==================== design 1
### src/rtl/seg2hex_scan_if.sv
// Bundles the segment/digit-select capture inputs and the decoded frame
// outputs of seg2hex_scan; master drives the scan, slave is the decoder.
interface seg2hex_scan_if #(
  parameter int NDIG = 6
) ();
  logic [7:0]        seg_d;
  logic [NDIG-1:0]   com;
  logic              sample_en;
  logic              out_ack;
  logic [4*NDIG-1:0] hex_out;
  logic [NDIG-1:0]   dp_out;
  logic [NDIG-1:0]   sep_out;
  logic [NDIG-1:0]   err_out;
  logic              out_valid;
  logic              overflow;
  logic              bad_com;

  modport master (
    output seg_d, com, sample_en, out_ack,
    input  hex_out, dp_out, sep_out, err_out, out_valid, overflow, bad_com
  );

  modport slave (
    input  seg_d, com, sample_en, out_ack,
    output hex_out, dp_out, sep_out, err_out, out_valid, overflow, bad_com
  );
endinterface

### src/rtl/seg2hex_scan.sv
// Captures a multiplexed seven-segment display, debounces each digit and
// presents whole decoded frames with a valid/ack hold.
//
// state   | meaning
// COLLECT | no frame presented; waiting for every digit to commit
// HOLD    | frame presented on outputs until the consumer acknowledges
module seg2hex_scan #(
  parameter int NDIG   = 6,
  parameter int STABLE = 2
) (
  input logic           clk,
  input logic           rst,
  seg2hex_scan_if.slave bus
);

  typedef enum logic {COLLECT, HOLD} state_t;

  typedef struct packed {
    logic [3:0] nib;
    logic       sep;
    logic       err;
  } dec_t;

  localparam logic [2:0] STABLE_C = 3'(STABLE);

  function automatic dec_t decode(input logic [6:0] pat);
    dec_t r;
    r = '0;
    case (pat)
      7'h3f: r.nib = 4'h0;
      7'h06: r.nib = 4'h1;
      7'h5b: r.nib = 4'h2;
      7'h4f: r.nib = 4'h3;
      7'h66: r.nib = 4'h4;
      7'h6d: r.nib = 4'h5;
      7'h7d: r.nib = 4'h6;
      7'h27: r.nib = 4'h7;
      7'h7f: r.nib = 4'h8;
      7'h6f: r.nib = 4'h9;
      7'h5f: r.nib = 4'ha;
      7'h7c: r.nib = 4'hb;
      7'h58: r.nib = 4'hc;
      7'h5e: r.nib = 4'hd;
      7'h7b: r.nib = 4'he;
      7'h71: r.nib = 4'hf;
      7'h49: r.sep = 1'b1;
      default: r.err = 1'b1;
    endcase
    return r;
  endfunction

  state_t            state_q, state_d;
  logic [7:0]        raw_q [NDIG];
  logic [7:0]        raw_d [NDIG];
  logic [2:0]        cnt_q [NDIG];
  logic [2:0]        cnt_d [NDIG];
  logic [NDIG-1:0]   seen_q, seen_d;
  logic [4*NDIG-1:0] wk_hex_q, wk_hex_d;
  logic [NDIG-1:0]   wk_dp_q, wk_dp_d;
  logic [NDIG-1:0]   wk_sep_q, wk_sep_d;
  logic [NDIG-1:0]   wk_err_q, wk_err_d;
  logic [4*NDIG-1:0] hex_q, hex_d;
  logic [NDIG-1:0]   dp_q, dp_d;
  logic [NDIG-1:0]   sep_q, sep_d;
  logic [NDIG-1:0]   err_q, err_d;
  logic              valid_q, valid_d;
  logic              ovf_q, ovf_d;
  logic              badcom_q, badcom_d;

  logic com_onehot;
  logic capture;
  logic frame_done;
  dec_t dec;

  assign com_onehot = (bus.com != '0) && ((bus.com & (bus.com - NDIG'(1))) == '0);
  assign capture    = bus.sample_en && com_onehot;
  assign frame_done = &seen_q;

  always_comb begin
    state_d  = state_q;
    raw_d    = raw_q;
    cnt_d    = cnt_q;
    seen_d   = seen_q;
    wk_hex_d = wk_hex_q;
    wk_dp_d  = wk_dp_q;
    wk_sep_d = wk_sep_q;
    wk_err_d = wk_err_q;
    hex_d    = hex_q;
    dp_d     = dp_q;
    sep_d    = sep_q;
    err_d    = err_q;
    valid_d  = valid_q;
    ovf_d    = ovf_q;
    badcom_d = badcom_q | (bus.sample_en && !com_onehot);
    dec      = decode(bus.seg_d[6:0]);

    // A completed frame clears its seen bits first so a commit on the same
    // edge already counts toward the next frame.
    if (frame_done) seen_d = '0;

    if (capture) begin
      for (int i = 0; i < NDIG; i++) begin
        if (bus.com[i]) begin
          if (bus.seg_d == raw_q[i]) begin
            cnt_d[i] = (cnt_q[i] >= STABLE_C) ? STABLE_C : cnt_q[i] + 3'd1;
          end else begin
            raw_d[i] = bus.seg_d;
            cnt_d[i] = 3'd1;
          end
          if (cnt_d[i] == STABLE_C) begin
            wk_hex_d[4*i +: 4] = dec.nib;
            wk_dp_d[i]         = bus.seg_d[7];
            wk_sep_d[i]        = dec.sep;
            wk_err_d[i]        = dec.err;
            seen_d[i]          = 1'b1;
          end
        end
      end
    end

    case (state_q)
      COLLECT: begin
        if (frame_done) begin
          hex_d   = wk_hex_q;
          dp_d    = wk_dp_q;
          sep_d   = wk_sep_q;
          err_d   = wk_err_q;
          valid_d = 1'b1;
          state_d = HOLD;
        end
      end
      HOLD: begin
        if (frame_done) begin
          if (bus.out_ack) begin
            hex_d = wk_hex_q;
            dp_d  = wk_dp_q;
            sep_d = wk_sep_q;
            err_d = wk_err_q;
          end else begin
            ovf_d = 1'b1;
          end
        end else if (bus.out_ack) begin
          valid_d = 1'b0;
          state_d = COLLECT;
        end
      end
      default: state_d = COLLECT;
    endcase
  end

  always_ff @(posedge clk) begin
    if (rst) begin
      state_q  <= COLLECT;
      for (int i = 0; i < NDIG; i++) begin
        raw_q[i] <= '0;
        cnt_q[i] <= '0;
      end
      seen_q   <= '0;
      wk_hex_q <= '0;
      wk_dp_q  <= '0;
      wk_sep_q <= '0;
      wk_err_q <= '0;
      hex_q    <= '0;
      dp_q     <= '0;
      sep_q    <= '0;
      err_q    <= '0;
      valid_q  <= 1'b0;
      ovf_q    <= 1'b0;
      badcom_q <= 1'b0;
    end else begin
      state_q  <= state_d;
      raw_q    <= raw_d;
      cnt_q    <= cnt_d;
      seen_q   <= seen_d;
      wk_hex_q <= wk_hex_d;
      wk_dp_q  <= wk_dp_d;
      wk_sep_q <= wk_sep_d;
      wk_err_q <= wk_err_d;
      hex_q    <= hex_d;
      dp_q     <= dp_d;
      sep_q    <= sep_d;
      err_q    <= err_d;
      valid_q  <= valid_d;
      ovf_q    <= ovf_d;
      badcom_q <= badcom_d;
    end
  end

  assign bus.hex_out   = hex_q;
  assign bus.dp_out    = dp_q;
  assign bus.sep_out   = sep_q;
  assign bus.err_out   = err_q;
  assign bus.out_valid = valid_q;
  assign bus.overflow  = ovf_q;
  assign bus.bad_com   = badcom_q;

endmodule

### src/flat_wrapper.sv
// flat-port wrapper written by rule: the top's interface ports become plain ports
module seg2hex_scan_flat 
#(
  parameter int NDIG   = 6,
  parameter int STABLE = 2
)
  (clk, rst, bus_seg_d, bus_com, bus_sample_en, bus_out_ack, bus_hex_out, bus_dp_out, bus_sep_out, bus_err_out, bus_out_valid, bus_overflow, bus_bad_com);
  seg2hex_scan_if #(.NDIG(NDIG)) bus_i ();
  input logic clk;
  input logic rst;
  input wire logic [$bits(bus_i.seg_d)-1:0] bus_seg_d;
  input wire logic [$bits(bus_i.com)-1:0] bus_com;
  input wire logic [$bits(bus_i.sample_en)-1:0] bus_sample_en;
  input wire logic [$bits(bus_i.out_ack)-1:0] bus_out_ack;
  output wire logic [$bits(bus_i.hex_out)-1:0] bus_hex_out;
  output wire logic [$bits(bus_i.dp_out)-1:0] bus_dp_out;
  output wire logic [$bits(bus_i.sep_out)-1:0] bus_sep_out;
  output wire logic [$bits(bus_i.err_out)-1:0] bus_err_out;
  output wire logic [$bits(bus_i.out_valid)-1:0] bus_out_valid;
  output wire logic [$bits(bus_i.overflow)-1:0] bus_overflow;
  output wire logic [$bits(bus_i.bad_com)-1:0] bus_bad_com;
  assign bus_i.seg_d = bus_seg_d;
  assign bus_i.com = bus_com;
  assign bus_i.sample_en = bus_sample_en;
  assign bus_i.out_ack = bus_out_ack;
  assign bus_hex_out = bus_i.hex_out;
  assign bus_dp_out = bus_i.dp_out;
  assign bus_sep_out = bus_i.sep_out;
  assign bus_err_out = bus_i.err_out;
  assign bus_out_valid = bus_i.out_valid;
  assign bus_overflow = bus_i.overflow;
  assign bus_bad_com = bus_i.bad_com;
  seg2hex_scan #(.NDIG(NDIG), .STABLE(STABLE)) u_core (.clk(clk), .rst(rst), .bus(bus_i));
endmodule
### config.mk
export PLATFORM = sky130hd
export DESIGN_NAME = seg2hex_scan_flat
export DESIGN_NICKNAME = d
export VERILOG_FILES = /design/src/rtl/seg2hex_scan_if.sv /design/src/rtl/seg2hex_scan.sv /design/src/flat_wrapper.sv
export SDC_FILE = /design/constraint.sdc
export NUM_CORES = 1
export LEC_CHECK = 0
export ABC_AREA = 1
export CAP_MARGIN = 20
export CORE_MARGIN = 1.5
export CORE_UTILIZATION = 60
export DETAILED_ROUTE_END_ITERATION = 8
export GPL_TIMING_DRIVEN = 0
export PLACE_DENSITY = 0.82
export SLEW_MARGIN = 30
export SYNTH_ARGS = -nofsm -noshare
export SYNTH_HDL_FRONTEND = slang
export SYNTH_SLANG_ARGS = --single-unit
### constraint.sdc
create_clock -name clk -period 4.2 [get_ports clk]
set_input_delay 0.84 -clock clk [delete_from_list [all_inputs] [get_ports clk]]
set_output_delay 0.84 -clock clk [all_outputs]
set_load 0.1 [all_outputs]
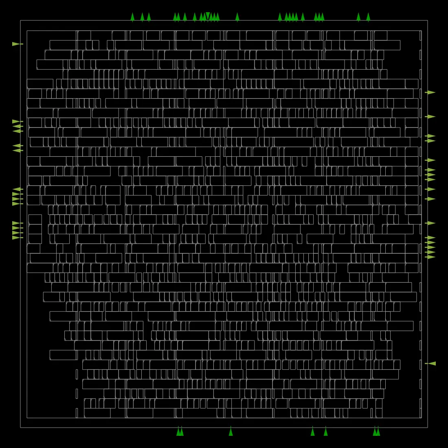
**Above:** design 1 (placement view).
number of flip-flops and latches: 160
number of rows created at floorplan: 40
Tapcells: 168
sequential share of cell area: 0.364
number of filler cells placed in the layout: 973

==> run summary <==
Reports from this run.

- The flow ran to the end, and the final reports show no timing, DRC or antenna violations.
- Setup repair after global routing left no endpoint under its margin.
- The slack of the critical path reads 1.42 ns.
- The overall die height reads 114 um.
- Of the total power, the share spent switching nets is 0.239.
- The fraction of registers with async set/reset is 0.
- Of the total synthesized cell area, the portion taken by full adders, half adders and majority gates is 0.0218.
- The root buffer cell chosen for the clock tree is sky130_fd_sc_hd__clkbuf_16.
- The maximum number of pins on one net before global-route repair reads 17.
- The post-cts resize count is 0.
- Final hold analysis gives a worst-case slack of 0.461 ns.
- The post-route antenna net violation count is 0.
- The post-route minimum period is 2.78 ns.
- The depth of the critical timing path with buffers and inverters included is 1.
- The first TritonRoute pass finished after 6 iterations.
- In the CTS report, the clock slew at the register clock pins of the worst setup and hold paths is listed as 0.06 ns.
- The commonest cells after synthesis are sky130_fd_sc_hd__nor2_1 (235), sky130_fd_sc_hd__nand2_1 (197), sky130_fd_sc_hd__dfxtp_1 (160).
- sky130_fd_sc_hd__nor2_1 is the most common cell in the netlist.
- Per STA, the endpoint of the critical path is bus_dp_out[1].
- The share of the final layout cell area in multi-input gates reads 0.409.
- In this run, synthesis inferred 0 flip-flops with an integrated enable.
- The worst max-slew margin expressed relative to the limit is 0.333.
- Per the skew report, the later register of the worst-skew pair sees a clock latency of 0.43 ns.
- Looking at the critical path, the single cell with the biggest stage delay is sky130_fd_sc_hd__clkdlybuf4s50_1.
- Registers take 0.00320 mm2.
- The number of nets in the finished design reads 1160.
- The number of distinct library cells after synthesis is 33.
- The worst hold path depth reads 2.
## logic make-up (layout without fill, tap and decap cells)
group	count (synthesis)	after routing
AND-OR/OR-AND	170	170
XOR/XNOR	38	38
adder cells (fa/ha/maj)	13	13
flip-flops	160	160
buffers and inverters	152	238
AND/OR/NAND/NOR	523	523
## layer usage
layer	vias to the layer above	GRT usage	share of wire
li1	3466	-	-
met4	0	0.128	0.027
met5	-	0	0
met3	41	0.0641	0.069
met1	3126	0.399	0.45
met2	230	0.484	0.46

==================== design 2
===== src/rtl/mem_access_stage.sv =====
// MEM pipeline stage: issues data-memory requests, handles LBU/SB byte lanes, stalls upstream while an access is outstanding.
// Optional access-abort timer is built in when MEM_STAGE_TIMEOUT_EN is defined; otherwise timeout_o is tied low.
module mem_access_stage #(
  parameter int TIMEOUT_CYC = 255
) (
  input  logic        clk,
  input  logic        n_reset_i,
  input  logic        valid_i,
  input  logic        is_mem_op_i,
  input  logic        is_load_op_i,
  input  logic        is_store_op_i,
  input  logic        is_byte_op_i,
  input  logic        op_writes_rf_i,
  input  logic [31:0] addr_i,
  input  logic [31:0] store_data_i,
  input  logic [4:0]  rd_i,
  output logic        stall_o,
  output logic        dmem_req_v_o,
  output logic        dmem_we_o,
  output logic [31:0] dmem_addr_o,
  output logic [31:0] dmem_wdata_o,
  output logic [3:0]  dmem_be_o,
  input  logic        dmem_ready_i,
  input  logic        dmem_resp_v_i,
  input  logic [31:0] dmem_rdata_i,
  output logic        wb_v_o,
  output logic        wb_we_o,
  output logic [4:0]  wb_rd_o,
  output logic [31:0] wb_data_o,
  output logic        misalign_o,
  output logic        timeout_o,
  output logic [1:0]  state_dbg
);

  // Handshake: request fields stay stable while dmem_req_v_o is high; a request transfers on a
  // cycle with dmem_req_v_o & dmem_ready_i, and load data is taken on dmem_resp_v_i only in RESP.
  typedef enum logic [1:0] {
    IDLE = 2'd0,
    REQ  = 2'd1,
    RESP = 2'd2
  } state_t;

  state_t      state_q, state_d;
  logic        aligned, mem_start, misalign_det, is_store, abort;
  logic        byte_q;
  logic [1:0]  off_q;
  logic [4:0]  rd_q;
  logic [7:0]  lane;

  assign aligned      = is_byte_op_i | (addr_i[1:0] == 2'b00);
  assign mem_start    = valid_i & is_mem_op_i & aligned;
  assign misalign_det = valid_i & is_mem_op_i & !aligned;
  // A conflicting decode with both load and store set is treated as a load.
  assign is_store     = is_store_op_i & !is_load_op_i;

  assign stall_o   = (state_q != IDLE) | ((state_q == IDLE) & mem_start);
  assign state_dbg = state_q;

  always_comb begin
    lane = 8'h00;
    case (off_q)
      2'd0: lane = dmem_rdata_i[7:0];
      2'd1: lane = dmem_rdata_i[15:8];
      2'd2: lane = dmem_rdata_i[23:16];
      2'd3: lane = dmem_rdata_i[31:24];
      default: lane = 8'h00;
    endcase
  end

  always_comb begin
    state_d = state_q;
    case (state_q)
      IDLE: if (mem_start) state_d = REQ;
      REQ: begin
        if (dmem_ready_i) state_d = dmem_we_o ? IDLE : RESP;
        else if (abort)   state_d = IDLE;
      end
      RESP: begin
        if (dmem_resp_v_i) state_d = IDLE;
        else if (abort)    state_d = IDLE;
      end
      default: state_d = IDLE;
    endcase
  end

  always_ff @(posedge clk) begin
    if (!n_reset_i) state_q <= IDLE;
    else            state_q <= state_d;
  end

`ifdef MEM_STAGE_TIMEOUT_EN
  localparam int CNT_W = ($clog2(TIMEOUT_CYC + 1) > 8) ? $clog2(TIMEOUT_CYC + 1) : 8;
  logic [CNT_W-1:0] cnt_q;
  logic             complete_now;

  // Completion in the same cycle as the limit wins over the abort.
  assign complete_now = ((state_q == REQ) & dmem_ready_i) | ((state_q == RESP) & dmem_resp_v_i);
  assign abort = (state_q != IDLE) & (cnt_q == CNT_W'(TIMEOUT_CYC)) & !complete_now;

  always_ff @(posedge clk) begin
    if (!n_reset_i) begin
      cnt_q     <= '0;
      timeout_o <= 1'b0;
    end else begin
      timeout_o <= abort;
      if (state_q == IDLE) cnt_q <= '0;
      else                 cnt_q <= cnt_q + 1'b1;
    end
  end
`else
  assign abort     = 1'b0;
  assign timeout_o = 1'b0;
`endif

  always_ff @(posedge clk) begin
    if (!n_reset_i) begin
      dmem_req_v_o <= 1'b0;
      dmem_we_o    <= 1'b0;
      dmem_addr_o  <= '0;
      dmem_wdata_o <= '0;
      dmem_be_o    <= '0;
      wb_v_o       <= 1'b0;
      wb_we_o      <= 1'b0;
      wb_rd_o      <= '0;
      wb_data_o    <= '0;
      misalign_o   <= 1'b0;
      byte_q       <= 1'b0;
      off_q        <= '0;
      rd_q         <= '0;
    end else begin
      wb_v_o     <= 1'b0;
      wb_we_o    <= 1'b0;
      misalign_o <= (state_q == IDLE) & misalign_det;
      case (state_q)
        IDLE: begin
          if (mem_start) begin
            dmem_req_v_o <= 1'b1;
            dmem_we_o    <= is_store;
            dmem_addr_o  <= {addr_i[31:2], 2'b00};
            byte_q       <= is_byte_op_i;
            off_q        <= addr_i[1:0];
            rd_q         <= rd_i;
            if (is_store & is_byte_op_i) begin
              dmem_be_o    <= 4'b0001 << addr_i[1:0];
              dmem_wdata_o <= {4{store_data_i[7:0]}};
            end else begin
              dmem_be_o    <= 4'hF;
              dmem_wdata_o <= store_data_i;
            end
          end else if (valid_i & !is_mem_op_i) begin
            wb_v_o    <= 1'b1;
            wb_we_o   <= op_writes_rf_i & (rd_i != 5'd0);
            wb_rd_o   <= rd_i;
            wb_data_o <= addr_i;
          end
        end
        REQ: begin
          if (dmem_ready_i) begin
            dmem_req_v_o <= 1'b0;
            if (dmem_we_o) begin
              wb_v_o  <= 1'b1;
              wb_rd_o <= rd_q;
            end
          end else if (abort) begin
            dmem_req_v_o <= 1'b0;
          end
        end
        RESP: begin
          if (dmem_resp_v_i) begin
            wb_v_o    <= 1'b1;
            wb_we_o   <= (rd_q != 5'd0);
            wb_rd_o   <= rd_q;
            wb_data_o <= byte_q ? {24'h000000, lane} : dmem_rdata_i;
          end
        end
        default: ;
      endcase
    end
  end

endmodule


===== config.mk =====
export PLATFORM = sky130hd
export DESIGN_NAME = mem_access_stage
export DESIGN_NICKNAME = d
export VERILOG_FILES = /design/src/rtl/mem_access_stage.sv
export SDC_FILE = /design/constraint.sdc
export NUM_CORES = 1
export LEC_CHECK = 0
export ABC_AREA = 0
export CAP_MARGIN = 20
export CORE_ASPECT_RATIO = 1.25
export CORE_MARGIN = 3
export CORE_UTILIZATION = 42
export CTS_CLUSTER_DIAMETER = 200
export CTS_CLUSTER_SIZE = 8
export DETAILED_ROUTE_END_ITERATION = 16
export PLACE_DENSITY_LB_ADDON = 0.08
export SYNTH_ARGS = -nofsm -noshare
export SYNTH_HDL_FRONTEND = slang
export SYNTH_SLANG_ARGS = --single-unit

===== constraint.sdc =====
create_clock -name clk -period 2.75 [get_ports clk]
set_clock_uncertainty 0.2 [all_clocks]
set_input_delay 0.55 -clock clk [delete_from_list [all_inputs] [get_ports clk]]
set_output_delay 0.55 -clock clk [all_outputs]
set_load 0.05 [all_outputs]

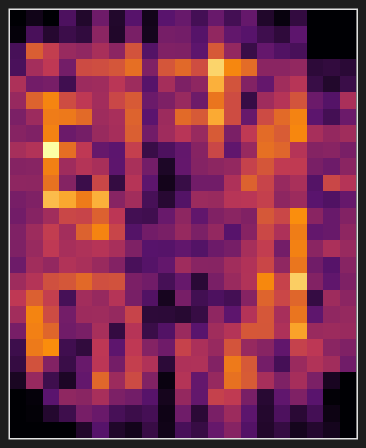
**Above:** design 2 (wire density map).
21 x 26 tiles, from black (low) to pale yellow (high), scaled to the fullest tile. Values are wire area over tile area, all layers added.
mean over tiles: 0.21
fullest tile: 0.57
tiles over half the peak: 23%
nearly empty tiles: 4.6%
detailed-route wire length per cell: 17.1 um
overall routing resource usage: 0.248

==> run summary <==
Reports from this run.

- The synthesis report lists the most area-consuming cells as sky130_fd_sc_hd__dfxtp_1 (46%), sky130_fd_sc_hd__a21oi_1 (13%), sky130_fd_sc_hd__nand2_1 (7.3%).
- The biggest area consumer among synthesized cells is sky130_fd_sc_hd__dfxtp_1.
- The number of distinct library cells after synthesis is 41.
- The placed instance area is 0.00750 mm2.
- The worst hold endpoint is dmem_addr_o[18].
- Registers take 0.00236 mm2.
- The registers of the reported paths see a clock transition of 0.05 ns.
- The number of cells on the worst reg-to-reg path is 6.
- The number of antenna repair diodes is 0.
- The final-layout fill cell count reads 1005.
- The layer with the highest usage after global routing is met2.
- The total non-filler cell area in the finished layout reads 0.00808 mm2.
- The number of global-route vias before repair is 5141.
- The flow ran to the end, and the final reports show no timing, DRC or antenna violations.
- The wire length on met3 is 1.34 mm.
- The overall power consumption is 5.43 mW.
- In this run the mean area of a mapped cell was 8.21 um2.
- The register-to-register setup slack reads 0.58 ns.
- The initial antenna violation count reads 0.
- For reference, the top cells by count after synthesis are sky130_fd_sc_hd__a21oi_1 (130), sky130_fd_sc_hd__dfxtp_1 (118), sky130_fd_sc_hd__nand2_1 (99).
- The biggest power consumer among the groups reads the clock network.
- The first-pass detailed-route iteration total is 4.
- The cell class with the largest area share reads logic gates.
- In the layout the tool counted multi-input logic cells amounting to 450.
- For this run, the chip area from Yosys synthesis comes to 0.00512 mm2.
- The maximum number of pins on one net before global-route repair reads 57.
- The timing-limited maximum frequency is 392 MHz.
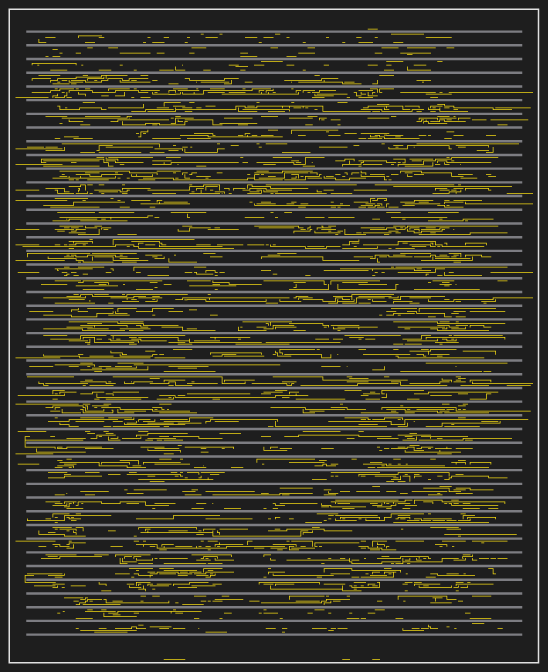
**Above:** design 2 (metal 1).
Supply wires on this layer in gray.
longest straight run: 29.0 um
main direction: horizontal
wire length on this layer: 6680 um
via count: 5212
routed wire length: 17.2 mm
met1 Use GR: 0.274

==> state kept, by name, indices dropped and copies added (netlist names), 2 cells and up <==
| signal | flops |
|---|---|
| dmem_addr_o | 30 |
| dmem_be_o | 4 |
| dmem_wdata_o | 32 |
| off_q | 2 |
| rd_q | 5 |
| state_dbg | 2 |
| wb_data_o | 32 |
| wb_rd_o | 5 |
==> critical path: stages <==
cell and delay (ns):
sky130_fd_sc_hd__clkdlybuf4s50_1 0.46, sky130_fd_sc_hd__o21ba_2 0.24, sky130_fd_sc_hd__o21ai_1 0.36, sky130_fd_sc_hd__buf_12 0.20

==================== design 3
**Design 3: wire density map**

23 x 23 tiles, from black (low) to pale yellow (high), scaled to the fullest tile. Values are wire area over tile area, all layers added.
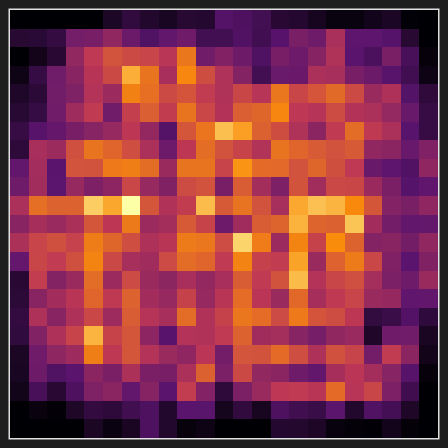
**Design 3: placement view**

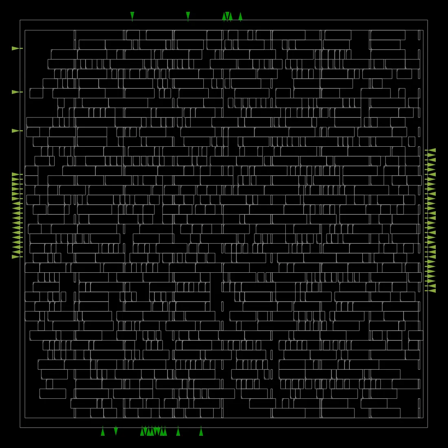
**Design 3: metal layers overlaid**

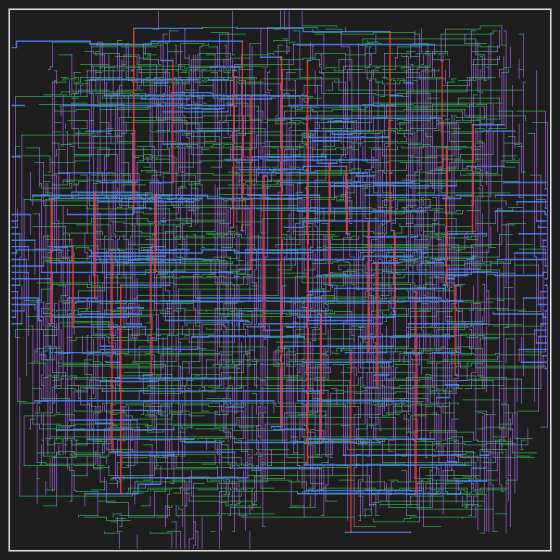
==> src/rtl/reg_file_cc_if.sv <==
// Bundle between the LC-3 datapath control and the register file / condition-code block.
// The master side drives indices, loads and the bus; the slave returns operands and flags.
interface reg_file_cc_if #(
    parameter int unsigned WIDTH = 16
);
    logic [WIDTH-1:0] bus;
    logic             ld_reg;
    logic [2:0]       dr;
    logic [2:0]       sr1;
    logic [2:0]       sr2;
    logic             ld_cc;
    logic             ld_ben;
    logic [2:0]       ir_cond;
    logic [WIDTH-1:0] sr1_out;
    logic [WIDTH-1:0] sr2_out;
    logic             n;
    logic             z;
    logic             p;
    logic             ben;

    modport master (
        output bus, ld_reg, dr, sr1, sr2, ld_cc, ld_ben, ir_cond,
        input  sr1_out, sr2_out, n, z, p, ben
    );

    modport slave (
        input  bus, ld_reg, dr, sr1, sr2, ld_cc, ld_ben, ir_cond,
        output sr1_out, sr2_out, n, z, p, ben
    );
endinterface

==> src/rtl/reg_file_cc.sv <==
// LC-3 general-purpose register file R0-R7 with two combinational read ports,
// one synchronous write port, NZP condition codes and the branch-enable flag.
module reg_file_cc #(
    parameter int unsigned WIDTH = 16,
    parameter int unsigned NREG  = 8
) (
    input logic         clk,
    input logic         rst,
    reg_file_cc_if.slave rf
);

    logic [WIDTH-1:0] regs_q [NREG];
    logic [WIDTH-1:0] regs_d [NREG];
    logic [2:0]       nzp_q;
    logic [2:0]       nzp_d;
    logic             ben_q;
    logic             ben_d;

    // Reads come straight from the flops: a write lands only after the edge.
    assign rf.sr1_out = regs_q[rf.sr1];
    assign rf.sr2_out = regs_q[rf.sr2];

    assign rf.n   = nzp_q[2];
    assign rf.z   = nzp_q[1];
    assign rf.p   = nzp_q[0];
    assign rf.ben = ben_q;

    always_comb begin
        regs_d = regs_q;
        if (rf.ld_reg) begin
            regs_d[rf.dr] = rf.bus;
        end
    end

    always_comb begin
        nzp_d = nzp_q;
        if (rf.ld_cc) begin
            if (rf.bus[WIDTH-1]) begin
                nzp_d = 3'b100;
            end else if (rf.bus == '0) begin
                nzp_d = 3'b010;
            end else begin
                nzp_d = 3'b001;
            end
        end
    end

    // BEN samples the flags held before this edge, even when ld_cc updates them alongside.
    always_comb begin
        ben_d = ben_q;
        if (rf.ld_ben) begin
            ben_d = |(rf.ir_cond & nzp_q);
        end
    end

    always_ff @(posedge clk) begin
        if (rst) begin
            for (int i = 0; i < NREG; i++) begin
                regs_q[i] <= '0;
            end
            nzp_q <= 3'b010;
            ben_q <= 1'b0;
        end else begin
            regs_q <= regs_d;
            nzp_q  <= nzp_d;
            ben_q  <= ben_d;
        end
    end

endmodule

==> src/flat_wrapper.sv <==
// flat-port wrapper written by rule: the top's interface ports become plain ports
module reg_file_cc_flat 
#(
    parameter int unsigned WIDTH = 16,
    parameter int unsigned NREG  = 8
)
  (clk, rst, rf_bus, rf_ld_reg, rf_dr, rf_sr1, rf_sr2, rf_ld_cc, rf_ld_ben, rf_ir_cond, rf_sr1_out, rf_sr2_out, rf_n, rf_z, rf_p, rf_ben);
  reg_file_cc_if #(.WIDTH(WIDTH)) rf_i ();
  input logic clk;
  input logic rst;
  input wire logic [$bits(rf_i.bus)-1:0] rf_bus;
  input wire logic [$bits(rf_i.ld_reg)-1:0] rf_ld_reg;
  input wire logic [$bits(rf_i.dr)-1:0] rf_dr;
  input wire logic [$bits(rf_i.sr1)-1:0] rf_sr1;
  input wire logic [$bits(rf_i.sr2)-1:0] rf_sr2;
  input wire logic [$bits(rf_i.ld_cc)-1:0] rf_ld_cc;
  input wire logic [$bits(rf_i.ld_ben)-1:0] rf_ld_ben;
  input wire logic [$bits(rf_i.ir_cond)-1:0] rf_ir_cond;
  output wire logic [$bits(rf_i.sr1_out)-1:0] rf_sr1_out;
  output wire logic [$bits(rf_i.sr2_out)-1:0] rf_sr2_out;
  output wire logic [$bits(rf_i.n)-1:0] rf_n;
  output wire logic [$bits(rf_i.z)-1:0] rf_z;
  output wire logic [$bits(rf_i.p)-1:0] rf_p;
  output wire logic [$bits(rf_i.ben)-1:0] rf_ben;
  assign rf_i.bus = rf_bus;
  assign rf_i.ld_reg = rf_ld_reg;
  assign rf_i.dr = rf_dr;
  assign rf_i.sr1 = rf_sr1;
  assign rf_i.sr2 = rf_sr2;
  assign rf_i.ld_cc = rf_ld_cc;
  assign rf_i.ld_ben = rf_ld_ben;
  assign rf_i.ir_cond = rf_ir_cond;
  assign rf_sr1_out = rf_i.sr1_out;
  assign rf_sr2_out = rf_i.sr2_out;
  assign rf_n = rf_i.n;
  assign rf_z = rf_i.z;
  assign rf_p = rf_i.p;
  assign rf_ben = rf_i.ben;
  reg_file_cc #(.WIDTH(WIDTH), .NREG(NREG)) u_core (.clk(clk), .rst(rst), .rf(rf_i));
endmodule
==> config.mk <==
export PLATFORM = sky130hd
export DESIGN_NAME = reg_file_cc_flat
export DESIGN_NICKNAME = d
export VERILOG_FILES = /design/src/rtl/reg_file_cc_if.sv /design/src/rtl/reg_file_cc.sv /design/src/flat_wrapper.sv
export SDC_FILE = /design/constraint.sdc
export NUM_CORES = 1
export LEC_CHECK = 0
export CORE_UTILIZATION = 55
export CTS_CLUSTER_DIAMETER = 120
export DETAILED_ROUTE_END_ITERATION = 16
export PLACE_DENSITY_LB_ADDON = 0.08
export SETUP_SLACK_MARGIN = 0.4
export SLEW_MARGIN = 15
export SYNTH_ARGS = -nofsm -noshare
export SYNTH_HDL_FRONTEND = slang
export SYNTH_SLANG_ARGS = --single-unit
==> constraint.sdc <==
create_clock -name clk -period 2.85 [get_ports clk]
set_input_delay 0.57 -clock clk [delete_from_list [all_inputs] [get_ports clk]]
set_output_delay 0.57 -clock clk [all_outputs]
set_load 0.03 [all_outputs]
==> run summary <==
Reports from this run.

- The number of placement rows is 40.
- Once detail routing completed, the nets flagged for antenna violations numbered 0.
- The transition time recorded at the tightest slew-check pin is 0.617 ns.
- From bottom edge to top edge, the die measures 114 um.
- Post-route period utilization is reported as 0.872.
- The sequential-to-total area share from yosys stat is 0.380.
- The buffer and inverter count on the worst path is 4.
- The area share of buffers outside the clock network is 0.178.
- At the floorplan stage, the core utilization is reported as 0.571.
- Per the Yosys statistics, synthesis produced 727 cells.
- For met2 alone, demand over resource in global routing was 0.598.
- The run finished with clean final reports.
- The kind of critical path reads primary input to primary output.
- The dominant delay contributor by cell family on the critical path is multiplexers.
- The wire length on met3 reads 2.48 mm.
About 'wire density map' of design 3:
mean over tiles: 0.30
nearly empty tiles: 5.1%
fullest tile: 0.74
tiles over half the peak: 34%
densest ninth of the die: center
detailed-route wire length per cell: 22.9 um
routed wire length: 22.6 mm
via count: 6191

About 'placement view' of design 3:
tally of non-filler cells in the final layout: 984
Tapcells: 168

About 'metal layers overlaid' of design 3:
| color | layer | wire length |
|---|---|---|
| blue | metal 3 | 2480 um |
| green | metal 1 | 8420 um |
| red | metal 4 | 919 um |
| purple | metal 2 | 10700 um |
overall routing resource usage: 0.366

-- cells by family after synthesis --
| kind of cell | after synthesis |
|---|---|
| mux | 97 |
| flops | 132 |
| compound gates | 133 |
| buf+inv | 84 |
| simple gates | 281 |
-- power breakdown --
part | internal, mW | switching [mW]
Combinational | 0.295 | 0.308
Sequential | 1.89 | 0.0333
Clock | 1.53 | 0.797
Total | 3.71 | 1.14
-- sequential cells by signal (all words and copies together) (netlist names) --
| name | count |
|---|---|
| u_core.nzp_q | 3 |
| u_core.rf.ben | 1 |
| u_core.regs_q | 128 |

==================== design 4
**Design 4: placement view**

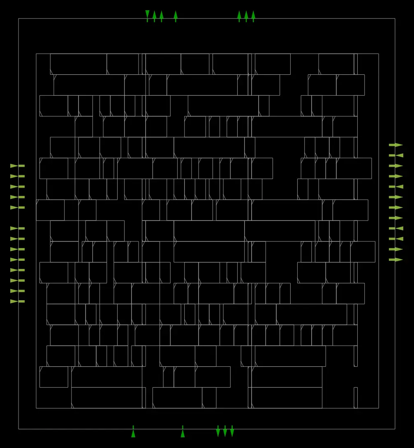
**Design 4: wire density map**

10 x 11 tiles, from black (low) to pale yellow (high), scaled to the fullest tile. Values are wire area over tile area, all layers added.
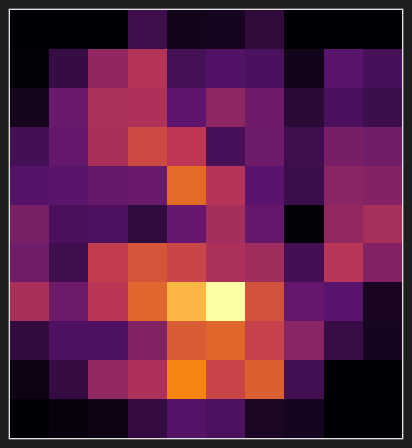
`src/rtl/mod14_counter_sequencer.sv`:
```
// Command sequencer and round-robin arbiter for a mod-14 up/down counter.
// Commands from two requesters are serialised into rest/load/mode/data_in pulses and reported on done.
module mod14_counter_sequencer #(
    parameter int MOD_MAX = 13,
    parameter int STEP_W  = 4
) (
    input  logic              clock,
    input  logic              rest,
    input  logic              req_a_valid,
    output logic              req_a_ready,
    input  logic [1:0]        req_a_op,
    input  logic [STEP_W-1:0] req_a_arg,
    input  logic              req_b_valid,
    output logic              req_b_ready,
    input  logic [1:0]        req_b_op,
    input  logic [STEP_W-1:0] req_b_arg,
    output logic              ctr_rest,
    output logic              ctr_load,
    output logic              ctr_mode,
    output logic [3:0]        ctr_data_in,
    input  logic [3:0]        ctr_data_out,
    output logic              busy,
    output logic              done,
    output logic              done_id,
    output logic [3:0]        done_value,
    output logic              err
);

    typedef enum logic [1:0] {
        ST_IDLE = 2'd0,
        ST_EXEC = 2'd1,
        ST_DONE = 2'd2
    } state_t;

    localparam logic [1:0] OP_CLEAR = 2'b00;
    localparam logic [1:0] OP_LOAD  = 2'b01;
    localparam logic [1:0] OP_UP    = 2'b10;

    localparam logic [STEP_W-1:0] LOAD_MAX = STEP_W'(MOD_MAX);
    localparam logic [STEP_W-1:0] ONE_STEP = STEP_W'(1);

    state_t            state;
    state_t            state_next;
    logic              ptr_b;
    logic [1:0]        op_q;
    logic [STEP_W-1:0] arg_q;
    logic [STEP_W-1:0] remain_q;
    logic              id_q;
    logic              err_q;

    logic              grant_a;
    logic              grant_b;
    logic              accept;
    logic [1:0]        sel_op;
    logic [STEP_W-1:0] sel_arg;
    logic              sel_bad;
    logic              sel_zero;

    // Valid/ready: ready is asserted only in IDLE for the granted, valid requester;
    // a command transfers on a rising edge where valid & ready, and the requester
    // keeps op/arg stable until then. ready never feeds back into valid.
    assign grant_a     = req_a_valid & (~req_b_valid | ~ptr_b);
    assign grant_b     = req_b_valid & (~req_a_valid | ptr_b);
    assign accept      = (state == ST_IDLE) & (grant_a | grant_b);
    assign req_a_ready = (state == ST_IDLE) & grant_a;
    assign req_b_ready = (state == ST_IDLE) & grant_b;

    assign sel_op   = grant_a ? req_a_op  : req_b_op;
    assign sel_arg  = grant_a ? req_a_arg : req_b_arg;
    assign sel_bad  = (sel_op == OP_LOAD) && (sel_arg > LOAD_MAX);
    assign sel_zero = sel_op[1] && (sel_arg == '0);

    always_ff @(posedge clock or negedge rest) begin
        if (!rest) begin
            state    <= ST_IDLE;
            ptr_b    <= 1'b0;
            op_q     <= OP_CLEAR;
            arg_q    <= '0;
            remain_q <= '0;
            id_q     <= 1'b0;
            err_q    <= 1'b0;
        end else begin
            state <= state_next;
            if (accept) begin
                ptr_b    <= grant_a;
                op_q     <= sel_op;
                arg_q    <= sel_arg;
                remain_q <= sel_arg;
                id_q     <= ~grant_a;
                err_q    <= sel_bad;
            end else if (state == ST_EXEC) begin
                remain_q <= remain_q - ONE_STEP;
            end
        end
    end

    always_comb begin
        state_next = state;
        case (state)
            ST_IDLE: begin
                if (accept) begin
                    state_next = (sel_bad || sel_zero) ? ST_DONE : ST_EXEC;
                end
            end
            ST_EXEC: begin
                // Count commands stay here until the last step; clear/load take one cycle.
                if (!op_q[1] || remain_q == ONE_STEP) begin
                    state_next = ST_DONE;
                end
            end
            ST_DONE: state_next = ST_IDLE;
            default: state_next = ST_IDLE;
        endcase
    end

    // The counter steps on every non-load cycle, so outside EXEC it is held by reloading itself.
    always_comb begin
        ctr_rest    = ~rest;
        ctr_load    = 1'b1;
        ctr_mode    = 1'b0;
        ctr_data_in = ctr_data_out;
        if (state == ST_EXEC) begin
            case (op_q)
                OP_CLEAR: ctr_rest = 1'b1;
                OP_LOAD:  ctr_data_in = 4'(arg_q);
                default: begin
                    ctr_load = 1'b0;
                    ctr_mode = (op_q == OP_UP);
                end
            endcase
        end
    end

    assign busy       = (state != ST_IDLE);
    assign done       = (state == ST_DONE);
    assign done_id    = done & id_q;
    assign err        = done & err_q;
    assign done_value = done ? ctr_data_out : 4'd0;

endmodule
```
`config.mk`:
```
export PLATFORM = sky130hd
export DESIGN_NAME = mod14_counter_sequencer
export DESIGN_NICKNAME = d
export VERILOG_FILES = /design/src/rtl/mod14_counter_sequencer.sv
export SDC_FILE = /design/constraint.sdc
export NUM_CORES = 1
export LEC_CHECK = 0
export ABC_AREA = 1
export ABC_CLOCK_PERIOD_IN_PS = 2120
export CORE_ASPECT_RATIO = 1.1
export CORE_MARGIN = 2
export CORE_UTILIZATION = 45
export CTS_CLUSTER_DIAMETER = 120
export DETAILED_ROUTE_END_ITERATION = 8
export PLACE_DENSITY = 0.81
export SLEW_MARGIN = 15
export SYNTH_ARGS = -nofsm -noshare
export SYNTH_HDL_FRONTEND = slang
export SYNTH_SLANG_ARGS = --single-unit
```
`constraint.sdc`:
```
create_clock -name clock -period 2.12 [get_ports clock]
set_input_delay 0.424 -clock clock [delete_from_list [all_inputs] [get_ports clock]]
set_output_delay 0.424 -clock clock [all_outputs]
set_load 0.01 [all_outputs]
```
==> run summary <==
Reports from this run.

- The initial standard-cell utilization of the core reads 0.487.
- TritonCTS built the clock tree.
- The fraction of registers with async set/reset is 1.00.
- The total cells reported by yosys after synthesis reads 133.
- The flip-flop and latch count after synthesis reads 15.
- The count of pins over their slew limit is 0.
- The combinational power share reads 0.592.
- Logged for this run, the post-placement worst setup slack is -0.175 ns.
- The tree is rooted in a sky130_fd_sc_hd__clkbuf_4.
- The biggest power consumer among the groups is combinational cells.
- For reference, the final report shows the hold violation count at 0.
- The script computed the net switching share of total power as 0.441.
- For this design, the CTS-stage hold fixing added 0 buffers.
- Note, the detailed placer reported a final HPWL of 1.98 mm.
- According to the floorplan report, the total die area is 0.00263 mm2.
- The flow ran to the end, and the final reports show no timing, DRC or antenna violations.
- In the synthesized netlist, the dominant kind of combinational cell is simple AND/OR/NAND/NOR gates.
About 'placement view' of design 4:
tally of non-filler cells in the final layout: 208
number of filler cells placed in the layout: 160
number of flip-flops and latches: 15
Tapcells: 28
number of rows created at floorplan: 17

About 'wire density map' of design 4:
fullest tile: 0.51
densest ninth of the die: south
tiles over half the peak: 14%
mean over tiles: 0.14
detailed-route wire length per cell: 11.3 um
routed wire length: 2.35 mm
via count: 1043

[flip-flops by register name (all words and copies together) (netlist names)]
| name | flops |
|---|---|
| state | 2 |
| err_q | 1 |
| op_q | 2 |
| remain_q | 4 |
| ptr_b | 1 |
| id_q | 1 |
| arg_q | 4 |
[path summary, 6_finish.rpt]
kind,from,end,cells after the start
worst min-delay path,rest,op_q[0],2
worst min register to register,err_q,err_q,2
worst max-delay path,state[0],ctr_data_in[2],5
max in group asynchronous,rest,ptr_b,2
min in group clock,err_q,err_q,2
worst max register to register,ptr_b,state[0],9

==================== design 5
<file path="src/rtl/recv_frame_pkg.sv">
// Shared definitions for the serial frame receiver: FSM state encoding,
// parity mode constants and a constant-evaluable ceiling log2 helper.
// Optional feature macro: RECV_ERR_CNT_EN (see recv_frame.sv).
package recv_frame_pkg;

  // Receiver FSM states (2-bit encoding)
  typedef enum logic [1:0] {
    ST_IDLE   = 2'd0,
    ST_DATA   = 2'd1,
    ST_PARITY = 2'd2,
    ST_STOP   = 2'd3
  } state_t;

  // Parity modes
  localparam int unsigned PAR_NONE = 0;
  localparam int unsigned PAR_ODD  = 1;
  localparam int unsigned PAR_EVEN = 2;

  // Width of the optional error counter
  localparam int unsigned ERR_CNT_W = 8;

  // Ceiling log2, usable in parameter expressions
  function automatic int unsigned clog2(input int unsigned v);
    int unsigned r;
    r = 0;
    for (int unsigned i = 0; i < 32; i++) begin
      if ((64'd1 << r) < 64'(v)) r = r + 1;
    end
    return r;
  endfunction

endpackage

</file>
<file path="src/rtl/recv_frame_if.sv">
// Receiver bus: serial sample input, output stream handshake and error pulses.
//   i_en/i_dat : one serial bit per i_en strobe
//   o_data/o_valid/i_ready : FIFO head word, valid/ready handshake
//   o_perr/o_ferr/o_ovf : one-cycle error pulses
//   o_busy : frame in progress
// master = receiver side, slave = producer/consumer side.
interface recv_frame_if #(
  parameter int unsigned DATA_W = 8
) ();

  logic              i_en;
  logic              i_dat;
  logic              i_ready;
  logic [DATA_W-1:0] o_data;
  logic              o_valid;
  logic              o_perr;
  logic              o_ferr;
  logic              o_ovf;
  logic              o_busy;

  modport master (
    input  i_en, i_dat, i_ready,
    output o_data, o_valid, o_perr, o_ferr, o_ovf, o_busy
  );

  modport slave (
    output i_en, i_dat, i_ready,
    input  o_data, o_valid, o_perr, o_ferr, o_ovf, o_busy
  );

endinterface

</file>
<file path="src/rtl/recv_fifo.sv">
// Synchronous FIFO with registered storage and extra-MSB pointers so that
// full and empty are distinguishable.
//   clk, i_sclr        : clock, synchronous active-high clear
//   i_push, i_din      : write request and data (ignored when full unless popping)
//   i_pop              : read request (ignored when empty)
//   o_dout             : head word
//   o_empty, o_full    : occupancy flags
module recv_fifo
  import recv_frame_pkg::*;
#(
  parameter int unsigned W     = 8,
  parameter int unsigned DEPTH = 4
) (
  input  logic         clk,
  input  logic         i_sclr,
  input  logic         i_push,
  input  logic [W-1:0] i_din,
  input  logic         i_pop,
  output logic [W-1:0] o_dout,
  output logic         o_empty,
  output logic         o_full
);

  localparam int unsigned AW = clog2(DEPTH);
  localparam int unsigned PW = AW + 1;

  logic [PW-1:0] wr_ptr;
  logic [PW-1:0] rd_ptr;
  logic [W-1:0]  mem [DEPTH];
  logic          do_push;
  logic          do_pop;

  assign o_empty = (wr_ptr == rd_ptr);
  assign o_full  = (wr_ptr[AW] != rd_ptr[AW]) && (wr_ptr[AW-1:0] == rd_ptr[AW-1:0]);
  assign do_pop  = i_pop & ~o_empty;
  // A pop in the same cycle frees the slot being written when full
  assign do_push = i_push & (~o_full | do_pop);
  assign o_dout  = mem[rd_ptr[AW-1:0]];

  // Pointer registers
  always_ff @(posedge clk) begin
    if (i_sclr) begin
      wr_ptr <= '0;
      rd_ptr <= '0;
    end else begin
      if (do_push) wr_ptr <= wr_ptr + PW'(1);
      if (do_pop)  rd_ptr <= rd_ptr + PW'(1);
    end
  end

  // Storage
  always_ff @(posedge clk) begin
    if (!i_sclr && do_push) mem[wr_ptr[AW-1:0]] <= i_din;
  end

endmodule

</file>
<file path="src/rtl/recv_frame.sv">
// Parametrised serial frame receiver: start bit, DATA_W data bits, optional
// odd/even parity, stop bit. Good frames are queued in an output FIFO;
// parity, framing and overflow errors are reported as one-cycle pulses.
//   clk, i_sclr : clock, synchronous active-high reset
//   bus         : recv_frame_if.master (serial input, stream output, pulses)
//   o_err_cnt   : saturating count of errored frames, only when the macro
//                 RECV_ERR_CNT_EN is defined
module recv_frame
  import recv_frame_pkg::*;
#(
  parameter int unsigned DATA_W     = 8,
  parameter int unsigned PARITY     = 1,
  parameter int unsigned LSB_FIRST  = 1,
  parameter int unsigned FIFO_DEPTH = 4
) (
  input  logic                 clk,
  input  logic                 i_sclr,
  recv_frame_if.master         bus
`ifdef RECV_ERR_CNT_EN
  ,
  output logic [ERR_CNT_W-1:0] o_err_cnt
`endif
);

  localparam int unsigned CNT_W = clog2(DATA_W);

  state_t            state;
  logic [CNT_W-1:0]  bit_cnt;
  logic [DATA_W-1:0] shreg;
  logic              par_acc;
  logic              perr_flag;
  logic              busy_q;
  logic              perr_q;
  logic              ferr_q;
  logic              ovf_q;

  logic              fifo_empty;
  logic              fifo_full;
  logic [DATA_W-1:0] fifo_dout;

  logic              stop_smp_c;
  logic              good_c;
  logic              pop_c;
  logic              ovf_c;
  logic              push_c;
  logic              exp_par_c;

  // Frame resolution on the stop-bit sample
  assign stop_smp_c = bus.i_en & (state == ST_STOP);
  assign good_c     = stop_smp_c & bus.i_dat & ~perr_flag;
  assign pop_c      = ~fifo_empty & bus.i_ready;
  assign ovf_c      = good_c & fifo_full & ~pop_c;
  assign push_c     = good_c & ~ovf_c;
  // Parity bit that makes the total ones count odd (odd mode) or even
  assign exp_par_c  = (PARITY == PAR_ODD) ? ~par_acc : par_acc;

  recv_fifo #(
    .W     (DATA_W),
    .DEPTH (FIFO_DEPTH)
  ) u_fifo (
    .clk     (clk),
    .i_sclr  (i_sclr),
    .i_push  (push_c),
    .i_din   (shreg),
    .i_pop   (bus.i_ready),
    .o_dout  (fifo_dout),
    .o_empty (fifo_empty),
    .o_full  (fifo_full)
  );

  // Receiver FSM, frame assembly and registered pulses
  always_ff @(posedge clk) begin
    if (i_sclr) begin
      state     <= ST_IDLE;
      bit_cnt   <= '0;
      shreg     <= '0;
      par_acc   <= 1'b0;
      perr_flag <= 1'b0;
      busy_q    <= 1'b0;
      perr_q    <= 1'b0;
      ferr_q    <= 1'b0;
      ovf_q     <= 1'b0;
    end else begin
      perr_q <= 1'b0;
      ferr_q <= 1'b0;
      ovf_q  <= 1'b0;
      if (bus.i_en) begin
        case (state)
          ST_IDLE: begin
            if (!bus.i_dat) begin
              state     <= ST_DATA;
              bit_cnt   <= '0;
              par_acc   <= 1'b0;
              perr_flag <= 1'b0;
              busy_q    <= 1'b1;
            end
          end
          ST_DATA: begin
            if (LSB_FIRST != 0) shreg <= {bus.i_dat, shreg[DATA_W-1:1]};
            else                shreg <= {shreg[DATA_W-2:0], bus.i_dat};
            par_acc <= par_acc ^ bus.i_dat;
            if (bit_cnt == CNT_W'(DATA_W - 1)) begin
              state <= (PARITY == PAR_NONE) ? ST_STOP : ST_PARITY;
            end else begin
              bit_cnt <= bit_cnt + CNT_W'(1);
            end
          end
          ST_PARITY: begin
            perr_flag <= (bus.i_dat != exp_par_c);
            state     <= ST_STOP;
          end
          ST_STOP: begin
            state  <= ST_IDLE;
            busy_q <= 1'b0;
            ferr_q <= ~bus.i_dat;
            perr_q <= perr_flag;
            ovf_q  <= ovf_c;
          end
        endcase
      end
    end
  end

  assign bus.o_data  = fifo_dout;
  assign bus.o_valid = ~fifo_empty;
  assign bus.o_perr  = perr_q;
  assign bus.o_ferr  = ferr_q;
  assign bus.o_ovf   = ovf_q;
  assign bus.o_busy  = busy_q;

`ifdef RECV_ERR_CNT_EN
  logic err_any_c;

  // One increment per errored frame, whatever combination of errors
  assign err_any_c = stop_smp_c & (~bus.i_dat | perr_flag | ovf_c);

  always_ff @(posedge clk) begin
    if (i_sclr) begin
      o_err_cnt <= '0;
    end else if (err_any_c && (o_err_cnt != {ERR_CNT_W{1'b1}})) begin
      o_err_cnt <= o_err_cnt + ERR_CNT_W'(1);
    end
  end
`endif

endmodule

</file>
<file path="src/flat_wrapper.sv">
// flat-port wrapper written by rule: the top's interface ports become plain ports
module recv_frame_flat import recv_frame_pkg::*;
#(
  parameter int unsigned DATA_W     = 8,
  parameter int unsigned PARITY     = 1,
  parameter int unsigned LSB_FIRST  = 1,
  parameter int unsigned FIFO_DEPTH = 4
)
  (clk, i_sclr, bus_i_en, bus_i_dat, bus_i_ready, bus_o_data, bus_o_valid, bus_o_perr, bus_o_ferr, bus_o_ovf, bus_o_busy);
  recv_frame_if #(.DATA_W(DATA_W)) bus_i ();
  input  logic clk;
  input  logic i_sclr;
  input wire logic [$bits(bus_i.i_en)-1:0] bus_i_en;
  input wire logic [$bits(bus_i.i_dat)-1:0] bus_i_dat;
  input wire logic [$bits(bus_i.i_ready)-1:0] bus_i_ready;
  output wire logic [$bits(bus_i.o_data)-1:0] bus_o_data;
  output wire logic [$bits(bus_i.o_valid)-1:0] bus_o_valid;
  output wire logic [$bits(bus_i.o_perr)-1:0] bus_o_perr;
  output wire logic [$bits(bus_i.o_ferr)-1:0] bus_o_ferr;
  output wire logic [$bits(bus_i.o_ovf)-1:0] bus_o_ovf;
  output wire logic [$bits(bus_i.o_busy)-1:0] bus_o_busy;
  assign bus_i.i_en = bus_i_en;
  assign bus_i.i_dat = bus_i_dat;
  assign bus_i.i_ready = bus_i_ready;
  assign bus_o_data = bus_i.o_data;
  assign bus_o_valid = bus_i.o_valid;
  assign bus_o_perr = bus_i.o_perr;
  assign bus_o_ferr = bus_i.o_ferr;
  assign bus_o_ovf = bus_i.o_ovf;
  assign bus_o_busy = bus_i.o_busy;
  recv_frame #(.DATA_W(DATA_W), .PARITY(PARITY), .LSB_FIRST(LSB_FIRST), .FIFO_DEPTH(FIFO_DEPTH)) u_core (.clk(clk), .i_sclr(i_sclr), .bus(bus_i));
endmodule
</file>
<file path="config.mk">
export PLATFORM = sky130hd
export DESIGN_NAME = recv_frame_flat
export DESIGN_NICKNAME = d
export VERILOG_FILES = /design/src/rtl/recv_frame_pkg.sv /design/src/rtl/recv_frame_if.sv /design/src/rtl/recv_fifo.sv /design/src/rtl/recv_frame.sv /design/src/flat_wrapper.sv
export SDC_FILE = /design/constraint.sdc
export NUM_CORES = 1
export LEC_CHECK = 0
export CORE_ASPECT_RATIO = 1.4
export CORE_UTILIZATION = 45
export DETAILED_ROUTE_END_ITERATION = 10
export SYNTH_ARGS = -nofsm -noshare
export SYNTH_HDL_FRONTEND = slang
export SYNTH_SLANG_ARGS = --single-unit
</file>
<file path="constraint.sdc">
create_clock -name clk -period 2.55 [get_ports clk]
set_input_delay 0.51 -clock clk [delete_from_list [all_inputs] [get_ports clk]]
set_output_delay 0.51 -clock clk [all_outputs]
set_load 0.01 [all_outputs]
</file>
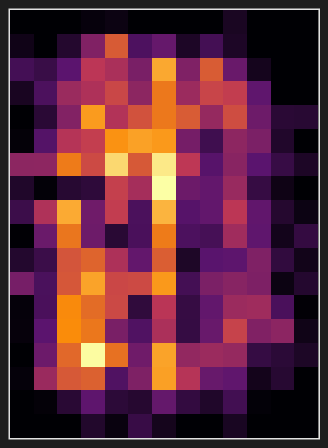
**Above:** design 5 (wire density map).
13 x 18 tiles, from black (low) to pale yellow (high), scaled to the fullest tile. Values are wire area over tile area, all layers added.
mean over tiles: 0.11
fullest tile: 0.38
nearly empty tiles: 19%
densest ninth of the die: center
routed wire length: 3.97 mm
detailed-route wire length per cell: 14.1 um

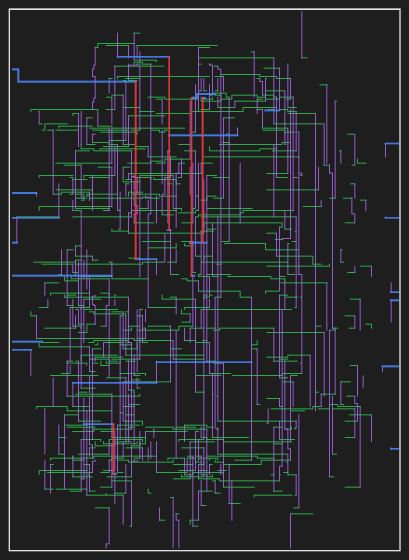
**Above:** design 5 (metal layers overlaid).
| color | layer | wire length |
|---|---|---|
| purple | metal 2 | 2050 um |
| red | metal 4 | 119 um |
| green | metal 1 | 1660 um |
| blue | metal 3 | 136 um |
via count: 1469
overall routing resource usage: 0.165

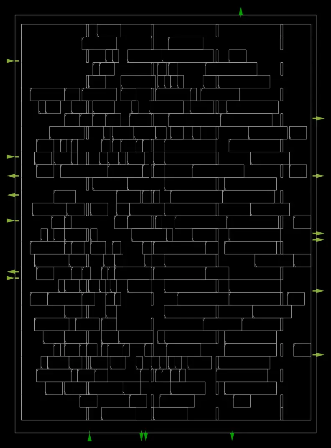
**Above:** design 5 (placement view).
area of the core: 0.00520 mm2
sequential share of cell area: 0.520
number of flip-flops and latches: 59
Final Core Density: 0.555
tally of non-filler cells in the final layout: 281

==> run summary <==
Reports from this run.

- The share of the final layout cell area in multi-input gates reads 0.304.
- The fraction of the mapped netlist area in adder cells reads 0.0566.
- The count of nets left with antenna violations once routing finished came out at 0.
- The min-delay analysis places its worst path in the category flop to flop.
- The share of layout cells above drive strength 1 reads 0.140.
- Setup repair after global routing left no endpoint under its margin.
- The script computed the net switching share of total power as 0.221.
- The clock insertion delay at the later pin of the skew report reads 0.33 ns.
- The top cell types in the final layout, fill and taps aside, are sky130_fd_sc_hd__edfxtp_1 (32), sky130_fd_sc_hd__dfxtp_1 (27), sky130_fd_sc_hd__nand2_1 (23).
- The number of nets in the finished design reads 226.
- The routed metal-1 wirelength is 1.66 mm.
- The number of cells in the design after placement is 265.
- The flip-flop and latch count after synthesis is 59.
- Per the detail_route log, the uppermost layer with routed signals is met4.
- The flow ran to the end, and the final reports show no timing, DRC or antenna violations.
- The worst hold endpoint is u_core.bit_cnt[2].
- The stage-log warning count reads 32.
- Max fanout on the critical path was recorded as 5.
- The total non-filler cell area in the finished layout reads 0.00289 mm2.
- Subtracting the final worst setup slack from the clock period gives 2.39 ns.
registers in the layout (all words and copies together) (netlist names), named ones only:
signal,count
u_core.u_fifo.mem,32
u_core.shreg,8
u_core.bit_cnt,3
u_core.u_fifo.rd_ptr,3
u_core.u_fifo.wr_ptr,3
u_core.state,2
u_core.bus.o_busy,1
u_core.bus.o_ferr,1
u_core.bus.o_ovf,1
u_core.bus.o_perr,1
u_core.par_acc,1
u_core.perr_flag,1
worst max-delay path: cells and delay by family (launching register included):
kind,cells,cell delay [ns]
xor+xnor,1,0.41
simple gates,2,0.19
buf+inv,1,0.53
flops,1,0.41

==================== design 6
File: src/rtl/aes_out_collector_pkg.sv
// Shared AES widths and the round constant that marks the last AES-128 round.
package aes_pkg;
  localparam int AES_BLOCK_W = 128;
  localparam int RCON_W      = 8;
  localparam logic [RCON_W-1:0] FINAL_RCON_AES128 = 8'h36;
endpackage

File: src/rtl/aes_out_collector_if.sv
// Block-input and ciphertext-output signals between the AES pipeline end and its consumer.
interface aes_out_collector_if #(
  parameter int DEPTH = 4
);
  logic [aes_pkg::AES_BLOCK_W-1:0] in;
  logic [aes_pkg::RCON_W-1:0]      Rcon_in;
  logic                            in_valid;
  logic [aes_pkg::AES_BLOCK_W-1:0] out;
  logic                            out_valid;
  logic                            out_ready;
  logic [$clog2(DEPTH+1)-1:0]      count;
  logic                            overflow;

  modport master (
    output in, Rcon_in, in_valid, out_ready,
    input  out, out_valid, count, overflow
  );

  modport slave (
    input  in, Rcon_in, in_valid, out_ready,
    output out, out_valid, count, overflow
  );
endinterface

File: src/rtl/aes_out_collector.sv
// Collects blocks leaving the last AES round into a small FIFO; non-final rounds are ignored
// and a final block arriving while full is dropped and latched into a sticky overflow flag.
module aes_out_collector
  import aes_pkg::*;
#(
  parameter int                DEPTH      = 4,
  parameter logic [RCON_W-1:0] FINAL_RCON = FINAL_RCON_AES128
) (
  input logic                clock,
  input logic                reset,
  aes_out_collector_if.slave bus
);

  localparam int PTR_W = (DEPTH > 1) ? $clog2(DEPTH) : 1;
  localparam int CNT_W = $clog2(DEPTH + 1);
  localparam logic [CNT_W-1:0] FULL_CNT = CNT_W'(DEPTH);

  logic [AES_BLOCK_W-1:0] mem [DEPTH];
  logic [PTR_W-1:0]       wr_ptr;
  logic [PTR_W-1:0]       rd_ptr;
  logic [CNT_W-1:0]       cnt;
  logic                   ovf;

  logic push_req;
  logic pop;
  logic full;
  logic push;
  logic drop;

  always_comb begin
    push_req = bus.in_valid && (bus.Rcon_in == FINAL_RCON);
    pop      = (cnt != '0) && bus.out_ready;
    full     = (cnt == FULL_CNT);
    // A full FIFO still accepts a block in the same cycle its head leaves.
    push     = push_req && (!full || pop);
    drop     = push_req && full && !pop;
  end

  // Storage is data only: reset discards entries by clearing the pointers and count.
  always_ff @(posedge clock) begin
    if (push) begin
      mem[wr_ptr] <= bus.in;
    end
  end

  // DEPTH is a power of two, so the pointers wrap by natural overflow.
  always_ff @(posedge clock or posedge reset) begin
    if (reset) begin
      wr_ptr <= '0;
      rd_ptr <= '0;
      cnt    <= '0;
      ovf    <= 1'b0;
    end else begin
      if (push) begin
        wr_ptr <= wr_ptr + PTR_W'(1);
      end
      if (pop) begin
        rd_ptr <= rd_ptr + PTR_W'(1);
      end
      case ({push, pop})
        2'b10:   cnt <= cnt + CNT_W'(1);
        2'b01:   cnt <= cnt - CNT_W'(1);
        default: cnt <= cnt;
      endcase
      if (drop) begin
        ovf <= 1'b1;
      end
    end
  end

  // Head is read through the registered pointer, so out never depends on in combinationally.
  always_comb begin
    bus.out_valid = (cnt != '0);
    bus.out       = bus.out_valid ? mem[rd_ptr] : '0;
    bus.count     = cnt;
    bus.overflow  = ovf;
  end

endmodule

File: src/flat_wrapper.sv
// flat-port wrapper written by rule: the top's interface ports become plain ports
module aes_out_collector_flat import aes_pkg::*;
#(
  parameter int                DEPTH      = 4,
  parameter logic [RCON_W-1:0] FINAL_RCON = FINAL_RCON_AES128
)
  (clock, reset, bus_in, bus_Rcon_in, bus_in_valid, bus_out_ready, bus_out, bus_out_valid, bus_count, bus_overflow);
  aes_out_collector_if #(.DEPTH(DEPTH)) bus_i ();
  input logic clock;
  input logic reset;
  input wire logic [$bits(bus_i.in)-1:0] bus_in;
  input wire logic [$bits(bus_i.Rcon_in)-1:0] bus_Rcon_in;
  input wire logic [$bits(bus_i.in_valid)-1:0] bus_in_valid;
  input wire logic [$bits(bus_i.out_ready)-1:0] bus_out_ready;
  output wire logic [$bits(bus_i.out)-1:0] bus_out;
  output wire logic [$bits(bus_i.out_valid)-1:0] bus_out_valid;
  output wire logic [$bits(bus_i.count)-1:0] bus_count;
  output wire logic [$bits(bus_i.overflow)-1:0] bus_overflow;
  assign bus_i.in = bus_in;
  assign bus_i.Rcon_in = bus_Rcon_in;
  assign bus_i.in_valid = bus_in_valid;
  assign bus_i.out_ready = bus_out_ready;
  assign bus_out = bus_i.out;
  assign bus_out_valid = bus_i.out_valid;
  assign bus_count = bus_i.count;
  assign bus_overflow = bus_i.overflow;
  aes_out_collector #(.DEPTH(DEPTH), .FINAL_RCON(FINAL_RCON)) u_core (.clock(clock), .reset(reset), .bus(bus_i));
endmodule
File: config.mk
export PLATFORM = sky130hd
export DESIGN_NAME = aes_out_collector_flat
export DESIGN_NICKNAME = d
export VERILOG_FILES = /design/src/rtl/aes_out_collector_pkg.sv /design/src/rtl/aes_out_collector_if.sv /design/src/rtl/aes_out_collector.sv /design/src/flat_wrapper.sv
export SDC_FILE = /design/constraint.sdc
export NUM_CORES = 1
export LEC_CHECK = 0
export CORE_ASPECT_RATIO = 0.9
export CORE_MARGIN = 2
export CORE_UTILIZATION = 45
export CTS_CLUSTER_DIAMETER = 40
export DETAILED_ROUTE_END_ITERATION = 12
export GPL_TIMING_DRIVEN = 0
export PLACE_DENSITY = 0.68
export REMOVE_ABC_BUFFERS = 1
export SYNTH_ARGS = -nofsm -noshare
export SYNTH_HDL_FRONTEND = slang
export SYNTH_SLANG_ARGS = --single-unit
File: constraint.sdc
create_clock -name clock -period 8.6 [get_ports clock]
set_input_delay 2.58 -clock clock [delete_from_list [all_inputs] [get_ports clock]]
set_output_delay 2.58 -clock clock [all_outputs]
set_load 0.01 [all_outputs]
==> run summary <==
Reports from this run.

- The run finished with clean final reports.
- The dominant cell type by count on the critical path is sky130_fd_sc_hd__buf_16.
- For this run, the detailed router's first-pass iteration total came to 5.
- The final timing summary puts the cycle share of the worst path at 0.674.
- The number of hold violations in the final report reads 0.
- For this sky-water flow run, the detailed-routed wirelength per cell is reported as 21.8 um.
- The number of antenna repair diodes is 2.
- Total power for the finished layout comes to 8.05 mW.
- The main flop type after synthesis is sky130_fd_sc_hd__edfxtp_1.
- The net switching power reads 2.10 mW.
- The number of placement rows reads 72.
- The multi-input gate area in the final layout reads 0.00397 mm2.
- The stage-log warning count reads 28.
- The clock network area share is 0.0855.
- In the global route stage, met2 resource usage came out at 0.283.
- The area fraction in mux cells is 0.146.
- In this run, CTS created clock tree buffers numbering 67.
- The most flop-heavy register reads u_core.mem.
- The root buffer cell chosen for the clock tree is sky130_fd_sc_hd__clkbuf_16.
- The category of the worst setup path capture point is a primary output.
[final timing paths]
path                                      from             endpoint  slack [ns]  cells past startpoint
min in group asynchronous                reset  u_core.bus.overflow        2.25                      2
max in group asynchronous                reset     u_core.rd_ptr[0]        6.08                      2
min                        u_core.bus.overflow  u_core.bus.overflow        0.51                      2
max                           u_core.rd_ptr[1]         bus_out[125]        2.80                      5
max reg2reg                u_core.bus.count[2]    u_core.mem[1][27]        6.09                      4
min reg2reg                u_core.bus.overflow  u_core.bus.overflow        0.51                      2
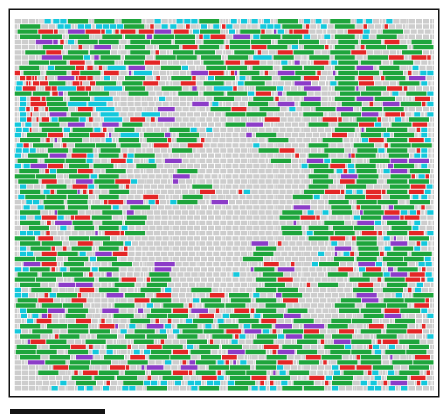
**Above:** design 6 (cell classes on the final placement).
The bar under the picture is 50 um long. Fill, decap, tap and diode cells in gray.
| color | class | cells |
|---|---|---|
| purple | clock drivers and dummy loads | 118 |
| cyan | other buffers and delay cells | 286 |
| red | combinational and other logic | 293 |
| green | flops | 520 |
area of the core: 0.0432 mm2
Final Core Density: 0.592
fin area: 0.0256 mm2
sequential share of cell area: 0.609

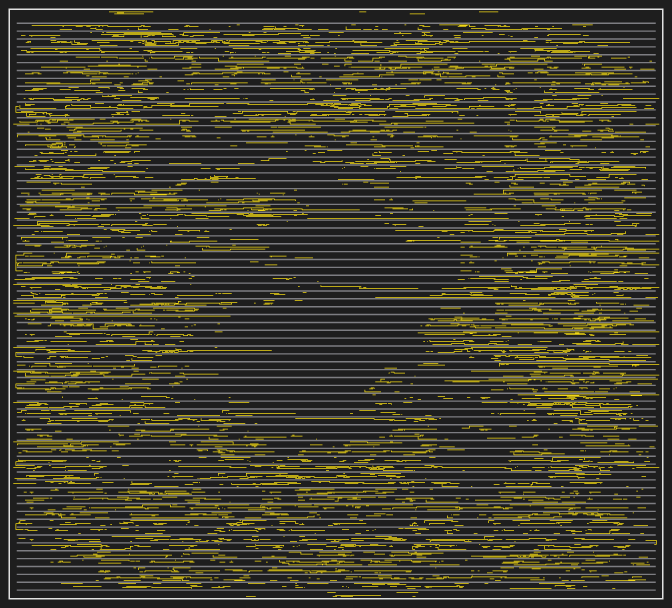
**Above:** design 6 (metal 1).
Supply wires on this layer in gray.
wire length on this layer: 15900 um
longest straight run: 74.5 um
main direction: horizontal
nets with wire on the layer: 1203
via count: 9452
met1 Use GR: 0.218
routed wire length: 38.7 mm


==================== design 7
**Design 7: metal 1**

Supply wires on this layer in gray.
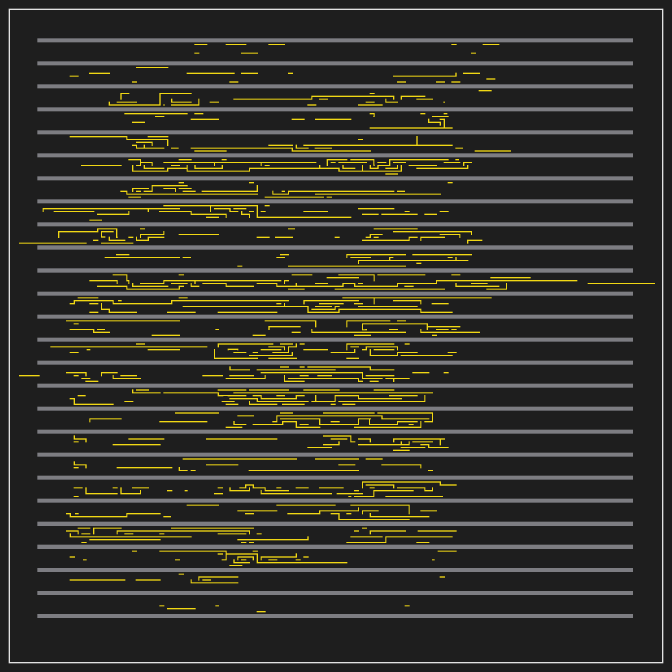
--- src/rtl/spi_ram_master.sv ---
// SPI initiator for the SPI-slave + RAM wrapper: serialises 10-bit command frames and collects 8-bit read replies.
// Optional abort input enabled by defining SPI_MASTER_ABORT_EN.
module spi_ram_master #(
  parameter int unsigned TURNAROUND = 2,
  parameter int unsigned ADDR_W     = 8
) (
  input  logic              clk,
  input  logic              rst,
`ifdef SPI_MASTER_ABORT_EN
  input  logic              abort,
`endif
  input  logic              cmd_valid,
  output logic              cmd_ready,
  input  logic [1:0]        cmd_op,
  input  logic [ADDR_W-1:0] cmd_payload,
  output logic              done,
  output logic              rsp_valid,
  output logic [7:0]        rsp_data,
  output logic              SS_n,
  output logic              MOSI,
  input  logic              MISO
);

  localparam logic [2:0] S_IDLE  = 3'd0;
  localparam logic [2:0] S_CTRL  = 3'd1;
  localparam logic [2:0] S_SHIFT = 3'd2;
  localparam logic [2:0] S_TURN  = 3'd3;
  localparam logic [2:0] S_RECV  = 3'd4;
  localparam logic [2:0] S_END   = 3'd5;

  localparam logic [3:0] SHIFT_LOAD = 4'(ADDR_W + 1);
  localparam logic [3:0] TURN_LOAD  = 4'(TURNAROUND - 1);
  localparam logic [3:0] RECV_LOAD  = 4'd7;

  logic [2:0]        state_q, state_d;
  logic [3:0]        cnt_q, cnt_d;
  logic [ADDR_W+1:0] frame_q, frame_d;
  logic [6:0]        sr_q, sr_d;
  logic [7:0]        rsp_data_q, rsp_data_d;
  logic              aborted_q, aborted_d;
  logic              abort_w;

`ifdef SPI_MASTER_ABORT_EN
  assign abort_w = abort;
`else
  assign abort_w = 1'b0;
`endif

  always_comb begin
    state_d    = state_q;
    cnt_d      = cnt_q;
    frame_d    = frame_q;
    sr_d       = sr_q;
    rsp_data_d = rsp_data_q;
    aborted_d  = aborted_q;

    case (state_q)
      S_IDLE: begin
        aborted_d = 1'b0;
        if (cmd_valid) begin
          frame_d = {cmd_op, cmd_payload};
          state_d = S_CTRL;
        end
      end
      S_CTRL: begin
        state_d = S_SHIFT;
        cnt_d   = SHIFT_LOAD;
      end
      S_SHIFT: begin
        if (cnt_q == '0) begin
          if (frame_q[ADDR_W+1:ADDR_W] == 2'b11) begin
            state_d = S_TURN;
            cnt_d   = TURN_LOAD;
          end else begin
            state_d = S_END;
          end
        end else begin
          cnt_d = cnt_q - 4'd1;
        end
      end
      S_TURN: begin
        if (cnt_q == '0) begin
          state_d = S_RECV;
          cnt_d   = RECV_LOAD;
        end else begin
          cnt_d = cnt_q - 4'd1;
        end
      end
      S_RECV: begin
        sr_d = {sr_q[5:0], MISO};
        if (cnt_q == '0) begin
          // Final sample goes straight into the reply so it is visible in END.
          rsp_data_d = {sr_q, MISO};
          state_d    = S_END;
        end else begin
          cnt_d = cnt_q - 4'd1;
        end
      end
      S_END: begin
        state_d   = S_IDLE;
        aborted_d = 1'b0;
        cnt_d     = '0;
      end
      default: begin
        state_d = S_IDLE;
        cnt_d   = '0;
      end
    endcase

    // Abort lands in END with the pulse suppressed; the reply register is left alone.
    if (abort_w && (state_q != S_IDLE) && (state_q != S_END)) begin
      state_d    = S_END;
      aborted_d  = 1'b1;
      cnt_d      = '0;
      sr_d       = sr_q;
      rsp_data_d = rsp_data_q;
    end
  end

  always_ff @(posedge clk) begin
    if (rst) begin
      state_q    <= S_IDLE;
      cnt_q      <= '0;
      frame_q    <= '0;
      sr_q       <= '0;
      rsp_data_q <= '0;
      aborted_q  <= 1'b0;
    end else begin
      state_q    <= state_d;
      cnt_q      <= cnt_d;
      frame_q    <= frame_d;
      sr_q       <= sr_d;
      rsp_data_q <= rsp_data_d;
      aborted_q  <= aborted_d;
    end
  end

  always_comb begin
    cmd_ready = (state_q == S_IDLE);
    SS_n      = (state_q == S_IDLE) || (state_q == S_END);
    MOSI      = 1'b0;
    if (state_q == S_CTRL) begin
      MOSI = frame_q[ADDR_W+1];
    end else if (state_q == S_SHIFT) begin
      MOSI = frame_q[cnt_q];
    end
    done      = (state_q == S_END) && !aborted_q;
    rsp_valid = done && (frame_q[ADDR_W+1:ADDR_W] == 2'b11);
    rsp_data  = rsp_data_q;
  end

endmodule

--- config.mk ---
export PLATFORM = sky130hd
export DESIGN_NAME = spi_ram_master
export DESIGN_NICKNAME = d
export VERILOG_FILES = /design/src/rtl/spi_ram_master.sv
export SDC_FILE = /design/constraint.sdc
export NUM_CORES = 1
export LEC_CHECK = 0
export ABC_CLOCK_PERIOD_IN_PS = 1900
export CORE_MARGIN = 3
export CORE_UTILIZATION = 30
export DETAILED_ROUTE_END_ITERATION = 10
export PLACE_DENSITY_LB_ADDON = 0.25
export SKIP_CTS_REPAIR_TIMING = 1
export SLEW_MARGIN = 10
export SYNTH_ARGS = -nofsm -noshare
export SYNTH_HDL_FRONTEND = slang
export SYNTH_SLANG_ARGS = --single-unit
--- constraint.sdc ---
create_clock -name clk -period 1.9 [get_ports clk]
set_clock_uncertainty 0.05 [all_clocks]
set_input_delay 0.285 -clock clk [delete_from_list [all_inputs] [get_ports clk]]
set_output_delay 0.285 -clock clk [all_outputs]
set_load 0.01 [all_outputs]
==> run summary <==
Reports from this run.

- The flow ran to the end, but the final reports show violations.
- The checks that failed: negative setup slack.
- The most common logic cell in the routed design reads sky130_fd_sc_hd__nand2_1.
- For reference, the top cells by count after synthesis are sky130_fd_sc_hd__nand2_1 (54), sky130_fd_sc_hd__dfxtp_1 (32), sky130_fd_sc_hd__a21oi_1 (29).
- After layout, the worst setup slack is -0.196 ns.
- From the final report, the count of setup violators was given as 1.
- The maximum number of pins on one net before global-route repair is 19.
- The launching instance or port of the critical path is cnt_q[0].
- The multi-input gate area in the final layout is 800 um2.
- The number of hold violations in the final report reads 0.
- The data required time of the critical path is 1.56 ns.
- The clock buffer count is 7.
- The layout report lists the clock-cell share of area as 0.0445.
- Sorting the synthesis cell report by count puts at the top sky130_fd_sc_hd__nand2_1.
- The overall power consumption is 2.42 mW.
- The non-clock buffer total of the final layout is 52.
- The wire length on met3 reads 120 um.
- For the worst-skew pair, the clock arrives at the later sink with an insertion delay of 0.28 ns.
- The mean post-synth cell area reads 8.05 um2.
- The synthesis report gives the async set-or-reset register share as 0.
- Nets still carrying antenna violations after routing amount to 0.
- The boundary pin count is 27.
- For reference, the critical path is captured by MOSI.
- The layout report gives the register share of total cell area as 0.307.
- For this run, global-route usage on met2 was measured as 0.203.
## Picture notes: 'metal 1' of design 7
main direction: horizontal
nets with wire on the layer: 227
longest straight run: 23.5 um
share of all routed wire: 49%
met1 Use GR: 0.165
via count: 1439
routed wire length: 3.64 mm

## per-stage QoR
stage / util / TNS, ns
2_1_floorplan: - / 0
3_3_place_gp: 0.415 / -0.493
3_5_place_dp: 0.415 / -0.350
4_1_cts: 0.434 / -1.10
5_1_grt: 0.440 / -0.268
6_report: 0.440 / -0.196
## where the power goes
part	internal (mW)	total (mW)	leakage [nW]	switching [mW]
Sequential	0.756	0.825	0.262	0.0695
Combinational	0.559	1.05	0.517	0.491
Clock	0.294	0.541	0.0445	0.247
## registers in the layout, indices dropped and copies added (netlist names)
name	flops
frame_q	10
rsp_data	8
sr_q	7
cnt_q	4
state_q	3

==================== design 8
==> src/rtl/pump_pkg.sv <==
// Shared types for the fragrance pump controller: pump indexing,
// arbiter state encoding and a one-hot helper.
package pump_pkg;

    localparam int NUM_PUMPS  = 3;
    localparam int PUMP_IDX_W = 2;

    typedef logic [PUMP_IDX_W-1:0] pump_idx_t;

    localparam pump_idx_t NO_PUMP = 2'd3;

    typedef enum logic [1:0] {
        IDLE  = 2'd0,
        DRIVE = 2'd1,
        GAP   = 2'd2
    } pump_state_e;

    function automatic logic [NUM_PUMPS-1:0] pump_onehot(
        input pump_idx_t idx
    );
        logic [NUM_PUMPS-1:0] oh;
        unique case (idx)
            2'd0:    oh = 3'b001;
            2'd1:    oh = 3'b010;
            2'd2:    oh = 3'b100;
            default: oh = 3'b000;
        endcase
        return oh;
    endfunction

endpackage

==> src/rtl/pump_rr_picker.sv <==
// Round-robin pick among eligible pumps, starting after the last owner.
// Ports: eligible (per-pump), last (previous owner) -> pick, valid.
module pump_rr_picker
    import pump_pkg::*;
(
    input  logic [NUM_PUMPS-1:0] eligible,
    input  pump_idx_t            last,
    output pump_idx_t            pick,
    output logic                 valid
);

    // rot[k] is the eligibility of the k-th pump in search order.
    logic [NUM_PUMPS-1:0] rot;
    pump_idx_t            p0;
    pump_idx_t            p1;
    pump_idx_t            p2;

    always_comb begin
        unique case (last)
            2'd0: begin
                p0  = 2'd1;
                p1  = 2'd2;
                p2  = 2'd0;
                rot = {eligible[0], eligible[2], eligible[1]};
            end
            2'd1: begin
                p0  = 2'd2;
                p1  = 2'd0;
                p2  = 2'd1;
                rot = {eligible[1], eligible[0], eligible[2]};
            end
            // last==2 (and the unused code 3) start at pump index 0
            default: begin
                p0  = 2'd0;
                p1  = 2'd1;
                p2  = 2'd2;
                rot = eligible;
            end
        endcase
    end

    always_comb begin
        valid = |eligible;
        if (rot[0]) begin
            pick = p0;
        end else if (rot[1]) begin
            pick = p1;
        end else if (rot[2]) begin
            pick = p2;
        end else begin
            pick = NO_PUMP;
        end
    end

endmodule

==> src/rtl/pump_drive_arbiter.sv <==
// Shares one pump supply among three pump timers: round-robin grant,
// dead-time gap between grants, and a max on-time cut-off with lockout.
// Ports: clk, rst_n, enable, req[2:0] -> pump_drive[2:0], active_id,
//        busy, timeout_pulse[2:0] (all outputs registered).
module pump_drive_arbiter
    import pump_pkg::*;
#(
    parameter int CLOCK_FREQ    = 1_000_000,
    parameter int GAP_CYCLES    = CLOCK_FREQ / 1000,
    parameter int MAX_ON_CYCLES = 5 * CLOCK_FREQ
) (
    input  logic                 clk,
    input  logic                 rst_n,
    input  logic                 enable,
    input  logic [NUM_PUMPS-1:0] req,
    output logic [NUM_PUMPS-1:0] pump_drive,
    output pump_idx_t            active_id,
    output logic                 busy,
    output logic [NUM_PUMPS-1:0] timeout_pulse
);

    localparam logic [31:0] GAP_LAST = 32'(GAP_CYCLES - 1);
    localparam logic [31:0] MAX_LAST = 32'(MAX_ON_CYCLES - 1);

    pump_state_e          state_q, state_d;
    logic [31:0]          cnt_q, cnt_d;
    pump_idx_t            last_q, last_d;
    logic [NUM_PUMPS-1:0] lockout_q, lockout_d;
    logic [NUM_PUMPS-1:0] drive_q, drive_d;
    pump_idx_t            aid_q, aid_d;
    logic                 busy_q, busy_d;
    logic [NUM_PUMPS-1:0] to_q, to_d;

    logic [NUM_PUMPS-1:0] eligible;
    pump_idx_t            pick;
    logic                 pick_valid;
    logic                 owner_req;
    logic                 rel_user;
    logic                 expire;

    assign eligible = req & ~lockout_q & {NUM_PUMPS{enable}};

    pump_rr_picker u_picker (
        .eligible (eligible),
        .last     (last_q),
        .pick     (pick),
        .valid    (pick_valid)
    );

    // The one-hot drive register identifies the owner directly.
    assign owner_req = |(drive_q & req);
    assign rel_user  = (state_q == DRIVE) && (!enable || !owner_req);
    // A dropped request wins over a coincident expiry.
    assign expire    = (state_q == DRIVE) && !rel_user
                       && (cnt_q == MAX_LAST);

    always_ff @(posedge clk or negedge rst_n) begin
        if (!rst_n) begin
            state_q   <= IDLE;
            cnt_q     <= '0;
            last_q    <= 2'd2;
            lockout_q <= '0;
            drive_q   <= '0;
            aid_q     <= NO_PUMP;
            busy_q    <= 1'b0;
            to_q      <= '0;
        end else begin
            state_q   <= state_d;
            cnt_q     <= cnt_d;
            last_q    <= last_d;
            lockout_q <= lockout_d;
            drive_q   <= drive_d;
            aid_q     <= aid_d;
            busy_q    <= busy_d;
            to_q      <= to_d;
        end
    end

    always_comb begin
        state_d = state_q;
        cnt_d   = cnt_q;
        last_d  = last_q;
        unique case (state_q)
            IDLE: begin
                if (pick_valid) begin
                    state_d = DRIVE;
                    cnt_d   = '0;
                    last_d  = pick;
                end
            end
            DRIVE: begin
                if (rel_user || expire) begin
                    state_d = GAP;
                    cnt_d   = '0;
                end else begin
                    cnt_d = cnt_q + 32'd1;
                end
            end
            GAP: begin
                if (cnt_q == GAP_LAST) begin
                    state_d = IDLE;
                    cnt_d   = '0;
                end else begin
                    cnt_d = cnt_q + 32'd1;
                end
            end
            default: begin
                state_d = IDLE;
                cnt_d   = '0;
            end
        endcase
        // Lockout holds only while the request stays high.
        lockout_d = (lockout_q & req) | (expire ? drive_q : '0);
    end

    always_comb begin
        drive_d = '0;
        aid_d   = NO_PUMP;
        to_d    = '0;
        unique case (state_q)
            IDLE: begin
                if (pick_valid) begin
                    drive_d = pump_onehot(pick);
                    aid_d   = pick;
                end
            end
            DRIVE: begin
                if (expire) begin
                    to_d = drive_q;
                end else if (!rel_user) begin
                    drive_d = drive_q;
                    aid_d   = aid_q;
                end
            end
            default: begin
                drive_d = '0;
            end
        endcase
        busy_d = (state_d != IDLE);
    end

    assign pump_drive    = drive_q;
    assign active_id     = aid_q;
    assign busy          = busy_q;
    assign timeout_pulse = to_q;

endmodule

==> config.mk <==
export PLATFORM = sky130hd
export DESIGN_NAME = pump_drive_arbiter
export DESIGN_NICKNAME = d
export VERILOG_FILES = /design/src/rtl/pump_pkg.sv /design/src/rtl/pump_rr_picker.sv /design/src/rtl/pump_drive_arbiter.sv
export SDC_FILE = /design/constraint.sdc
export NUM_CORES = 1
export LEC_CHECK = 0
export ABC_CLOCK_PERIOD_IN_PS = 2450
export CAP_MARGIN = 10
export CORE_MARGIN = 5
export CORE_UTILIZATION = 45
export CTS_CLUSTER_SIZE = 10
export DETAILED_ROUTE_END_ITERATION = 16
export PLACE_DENSITY = 0.62
export SLEW_MARGIN = 20
export SYNTH_ARGS = -nofsm -noshare
export SYNTH_HDL_FRONTEND = slang
export SYNTH_SLANG_ARGS = --single-unit
==> constraint.sdc <==
create_clock -name clk -period 2.45 [get_ports clk]
set_input_delay 0.6125 -clock clk [delete_from_list [all_inputs] [get_ports clk]]
set_output_delay 0.6125 -clock clk [all_outputs]
set_load 0.005 [all_outputs]
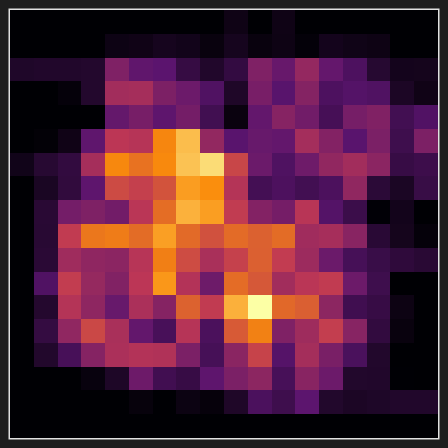
**Above:** design 8 (wire density map).
18 x 18 tiles, from black (low) to pale yellow (high), scaled to the fullest tile. Values are wire area over tile area, all layers added.
emptiest ninth of the die: north-west
tiles over half the peak: 15%
nearly empty tiles: 25%
densest ninth of the die: center
fullest tile: 0.64
overall routing resource usage: 0.199
routed wire length: 8.23 mm
detailed-route wire length per cell: 18.3 um
via count: 2856

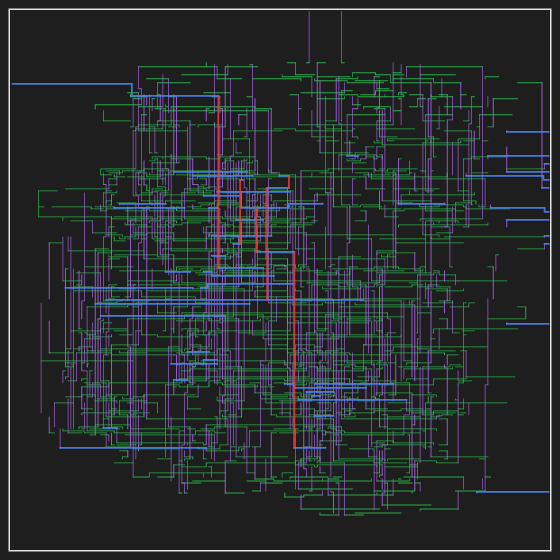
**Above:** design 8 (metal layers overlaid).
| color | layer | wire length |
|---|---|---|
| blue | metal 3 | 491 um |
| purple | metal 2 | 3830 um |
| red | metal 4 | 102 um |
| green | metal 1 | 3810 um |

==> run summary <==
Reports from this run.

- The die covers 0.00842 mm2.
- The and-or/or-and share of the synthesized area is 0.231.
- Overall power consumption after layout is estimated at 2.25 mW.
- The routed layout reports a DRC error count of 0.
- The area share of buffers outside the clock network is 0.136.
- In this run the cell area of the synthesized design comes to 0.00301 mm2.
- The stage-log warning count reads 29.
- The TritonCTS clock tree is yes.
- The cell with the most instances after synthesis is sky130_fd_sc_hd__dfrtp_1.
- The net count of the mapped netlist reads 346.
- Per the post-place timing report, worst setup slack is -0.0959 ns.
- The post-route antenna net violation count is 0.
- The main flop type after synthesis is sky130_fd_sc_hd__dfrtp_1.
- The count of yosys warnings during synthesis is 0.
- The total non-filler cell area in the finished layout reads 0.00356 mm2.
- Ranked by instance count, the synthesized netlist is headed by sky130_fd_sc_hd__dfrtp_1 (45), sky130_fd_sc_hd__nand2_1 (44), sky130_fd_sc_hd__nand3_1 (20), sky130_fd_sc_hd__o2111ai_1 (20), sky130_fd_sc_hd__a21oi_1 (18).
- The slew check shows that the tightest pin keeps a relative margin of 0.642.
- The congestion estimate from routability-driven global placement came to 0.955.
- The number of maximum-capacitance violations is 0.
- The share of total power consumed by net switching is 0.377.
- In the layout the commonest cells are sky130_fd_sc_hd__dfrtp_1 (45), sky130_fd_sc_hd__nand2_1 (44), sky130_fd_sc_hd__buf_4 (41).
- The run finished with clean final reports.
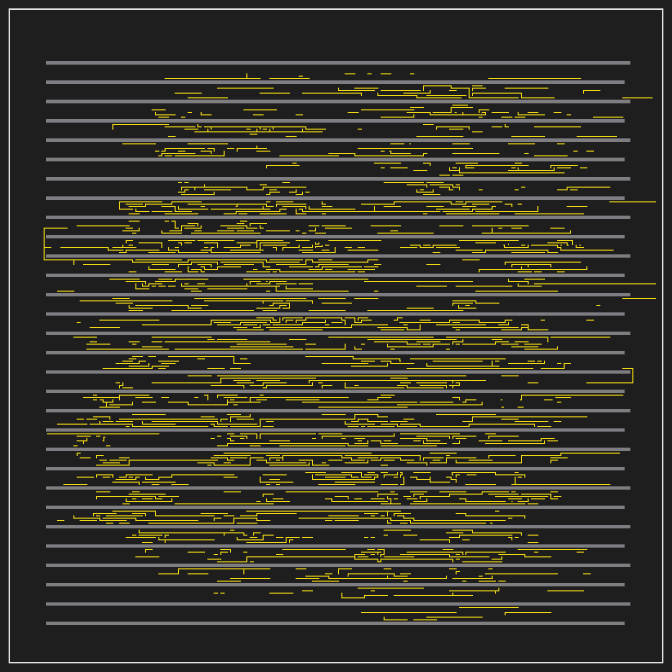
**Above:** design 8 (metal 1).
Supply wires on this layer in gray.
nets with wire on the layer: 356
longest straight run: 35.0 um
share of all routed wire: 46%
wire length on this layer: 3810 um
main direction: horizontal
met1 Use GR: 0.274

## metal layers
| metal | wire length, um | vias up | global-route usage |
|---|---|---|---|
| met5 | 0 | - | 0.0238 |
| met4 | 102 | 0 | 0.0495 |
| met3 | 490 | 14 | 0.0376 |
| met2 | 3830 | 86 | 0.322 |
| met1 | 3810 | 1391 | 0.274 |
| li1 | - | 1365 | - |
## state kept, by name, summed over array words and instances (netlist names)
signal,cells
last_q,2
timeout_pulse,3
lockout_q,3
state_q,2
busy,1
active_id,2
pump_drive,3
cnt_q,32

==================== design 9
**src/rtl/vmem_rect_fill.sv**
```systemverilog
`default_nettype none
// ============================================================================
// Module      : vmem_rect_fill
// Description : Command-driven rectangle fill engine for the 24-bit video
//               memory. Accepts one fill command at a time while idle, clips
//               the lower-right corner to the visible screen, then issues one
//               memory write per cycle in raster order (x inner, y outer).
//               Writes pause while the memory port stalls; abort cancels.
// Ports       : clk, resetn       - clock, synchronous active-low reset
//               cmd_valid/ready   - command handshake (accepted only in IDLE)
//               cmd_x0/y0/x1/y1   - inclusive corners; cmd_color {R,G,B}
//               abort             - cancel current clip/fill, no done pulse
//               wr_stall          - memory port unavailable this cycle
//               wr_en/addr/data   - write port, addr = {x[9:0], y[8:0]}
//               busy              - engine in CLIP or FILL
//               done              - one-cycle pulse at end of every fill
// Revision    : 1.0 - initial release
// ============================================================================
module vmem_rect_fill #(
    parameter int H_RES = 640,
    parameter int V_RES = 480
) (
    input  logic        clk,
    input  logic        resetn,
    input  logic        cmd_valid,
    output logic        cmd_ready,
    input  logic [9:0]  cmd_x0,
    input  logic [8:0]  cmd_y0,
    input  logic [9:0]  cmd_x1,
    input  logic [8:0]  cmd_y1,
    input  logic [23:0] cmd_color,
    input  logic        abort,
    input  logic        wr_stall,
    output logic        wr_en,
    output logic [18:0] wr_addr,
    output logic [23:0] wr_data,
    output logic        busy,
    output logic        done
);

    localparam logic [1:0] c_IDLE = 2'd0;
    localparam logic [1:0] c_CLIP = 2'd1;
    localparam logic [1:0] c_FILL = 2'd2;
    localparam logic [1:0] c_DONE = 2'd3;

    localparam logic [9:0] c_X_MAX = 10'(H_RES - 1);
    localparam logic [8:0] c_Y_MAX = 9'(V_RES - 1);

    logic [1:0]  r_state;
    logic [1:0]  w_next;
    logic [9:0]  r_x0;
    logic [8:0]  r_y0;
    logic [9:0]  r_x1;      // raw corner until CLIP, clipped corner afterwards
    logic [8:0]  r_y1;
    logic [9:0]  r_cur_x;
    logic [8:0]  r_cur_y;
    logic [23:0] r_color;

    logic [9:0]  w_x1c;
    logic [8:0]  w_y1c;
    logic        w_empty;
    logic        w_last_x;
    logic        w_last;
    logic        w_wr_en;

    assign w_x1c   = (r_x1 > c_X_MAX) ? c_X_MAX : r_x1;
    assign w_y1c   = (r_y1 > c_Y_MAX) ? c_Y_MAX : r_y1;
    // Covers inverted corners and a start corner that is entirely off-screen.
    assign w_empty = (r_x0 > w_x1c) || (r_y0 > w_y1c);

    // Only meaningful in FILL, where r_x1/r_y1 already hold the clipped corner.
    assign w_last_x = (r_cur_x == r_x1);
    assign w_last   = w_last_x && (r_cur_y == r_y1);

    assign wr_addr = {r_cur_x, r_cur_y};
    assign wr_data = r_color;
    assign wr_en   = w_wr_en;

    always_comb begin
        w_next    = r_state;
        w_wr_en   = 1'b0;
        cmd_ready = 1'b0;
        busy      = 1'b0;
        done      = 1'b0;
        case (r_state)
            c_IDLE: begin
                cmd_ready = 1'b1;
                if (cmd_valid) begin
                    w_next = c_CLIP;
                end
            end
            c_CLIP: begin
                busy = 1'b1;
                if (abort) begin
                    w_next = c_IDLE;
                end else if (w_empty) begin
                    w_next = c_DONE;
                end else begin
                    w_next = c_FILL;
                end
            end
            c_FILL: begin
                busy = 1'b1;
                // Abort takes priority over everything, including a free port.
                w_wr_en = ~wr_stall & ~abort;
                if (abort) begin
                    w_next = c_IDLE;
                end else if (w_wr_en && w_last) begin
                    w_next = c_DONE;
                end
            end
            c_DONE: begin
                done   = 1'b1;
                w_next = c_IDLE;
            end
            default: begin
                w_next = c_IDLE;
            end
        endcase
    end

    always_ff @(posedge clk) begin
        if (!resetn) begin
            r_state <= c_IDLE;
            r_x0    <= '0;
            r_y0    <= '0;
            r_x1    <= '0;
            r_y1    <= '0;
            r_cur_x <= '0;
            r_cur_y <= '0;
            r_color <= '0;
        end else begin
            r_state <= w_next;
            case (r_state)
                c_IDLE: begin
                    if (cmd_valid) begin
                        r_x0    <= cmd_x0;
                        r_y0    <= cmd_y0;
                        r_x1    <= cmd_x1;
                        r_y1    <= cmd_y1;
                        r_color <= cmd_color;
                    end
                end
                c_CLIP: begin
                    r_x1    <= w_x1c;
                    r_y1    <= w_y1c;
                    r_cur_x <= r_x0;
                    r_cur_y <= r_y0;
                end
                c_FILL: begin
                    // Counters stop at the final pixel so the address never
                    // runs past the clipped corner.
                    if (w_wr_en && !w_last) begin
                        if (!w_last_x) begin
                            r_cur_x <= r_cur_x + 10'd1;
                        end else begin
                            r_cur_x <= r_x0;
                            r_cur_y <= r_cur_y + 9'd1;
                        end
                    end
                end
                default: begin
                end
            endcase
        end
    end

endmodule
`default_nettype wire

```
**config.mk**
```make
export PLATFORM = sky130hd
export DESIGN_NAME = vmem_rect_fill
export DESIGN_NICKNAME = d
export VERILOG_FILES = /design/src/rtl/vmem_rect_fill.sv
export SDC_FILE = /design/constraint.sdc
export NUM_CORES = 1
export LEC_CHECK = 0
export ABC_CLOCK_PERIOD_IN_PS = 2100
export CAP_MARGIN = 20
export CORE_AREA = 2 2 137 139
export CTS_CLUSTER_DIAMETER = 80
export DETAILED_ROUTE_END_ITERATION = 10
export DIE_AREA = 0 0 139 141
export GPL_ROUTABILITY_DRIVEN = 0
export PLACE_DENSITY = 0.47
export SLEW_MARGIN = 10
export SYNTH_ARGS = -nofsm -noshare
export SYNTH_HDL_FRONTEND = slang
export SYNTH_SLANG_ARGS = --single-unit
```
**constraint.sdc**
```tcl
create_clock -name clk -period 2.1 [get_ports clk]
set_input_delay 0.42 -clock clk [delete_from_list [all_inputs] [get_ports clk]]
set_output_delay 0.42 -clock clk [all_outputs]
set_load 0.1 [all_outputs]
```
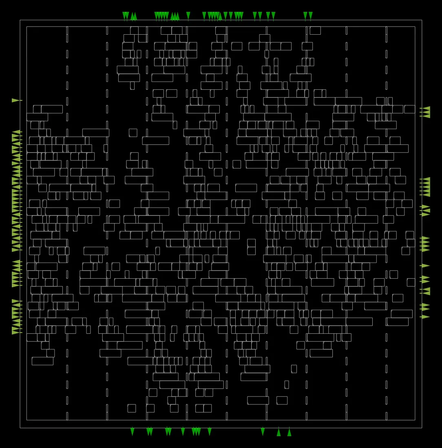
**Above:** design 9 (placement view).
area of the core: 0.0183 mm2
number of rows created at floorplan: 50

==> run summary <==
Reports from this run.

- Endpoints with negative setup slack in the final report add up to 0.
- The sequential-to-total area share from yosys stat is 0.373.
- The non-clock buffer total of the final layout is 159.
- The run finished with clean final reports.
- In this run the critical path is formed by inv_6, ha_4, inv_2, nor2_4, nand2_4, buf_4, clkinvlp_4, buf_12.
- The main kind of combinational logic by area is AND-OR/OR-AND gates.
- Per the synth stats, the proportion of register bits with asynchronous set or reset is 0.
- The and-or/or-and share of the synthesized area reads 0.223.
- The tapcell count is 234.
- The number of distinct library cells after synthesis is 58.
- The library cell used most frequently in the layout, excluding fill and tap cells, is sky130_fd_sc_hd__nand2_1.
- The design has 83 sequential cells.
- The initial antenna violation count came to 0.
- The boundary pin count is 114.
- Setup repair after global routing left no endpoint under its margin.
- The kind of critical path is flop to primary output.
- For reference, the top cells by area after synthesis are sky130_fd_sc_hd__dfxtp_1 (37%), sky130_fd_sc_hd__nand2_1 (10%), sky130_fd_sc_hd__a21boi_0 (8.6%).
- The number of buffers inserted by port buffering reads 113.
- The area fraction in mux cells is 0.0281.
- The synthesized-area fraction occupied by xor and xnor cells is 0.0505.
- The leakage power summed over all cells is 2.53 nW.
- The worst-path maximum fanout reads 4.
- The TritonCTS sink count is 83.
- For the final database, setup skew stands at 0.00695 ns.
- The post-route antenna net violation count is 0.
- Leaving out fill and tap cells, the most frequent cells in the layout are sky130_fd_sc_hd__nand2_1 (122), sky130_fd_sc_hd__buf_4 (87), sky130_fd_sc_hd__clkdlybuf4s50_1 (65).
- The area of the chip is 0.0196 mm2.
- The number of ordinary inverters in the final layout is 16.
- For the finished layout, the period the worst path requires is 2.01 ns.
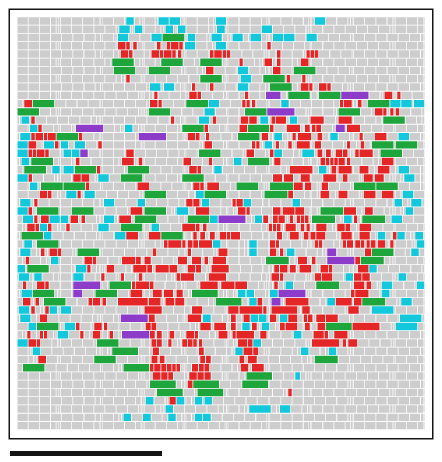
**Above:** design 9 (cell classes on the final placement).
The bar under the picture is 50 um long. Fill, decap, tap and diode cells in gray.
| color | class | cells |
|---|---|---|
| green | flops | 83 |
| red | combinational and other logic | 419 |
| purple | clock drivers and dummy loads | 16 |
| cyan | other buffers and delay cells | 159 |
sequential share of cell area: 0.263
fin area: 0.00651 mm2
Final Core Density: 0.356

through the flow:
step           setup TNS, ns  instances  hold WS [ns]   util
2_1_floorplan        -0.0231        528         0.456      -
5_1_grt                    0        911         0.488  0.356
4_1_cts             -0.00856        910         0.468  0.352
6_report                   0        911         0.465  0.356
3_5_place_dp           -1.27        892         0.459  0.334
3_3_place_gp          -0.143        892         0.452  0.334
per-layer routing:
metal | GRT usage | part of all wire
met1 | 0.173 | 0.42
met2 | 0.257 | 0.49
met3 | 0.0577 | 0.072
met4 | 0.0425 | 0.018
met5 | 0 | 0

==================== design 10
--- config.mk ---
export PLATFORM = sky130hd
export DESIGN_NAME = ar_rr_arbiter
export DESIGN_NICKNAME = d
export VERILOG_FILES = /design/src/rtl/ar_rr_arbiter.sv
export SDC_FILE = /design/constraint.sdc
export NUM_CORES = 1
export LEC_CHECK = 0
export ABC_AREA = 1
export CAP_MARGIN = 20
export CORE_AREA = 2 2 131 133
export DETAILED_ROUTE_END_ITERATION = 8
export DIE_AREA = 0 0 133 135
export GPL_TIMING_DRIVEN = 0
export PLACE_DENSITY = 0.75
export SLEW_MARGIN = 0
export SYNTH_ARGS = -nofsm -noshare
export SYNTH_HDL_FRONTEND = slang
export SYNTH_SLANG_ARGS = --single-unit
--- constraint.sdc ---
create_clock -name clk -period 6 [get_ports clk]
set_clock_uncertainty 0.15 [all_clocks]
set_input_delay 1.2 -clock clk [delete_from_list [all_inputs] [get_ports clk]]
set_output_delay 1.2 -clock clk [all_outputs]
set_load 0.05 [all_outputs]
--- src/rtl/ar_rr_arbiter.sv ---
// Round-robin arbiter: pops one non-empty AR queue per cycle into a registered valid/ready slot tagged with its source.
// One-cycle latency with zero-bubble grants while req_ready_i is high; `AR_ARB_GRANT_CNT_EN adds per-master grant counters.
module ar_rr_arbiter #(
  parameter int NUM_MASTERS = 4,
  parameter int REQ_WIDTH   = 64,
  parameter int SRC_WIDTH   = $clog2(NUM_MASTERS)
) (
  input  logic                             clk,
  input  logic                             reset,
  input  logic [NUM_MASTERS-1:0]           q_empty_i,
  input  logic [NUM_MASTERS*REQ_WIDTH-1:0] q_data_i,
  output logic [NUM_MASTERS-1:0]           q_pop_o,
  output logic                             req_valid_o,
  input  logic                             req_ready_i,
  output logic [REQ_WIDTH-1:0]             req_data_o,
  output logic [SRC_WIDTH-1:0]             req_src_o
`ifdef AR_ARB_GRANT_CNT_EN
  ,
  output logic [NUM_MASTERS*16-1:0]        grant_cnt_o
`endif
);

  typedef enum logic {IDLE, HOLD} state_t;

  state_t                 r_state;
  state_t                 w_state_nxt;
  logic [SRC_WIDTH-1:0]   r_last_grant;
  logic [SRC_WIDTH-1:0]   w_winner;
  logic                   w_any;
  logic                   w_load;
  logic [NUM_MASTERS-1:0] w_pop;
  logic [REQ_WIDTH-1:0]   w_q_data [NUM_MASTERS];

  genvar g;
  for (g = 0; g < NUM_MASTERS; g++) begin : g_slice
    assign w_q_data[g] = q_data_i[g*REQ_WIDTH +: REQ_WIDTH];
  end

  // Scan farthest-first so the nearest non-empty queue after last_grant wins.
  always_comb begin : winner_search
    logic [SRC_WIDTH-1:0] v_idx;
    w_winner = '0;
    w_any    = 1'b0;
    v_idx    = '0;
    for (int i = NUM_MASTERS; i >= 1; i--) begin
      v_idx = SRC_WIDTH'((int'(r_last_grant) + i) % NUM_MASTERS);
      if (!q_empty_i[v_idx]) begin
        w_winner = v_idx;
        w_any    = 1'b1;
      end
    end
  end

  assign w_load = (r_state == IDLE) || req_ready_i;

  always_comb begin : fsm_next
    w_state_nxt = r_state;
    w_pop       = '0;
    if (w_load) begin
      if (w_any) begin
        w_state_nxt     = HOLD;
        w_pop[w_winner] = 1'b1;
      end else begin
        w_state_nxt = IDLE;
      end
    end
  end

  assign q_pop_o     = reset ? '0 : w_pop;
  assign req_valid_o = (r_state == HOLD);

  always_ff @(posedge clk or posedge reset) begin
    if (reset) begin
      r_state      <= IDLE;
      r_last_grant <= SRC_WIDTH'(NUM_MASTERS - 1);
      req_data_o   <= '0;
      req_src_o    <= '0;
    end else begin
      r_state <= w_state_nxt;
      if (w_load && w_any) begin
        req_data_o   <= w_q_data[w_winner];
        req_src_o    <= w_winner;
        r_last_grant <= w_winner;
      end
    end
  end

`ifdef AR_ARB_GRANT_CNT_EN
  logic [15:0] r_grant_cnt [NUM_MASTERS];

  // Saturating: a counter parks at 16'hFFFF instead of wrapping.
  always_ff @(posedge clk or posedge reset) begin
    if (reset) begin
      for (int m = 0; m < NUM_MASTERS; m++) r_grant_cnt[m] <= '0;
    end else begin
      for (int m = 0; m < NUM_MASTERS; m++) begin
        if (w_pop[m] && (r_grant_cnt[m] != 16'hFFFF)) r_grant_cnt[m] <= r_grant_cnt[m] + 16'd1;
      end
    end
  end

  for (g = 0; g < NUM_MASTERS; g++) begin : g_cnt
    assign grant_cnt_o[g*16 +: 16] = r_grant_cnt[g];
  end
`else
  // Grant counters are not built in this configuration.
`endif

endmodule
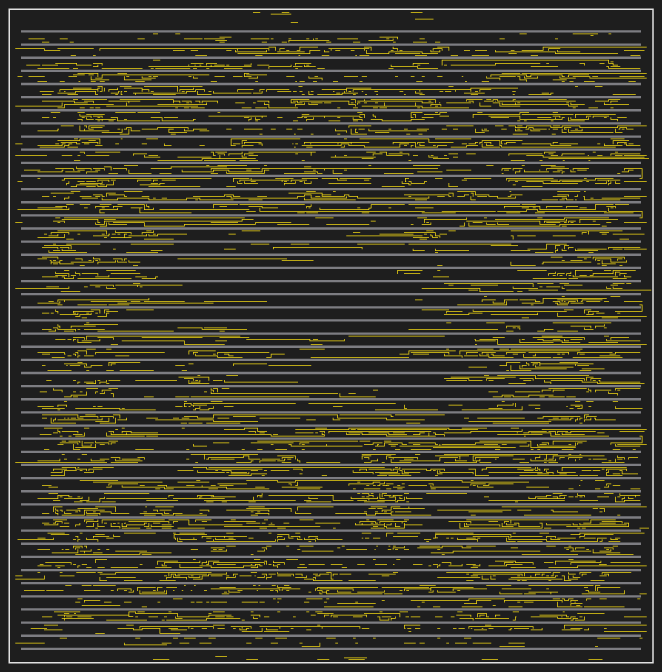
**Above:** design 10 (metal 1).
Supply wires on this layer in gray.
wire length on this layer: 9530 um
main direction: horizontal
share of all routed wire: 40%
nets with wire on the layer: 1450
longest straight run: 37.3 um
via count: 7496
met1 Use GR: 0.310
routed wire length: 24.0 mm

==> run summary <==
Reports from this run.

- The number of cells in the design after placement is 1597.
- The TritonCTS clock tree is yes.
- The detailed placer's ending HPWL is 18.8 mm.
- The global-route wire length before repair is 37.8 mm.
- The sequential-to-total area share from yosys stat is 0.301.
- The worst setup path is launched from a primary input.
- The H-tree level count reads 3.
- The flip-flop count of the largest register, all copies and words added reads 64.
- The worst slack on hold paths reads 0.326 ns.
- The path category of the worst min-delay check reads flop to flop.
- The initial detailed-routing violation count reads 323.
- Buffers inserted during clock tree synthesis total 9.
- The run finished with clean final reports.
- The number of global-route vias before repair reads 7432.
- The final weighted congestion recorded by global placement is 0.931.
- Listed in order, past its start point the critical path passes clkdlybuf4s50_1, inv_1, nand2_1, nand2_1, a21oi_1, nor2_1, nand2_1, nand2_1, inv_1, buf_2, buf_2, nand2_1, nor2_1, clkdlybuf4s50_1.
- Counting endpoints that fail hold in the final report gives 0.
- Pin placement for this block handled 334 I/O pins.
- Once synthesis finished, the tally of register bits stood at 69.
- The sequential cell count of the final layout reads 69.
- The overall die height is 135 um.
- The multi-input gate area in the final layout reads 0.00314 mm2.
- The TritonCTS sink count is 69.
- The register-to-register setup slack is 3.41 ns.
- The largest registers in the layout are req_data_o: 64 flops, r_last_grant: 2 flops, req_src_o: 2 flops.
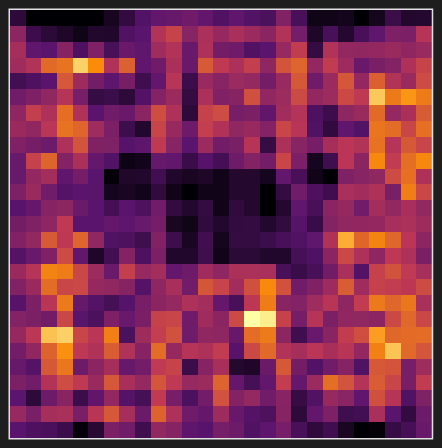
**Above:** design 10 (wire density map).
27 x 27 tiles, from black (low) to pale yellow (high), scaled to the fullest tile. Values are wire area over tile area, all layers added.
fullest tile: 0.61
mean over tiles: 0.22
nearly empty tiles: 1.9%
overall routing resource usage: 0.266
detailed-route wire length per cell: 14.9 um

-- cells in the mapped netlist (all sizes together) --
library cell  count  area, um2
nand2           555       2090
nand3           194        976
inv             140        526
dfrtp            67       1680
buf              57        315
clkbuf           13       48.8
nor2              7       26.3
a21oi             2       10.0
dfstp             2       52.6
nand4             2       12.5
o21ai             2       10.0
nand3b            1       7.51
nor3              1       5.00
-- layer usage --
layer	share of wire	global-route usage	wire length [um]
met5	0	0	0
met4	0.020	0.0741	469
met3	0.092	0.0766	2220
met2	0.49	0.475	11700
met1	0.40	0.310	9530


==> screenshots <==
Metal 1.
Supply wires on this layer in gray.
shot_01.png
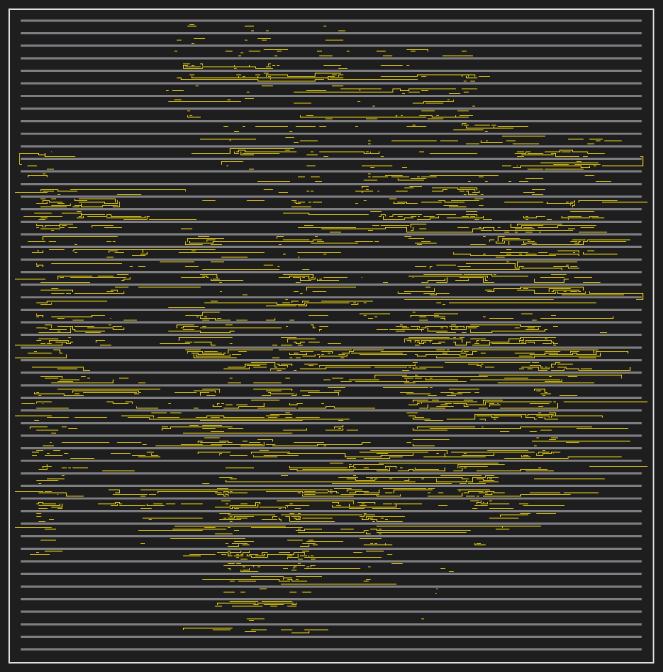
shot_02.png
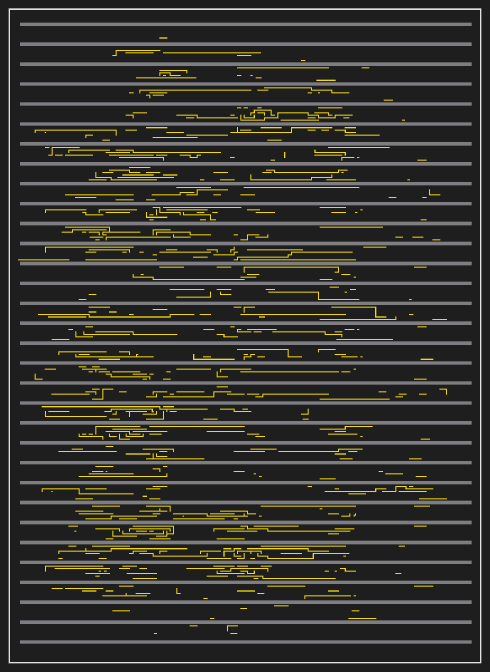
shot_03.png
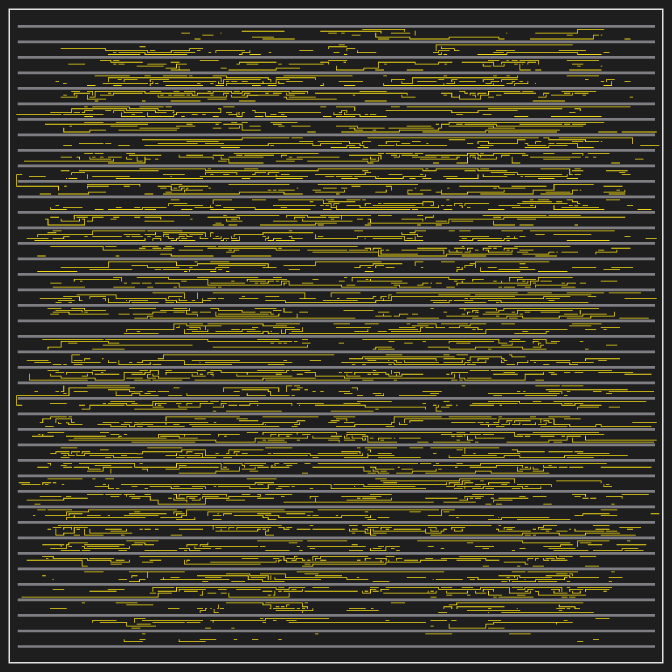
shot_04.png
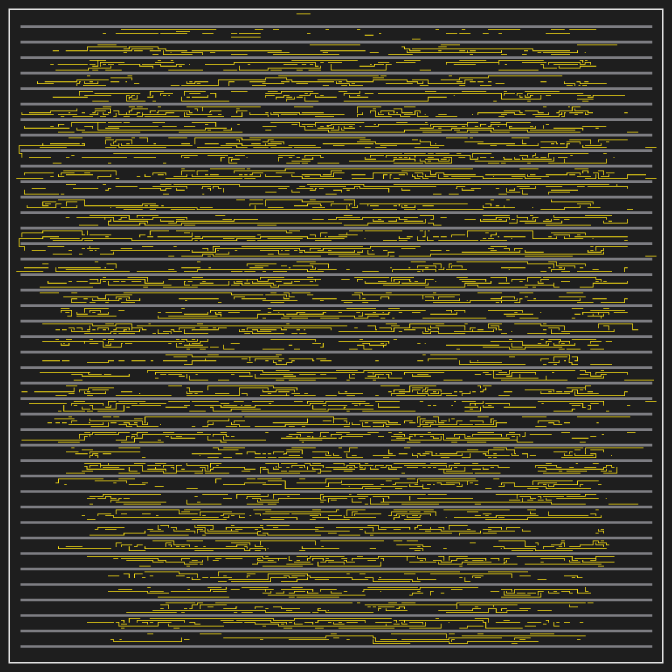
shot_05.png
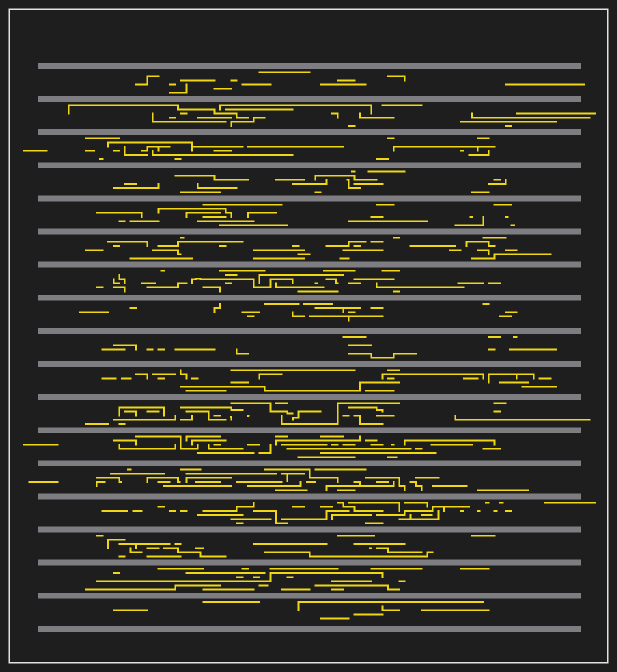
shot_02.png -> design 5
shot_05.png -> design 4
shot_03.png -> design 3
shot_01.png -> design 9
shot_04.png -> design 1


==> gallery <==
Wire density map.
Plate I
23 x 23 tiles, from black (low) to pale yellow (high), scaled to the fullest tile. Values are wire area over tile area, all layers added.
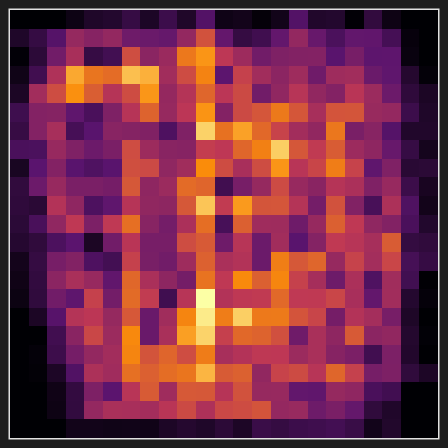
Plate II
28 x 28 tiles, from black (low) to pale yellow (high), scaled to the fullest tile. Values are wire area over tile area, all layers added.
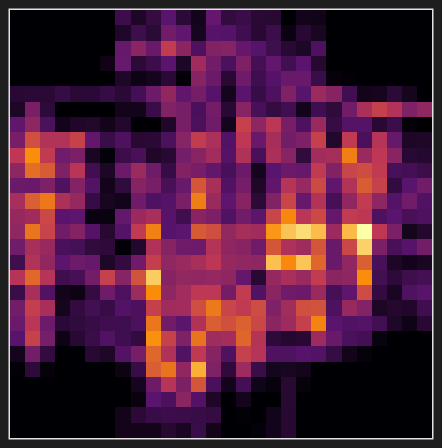
Plate III
15 x 15 tiles, from black (low) to pale yellow (high), scaled to the fullest tile. Values are wire area over tile area, all layers added.
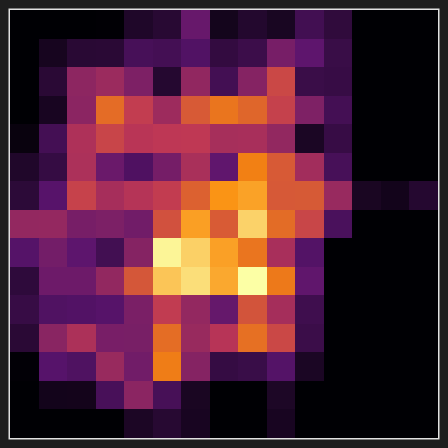
Plate IV
23 x 20 tiles, from black (low) to pale yellow (high), scaled to the fullest tile. Values are wire area over tile area, all layers added.
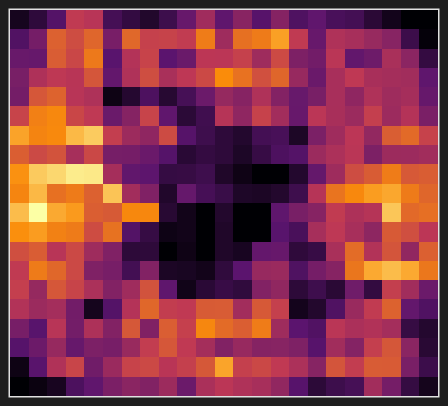
design 1 -> Plate I
design 9 -> Plate II
design 6 -> Plate IV
design 7 -> Plate III

Power and IR drop assume default switching activity.
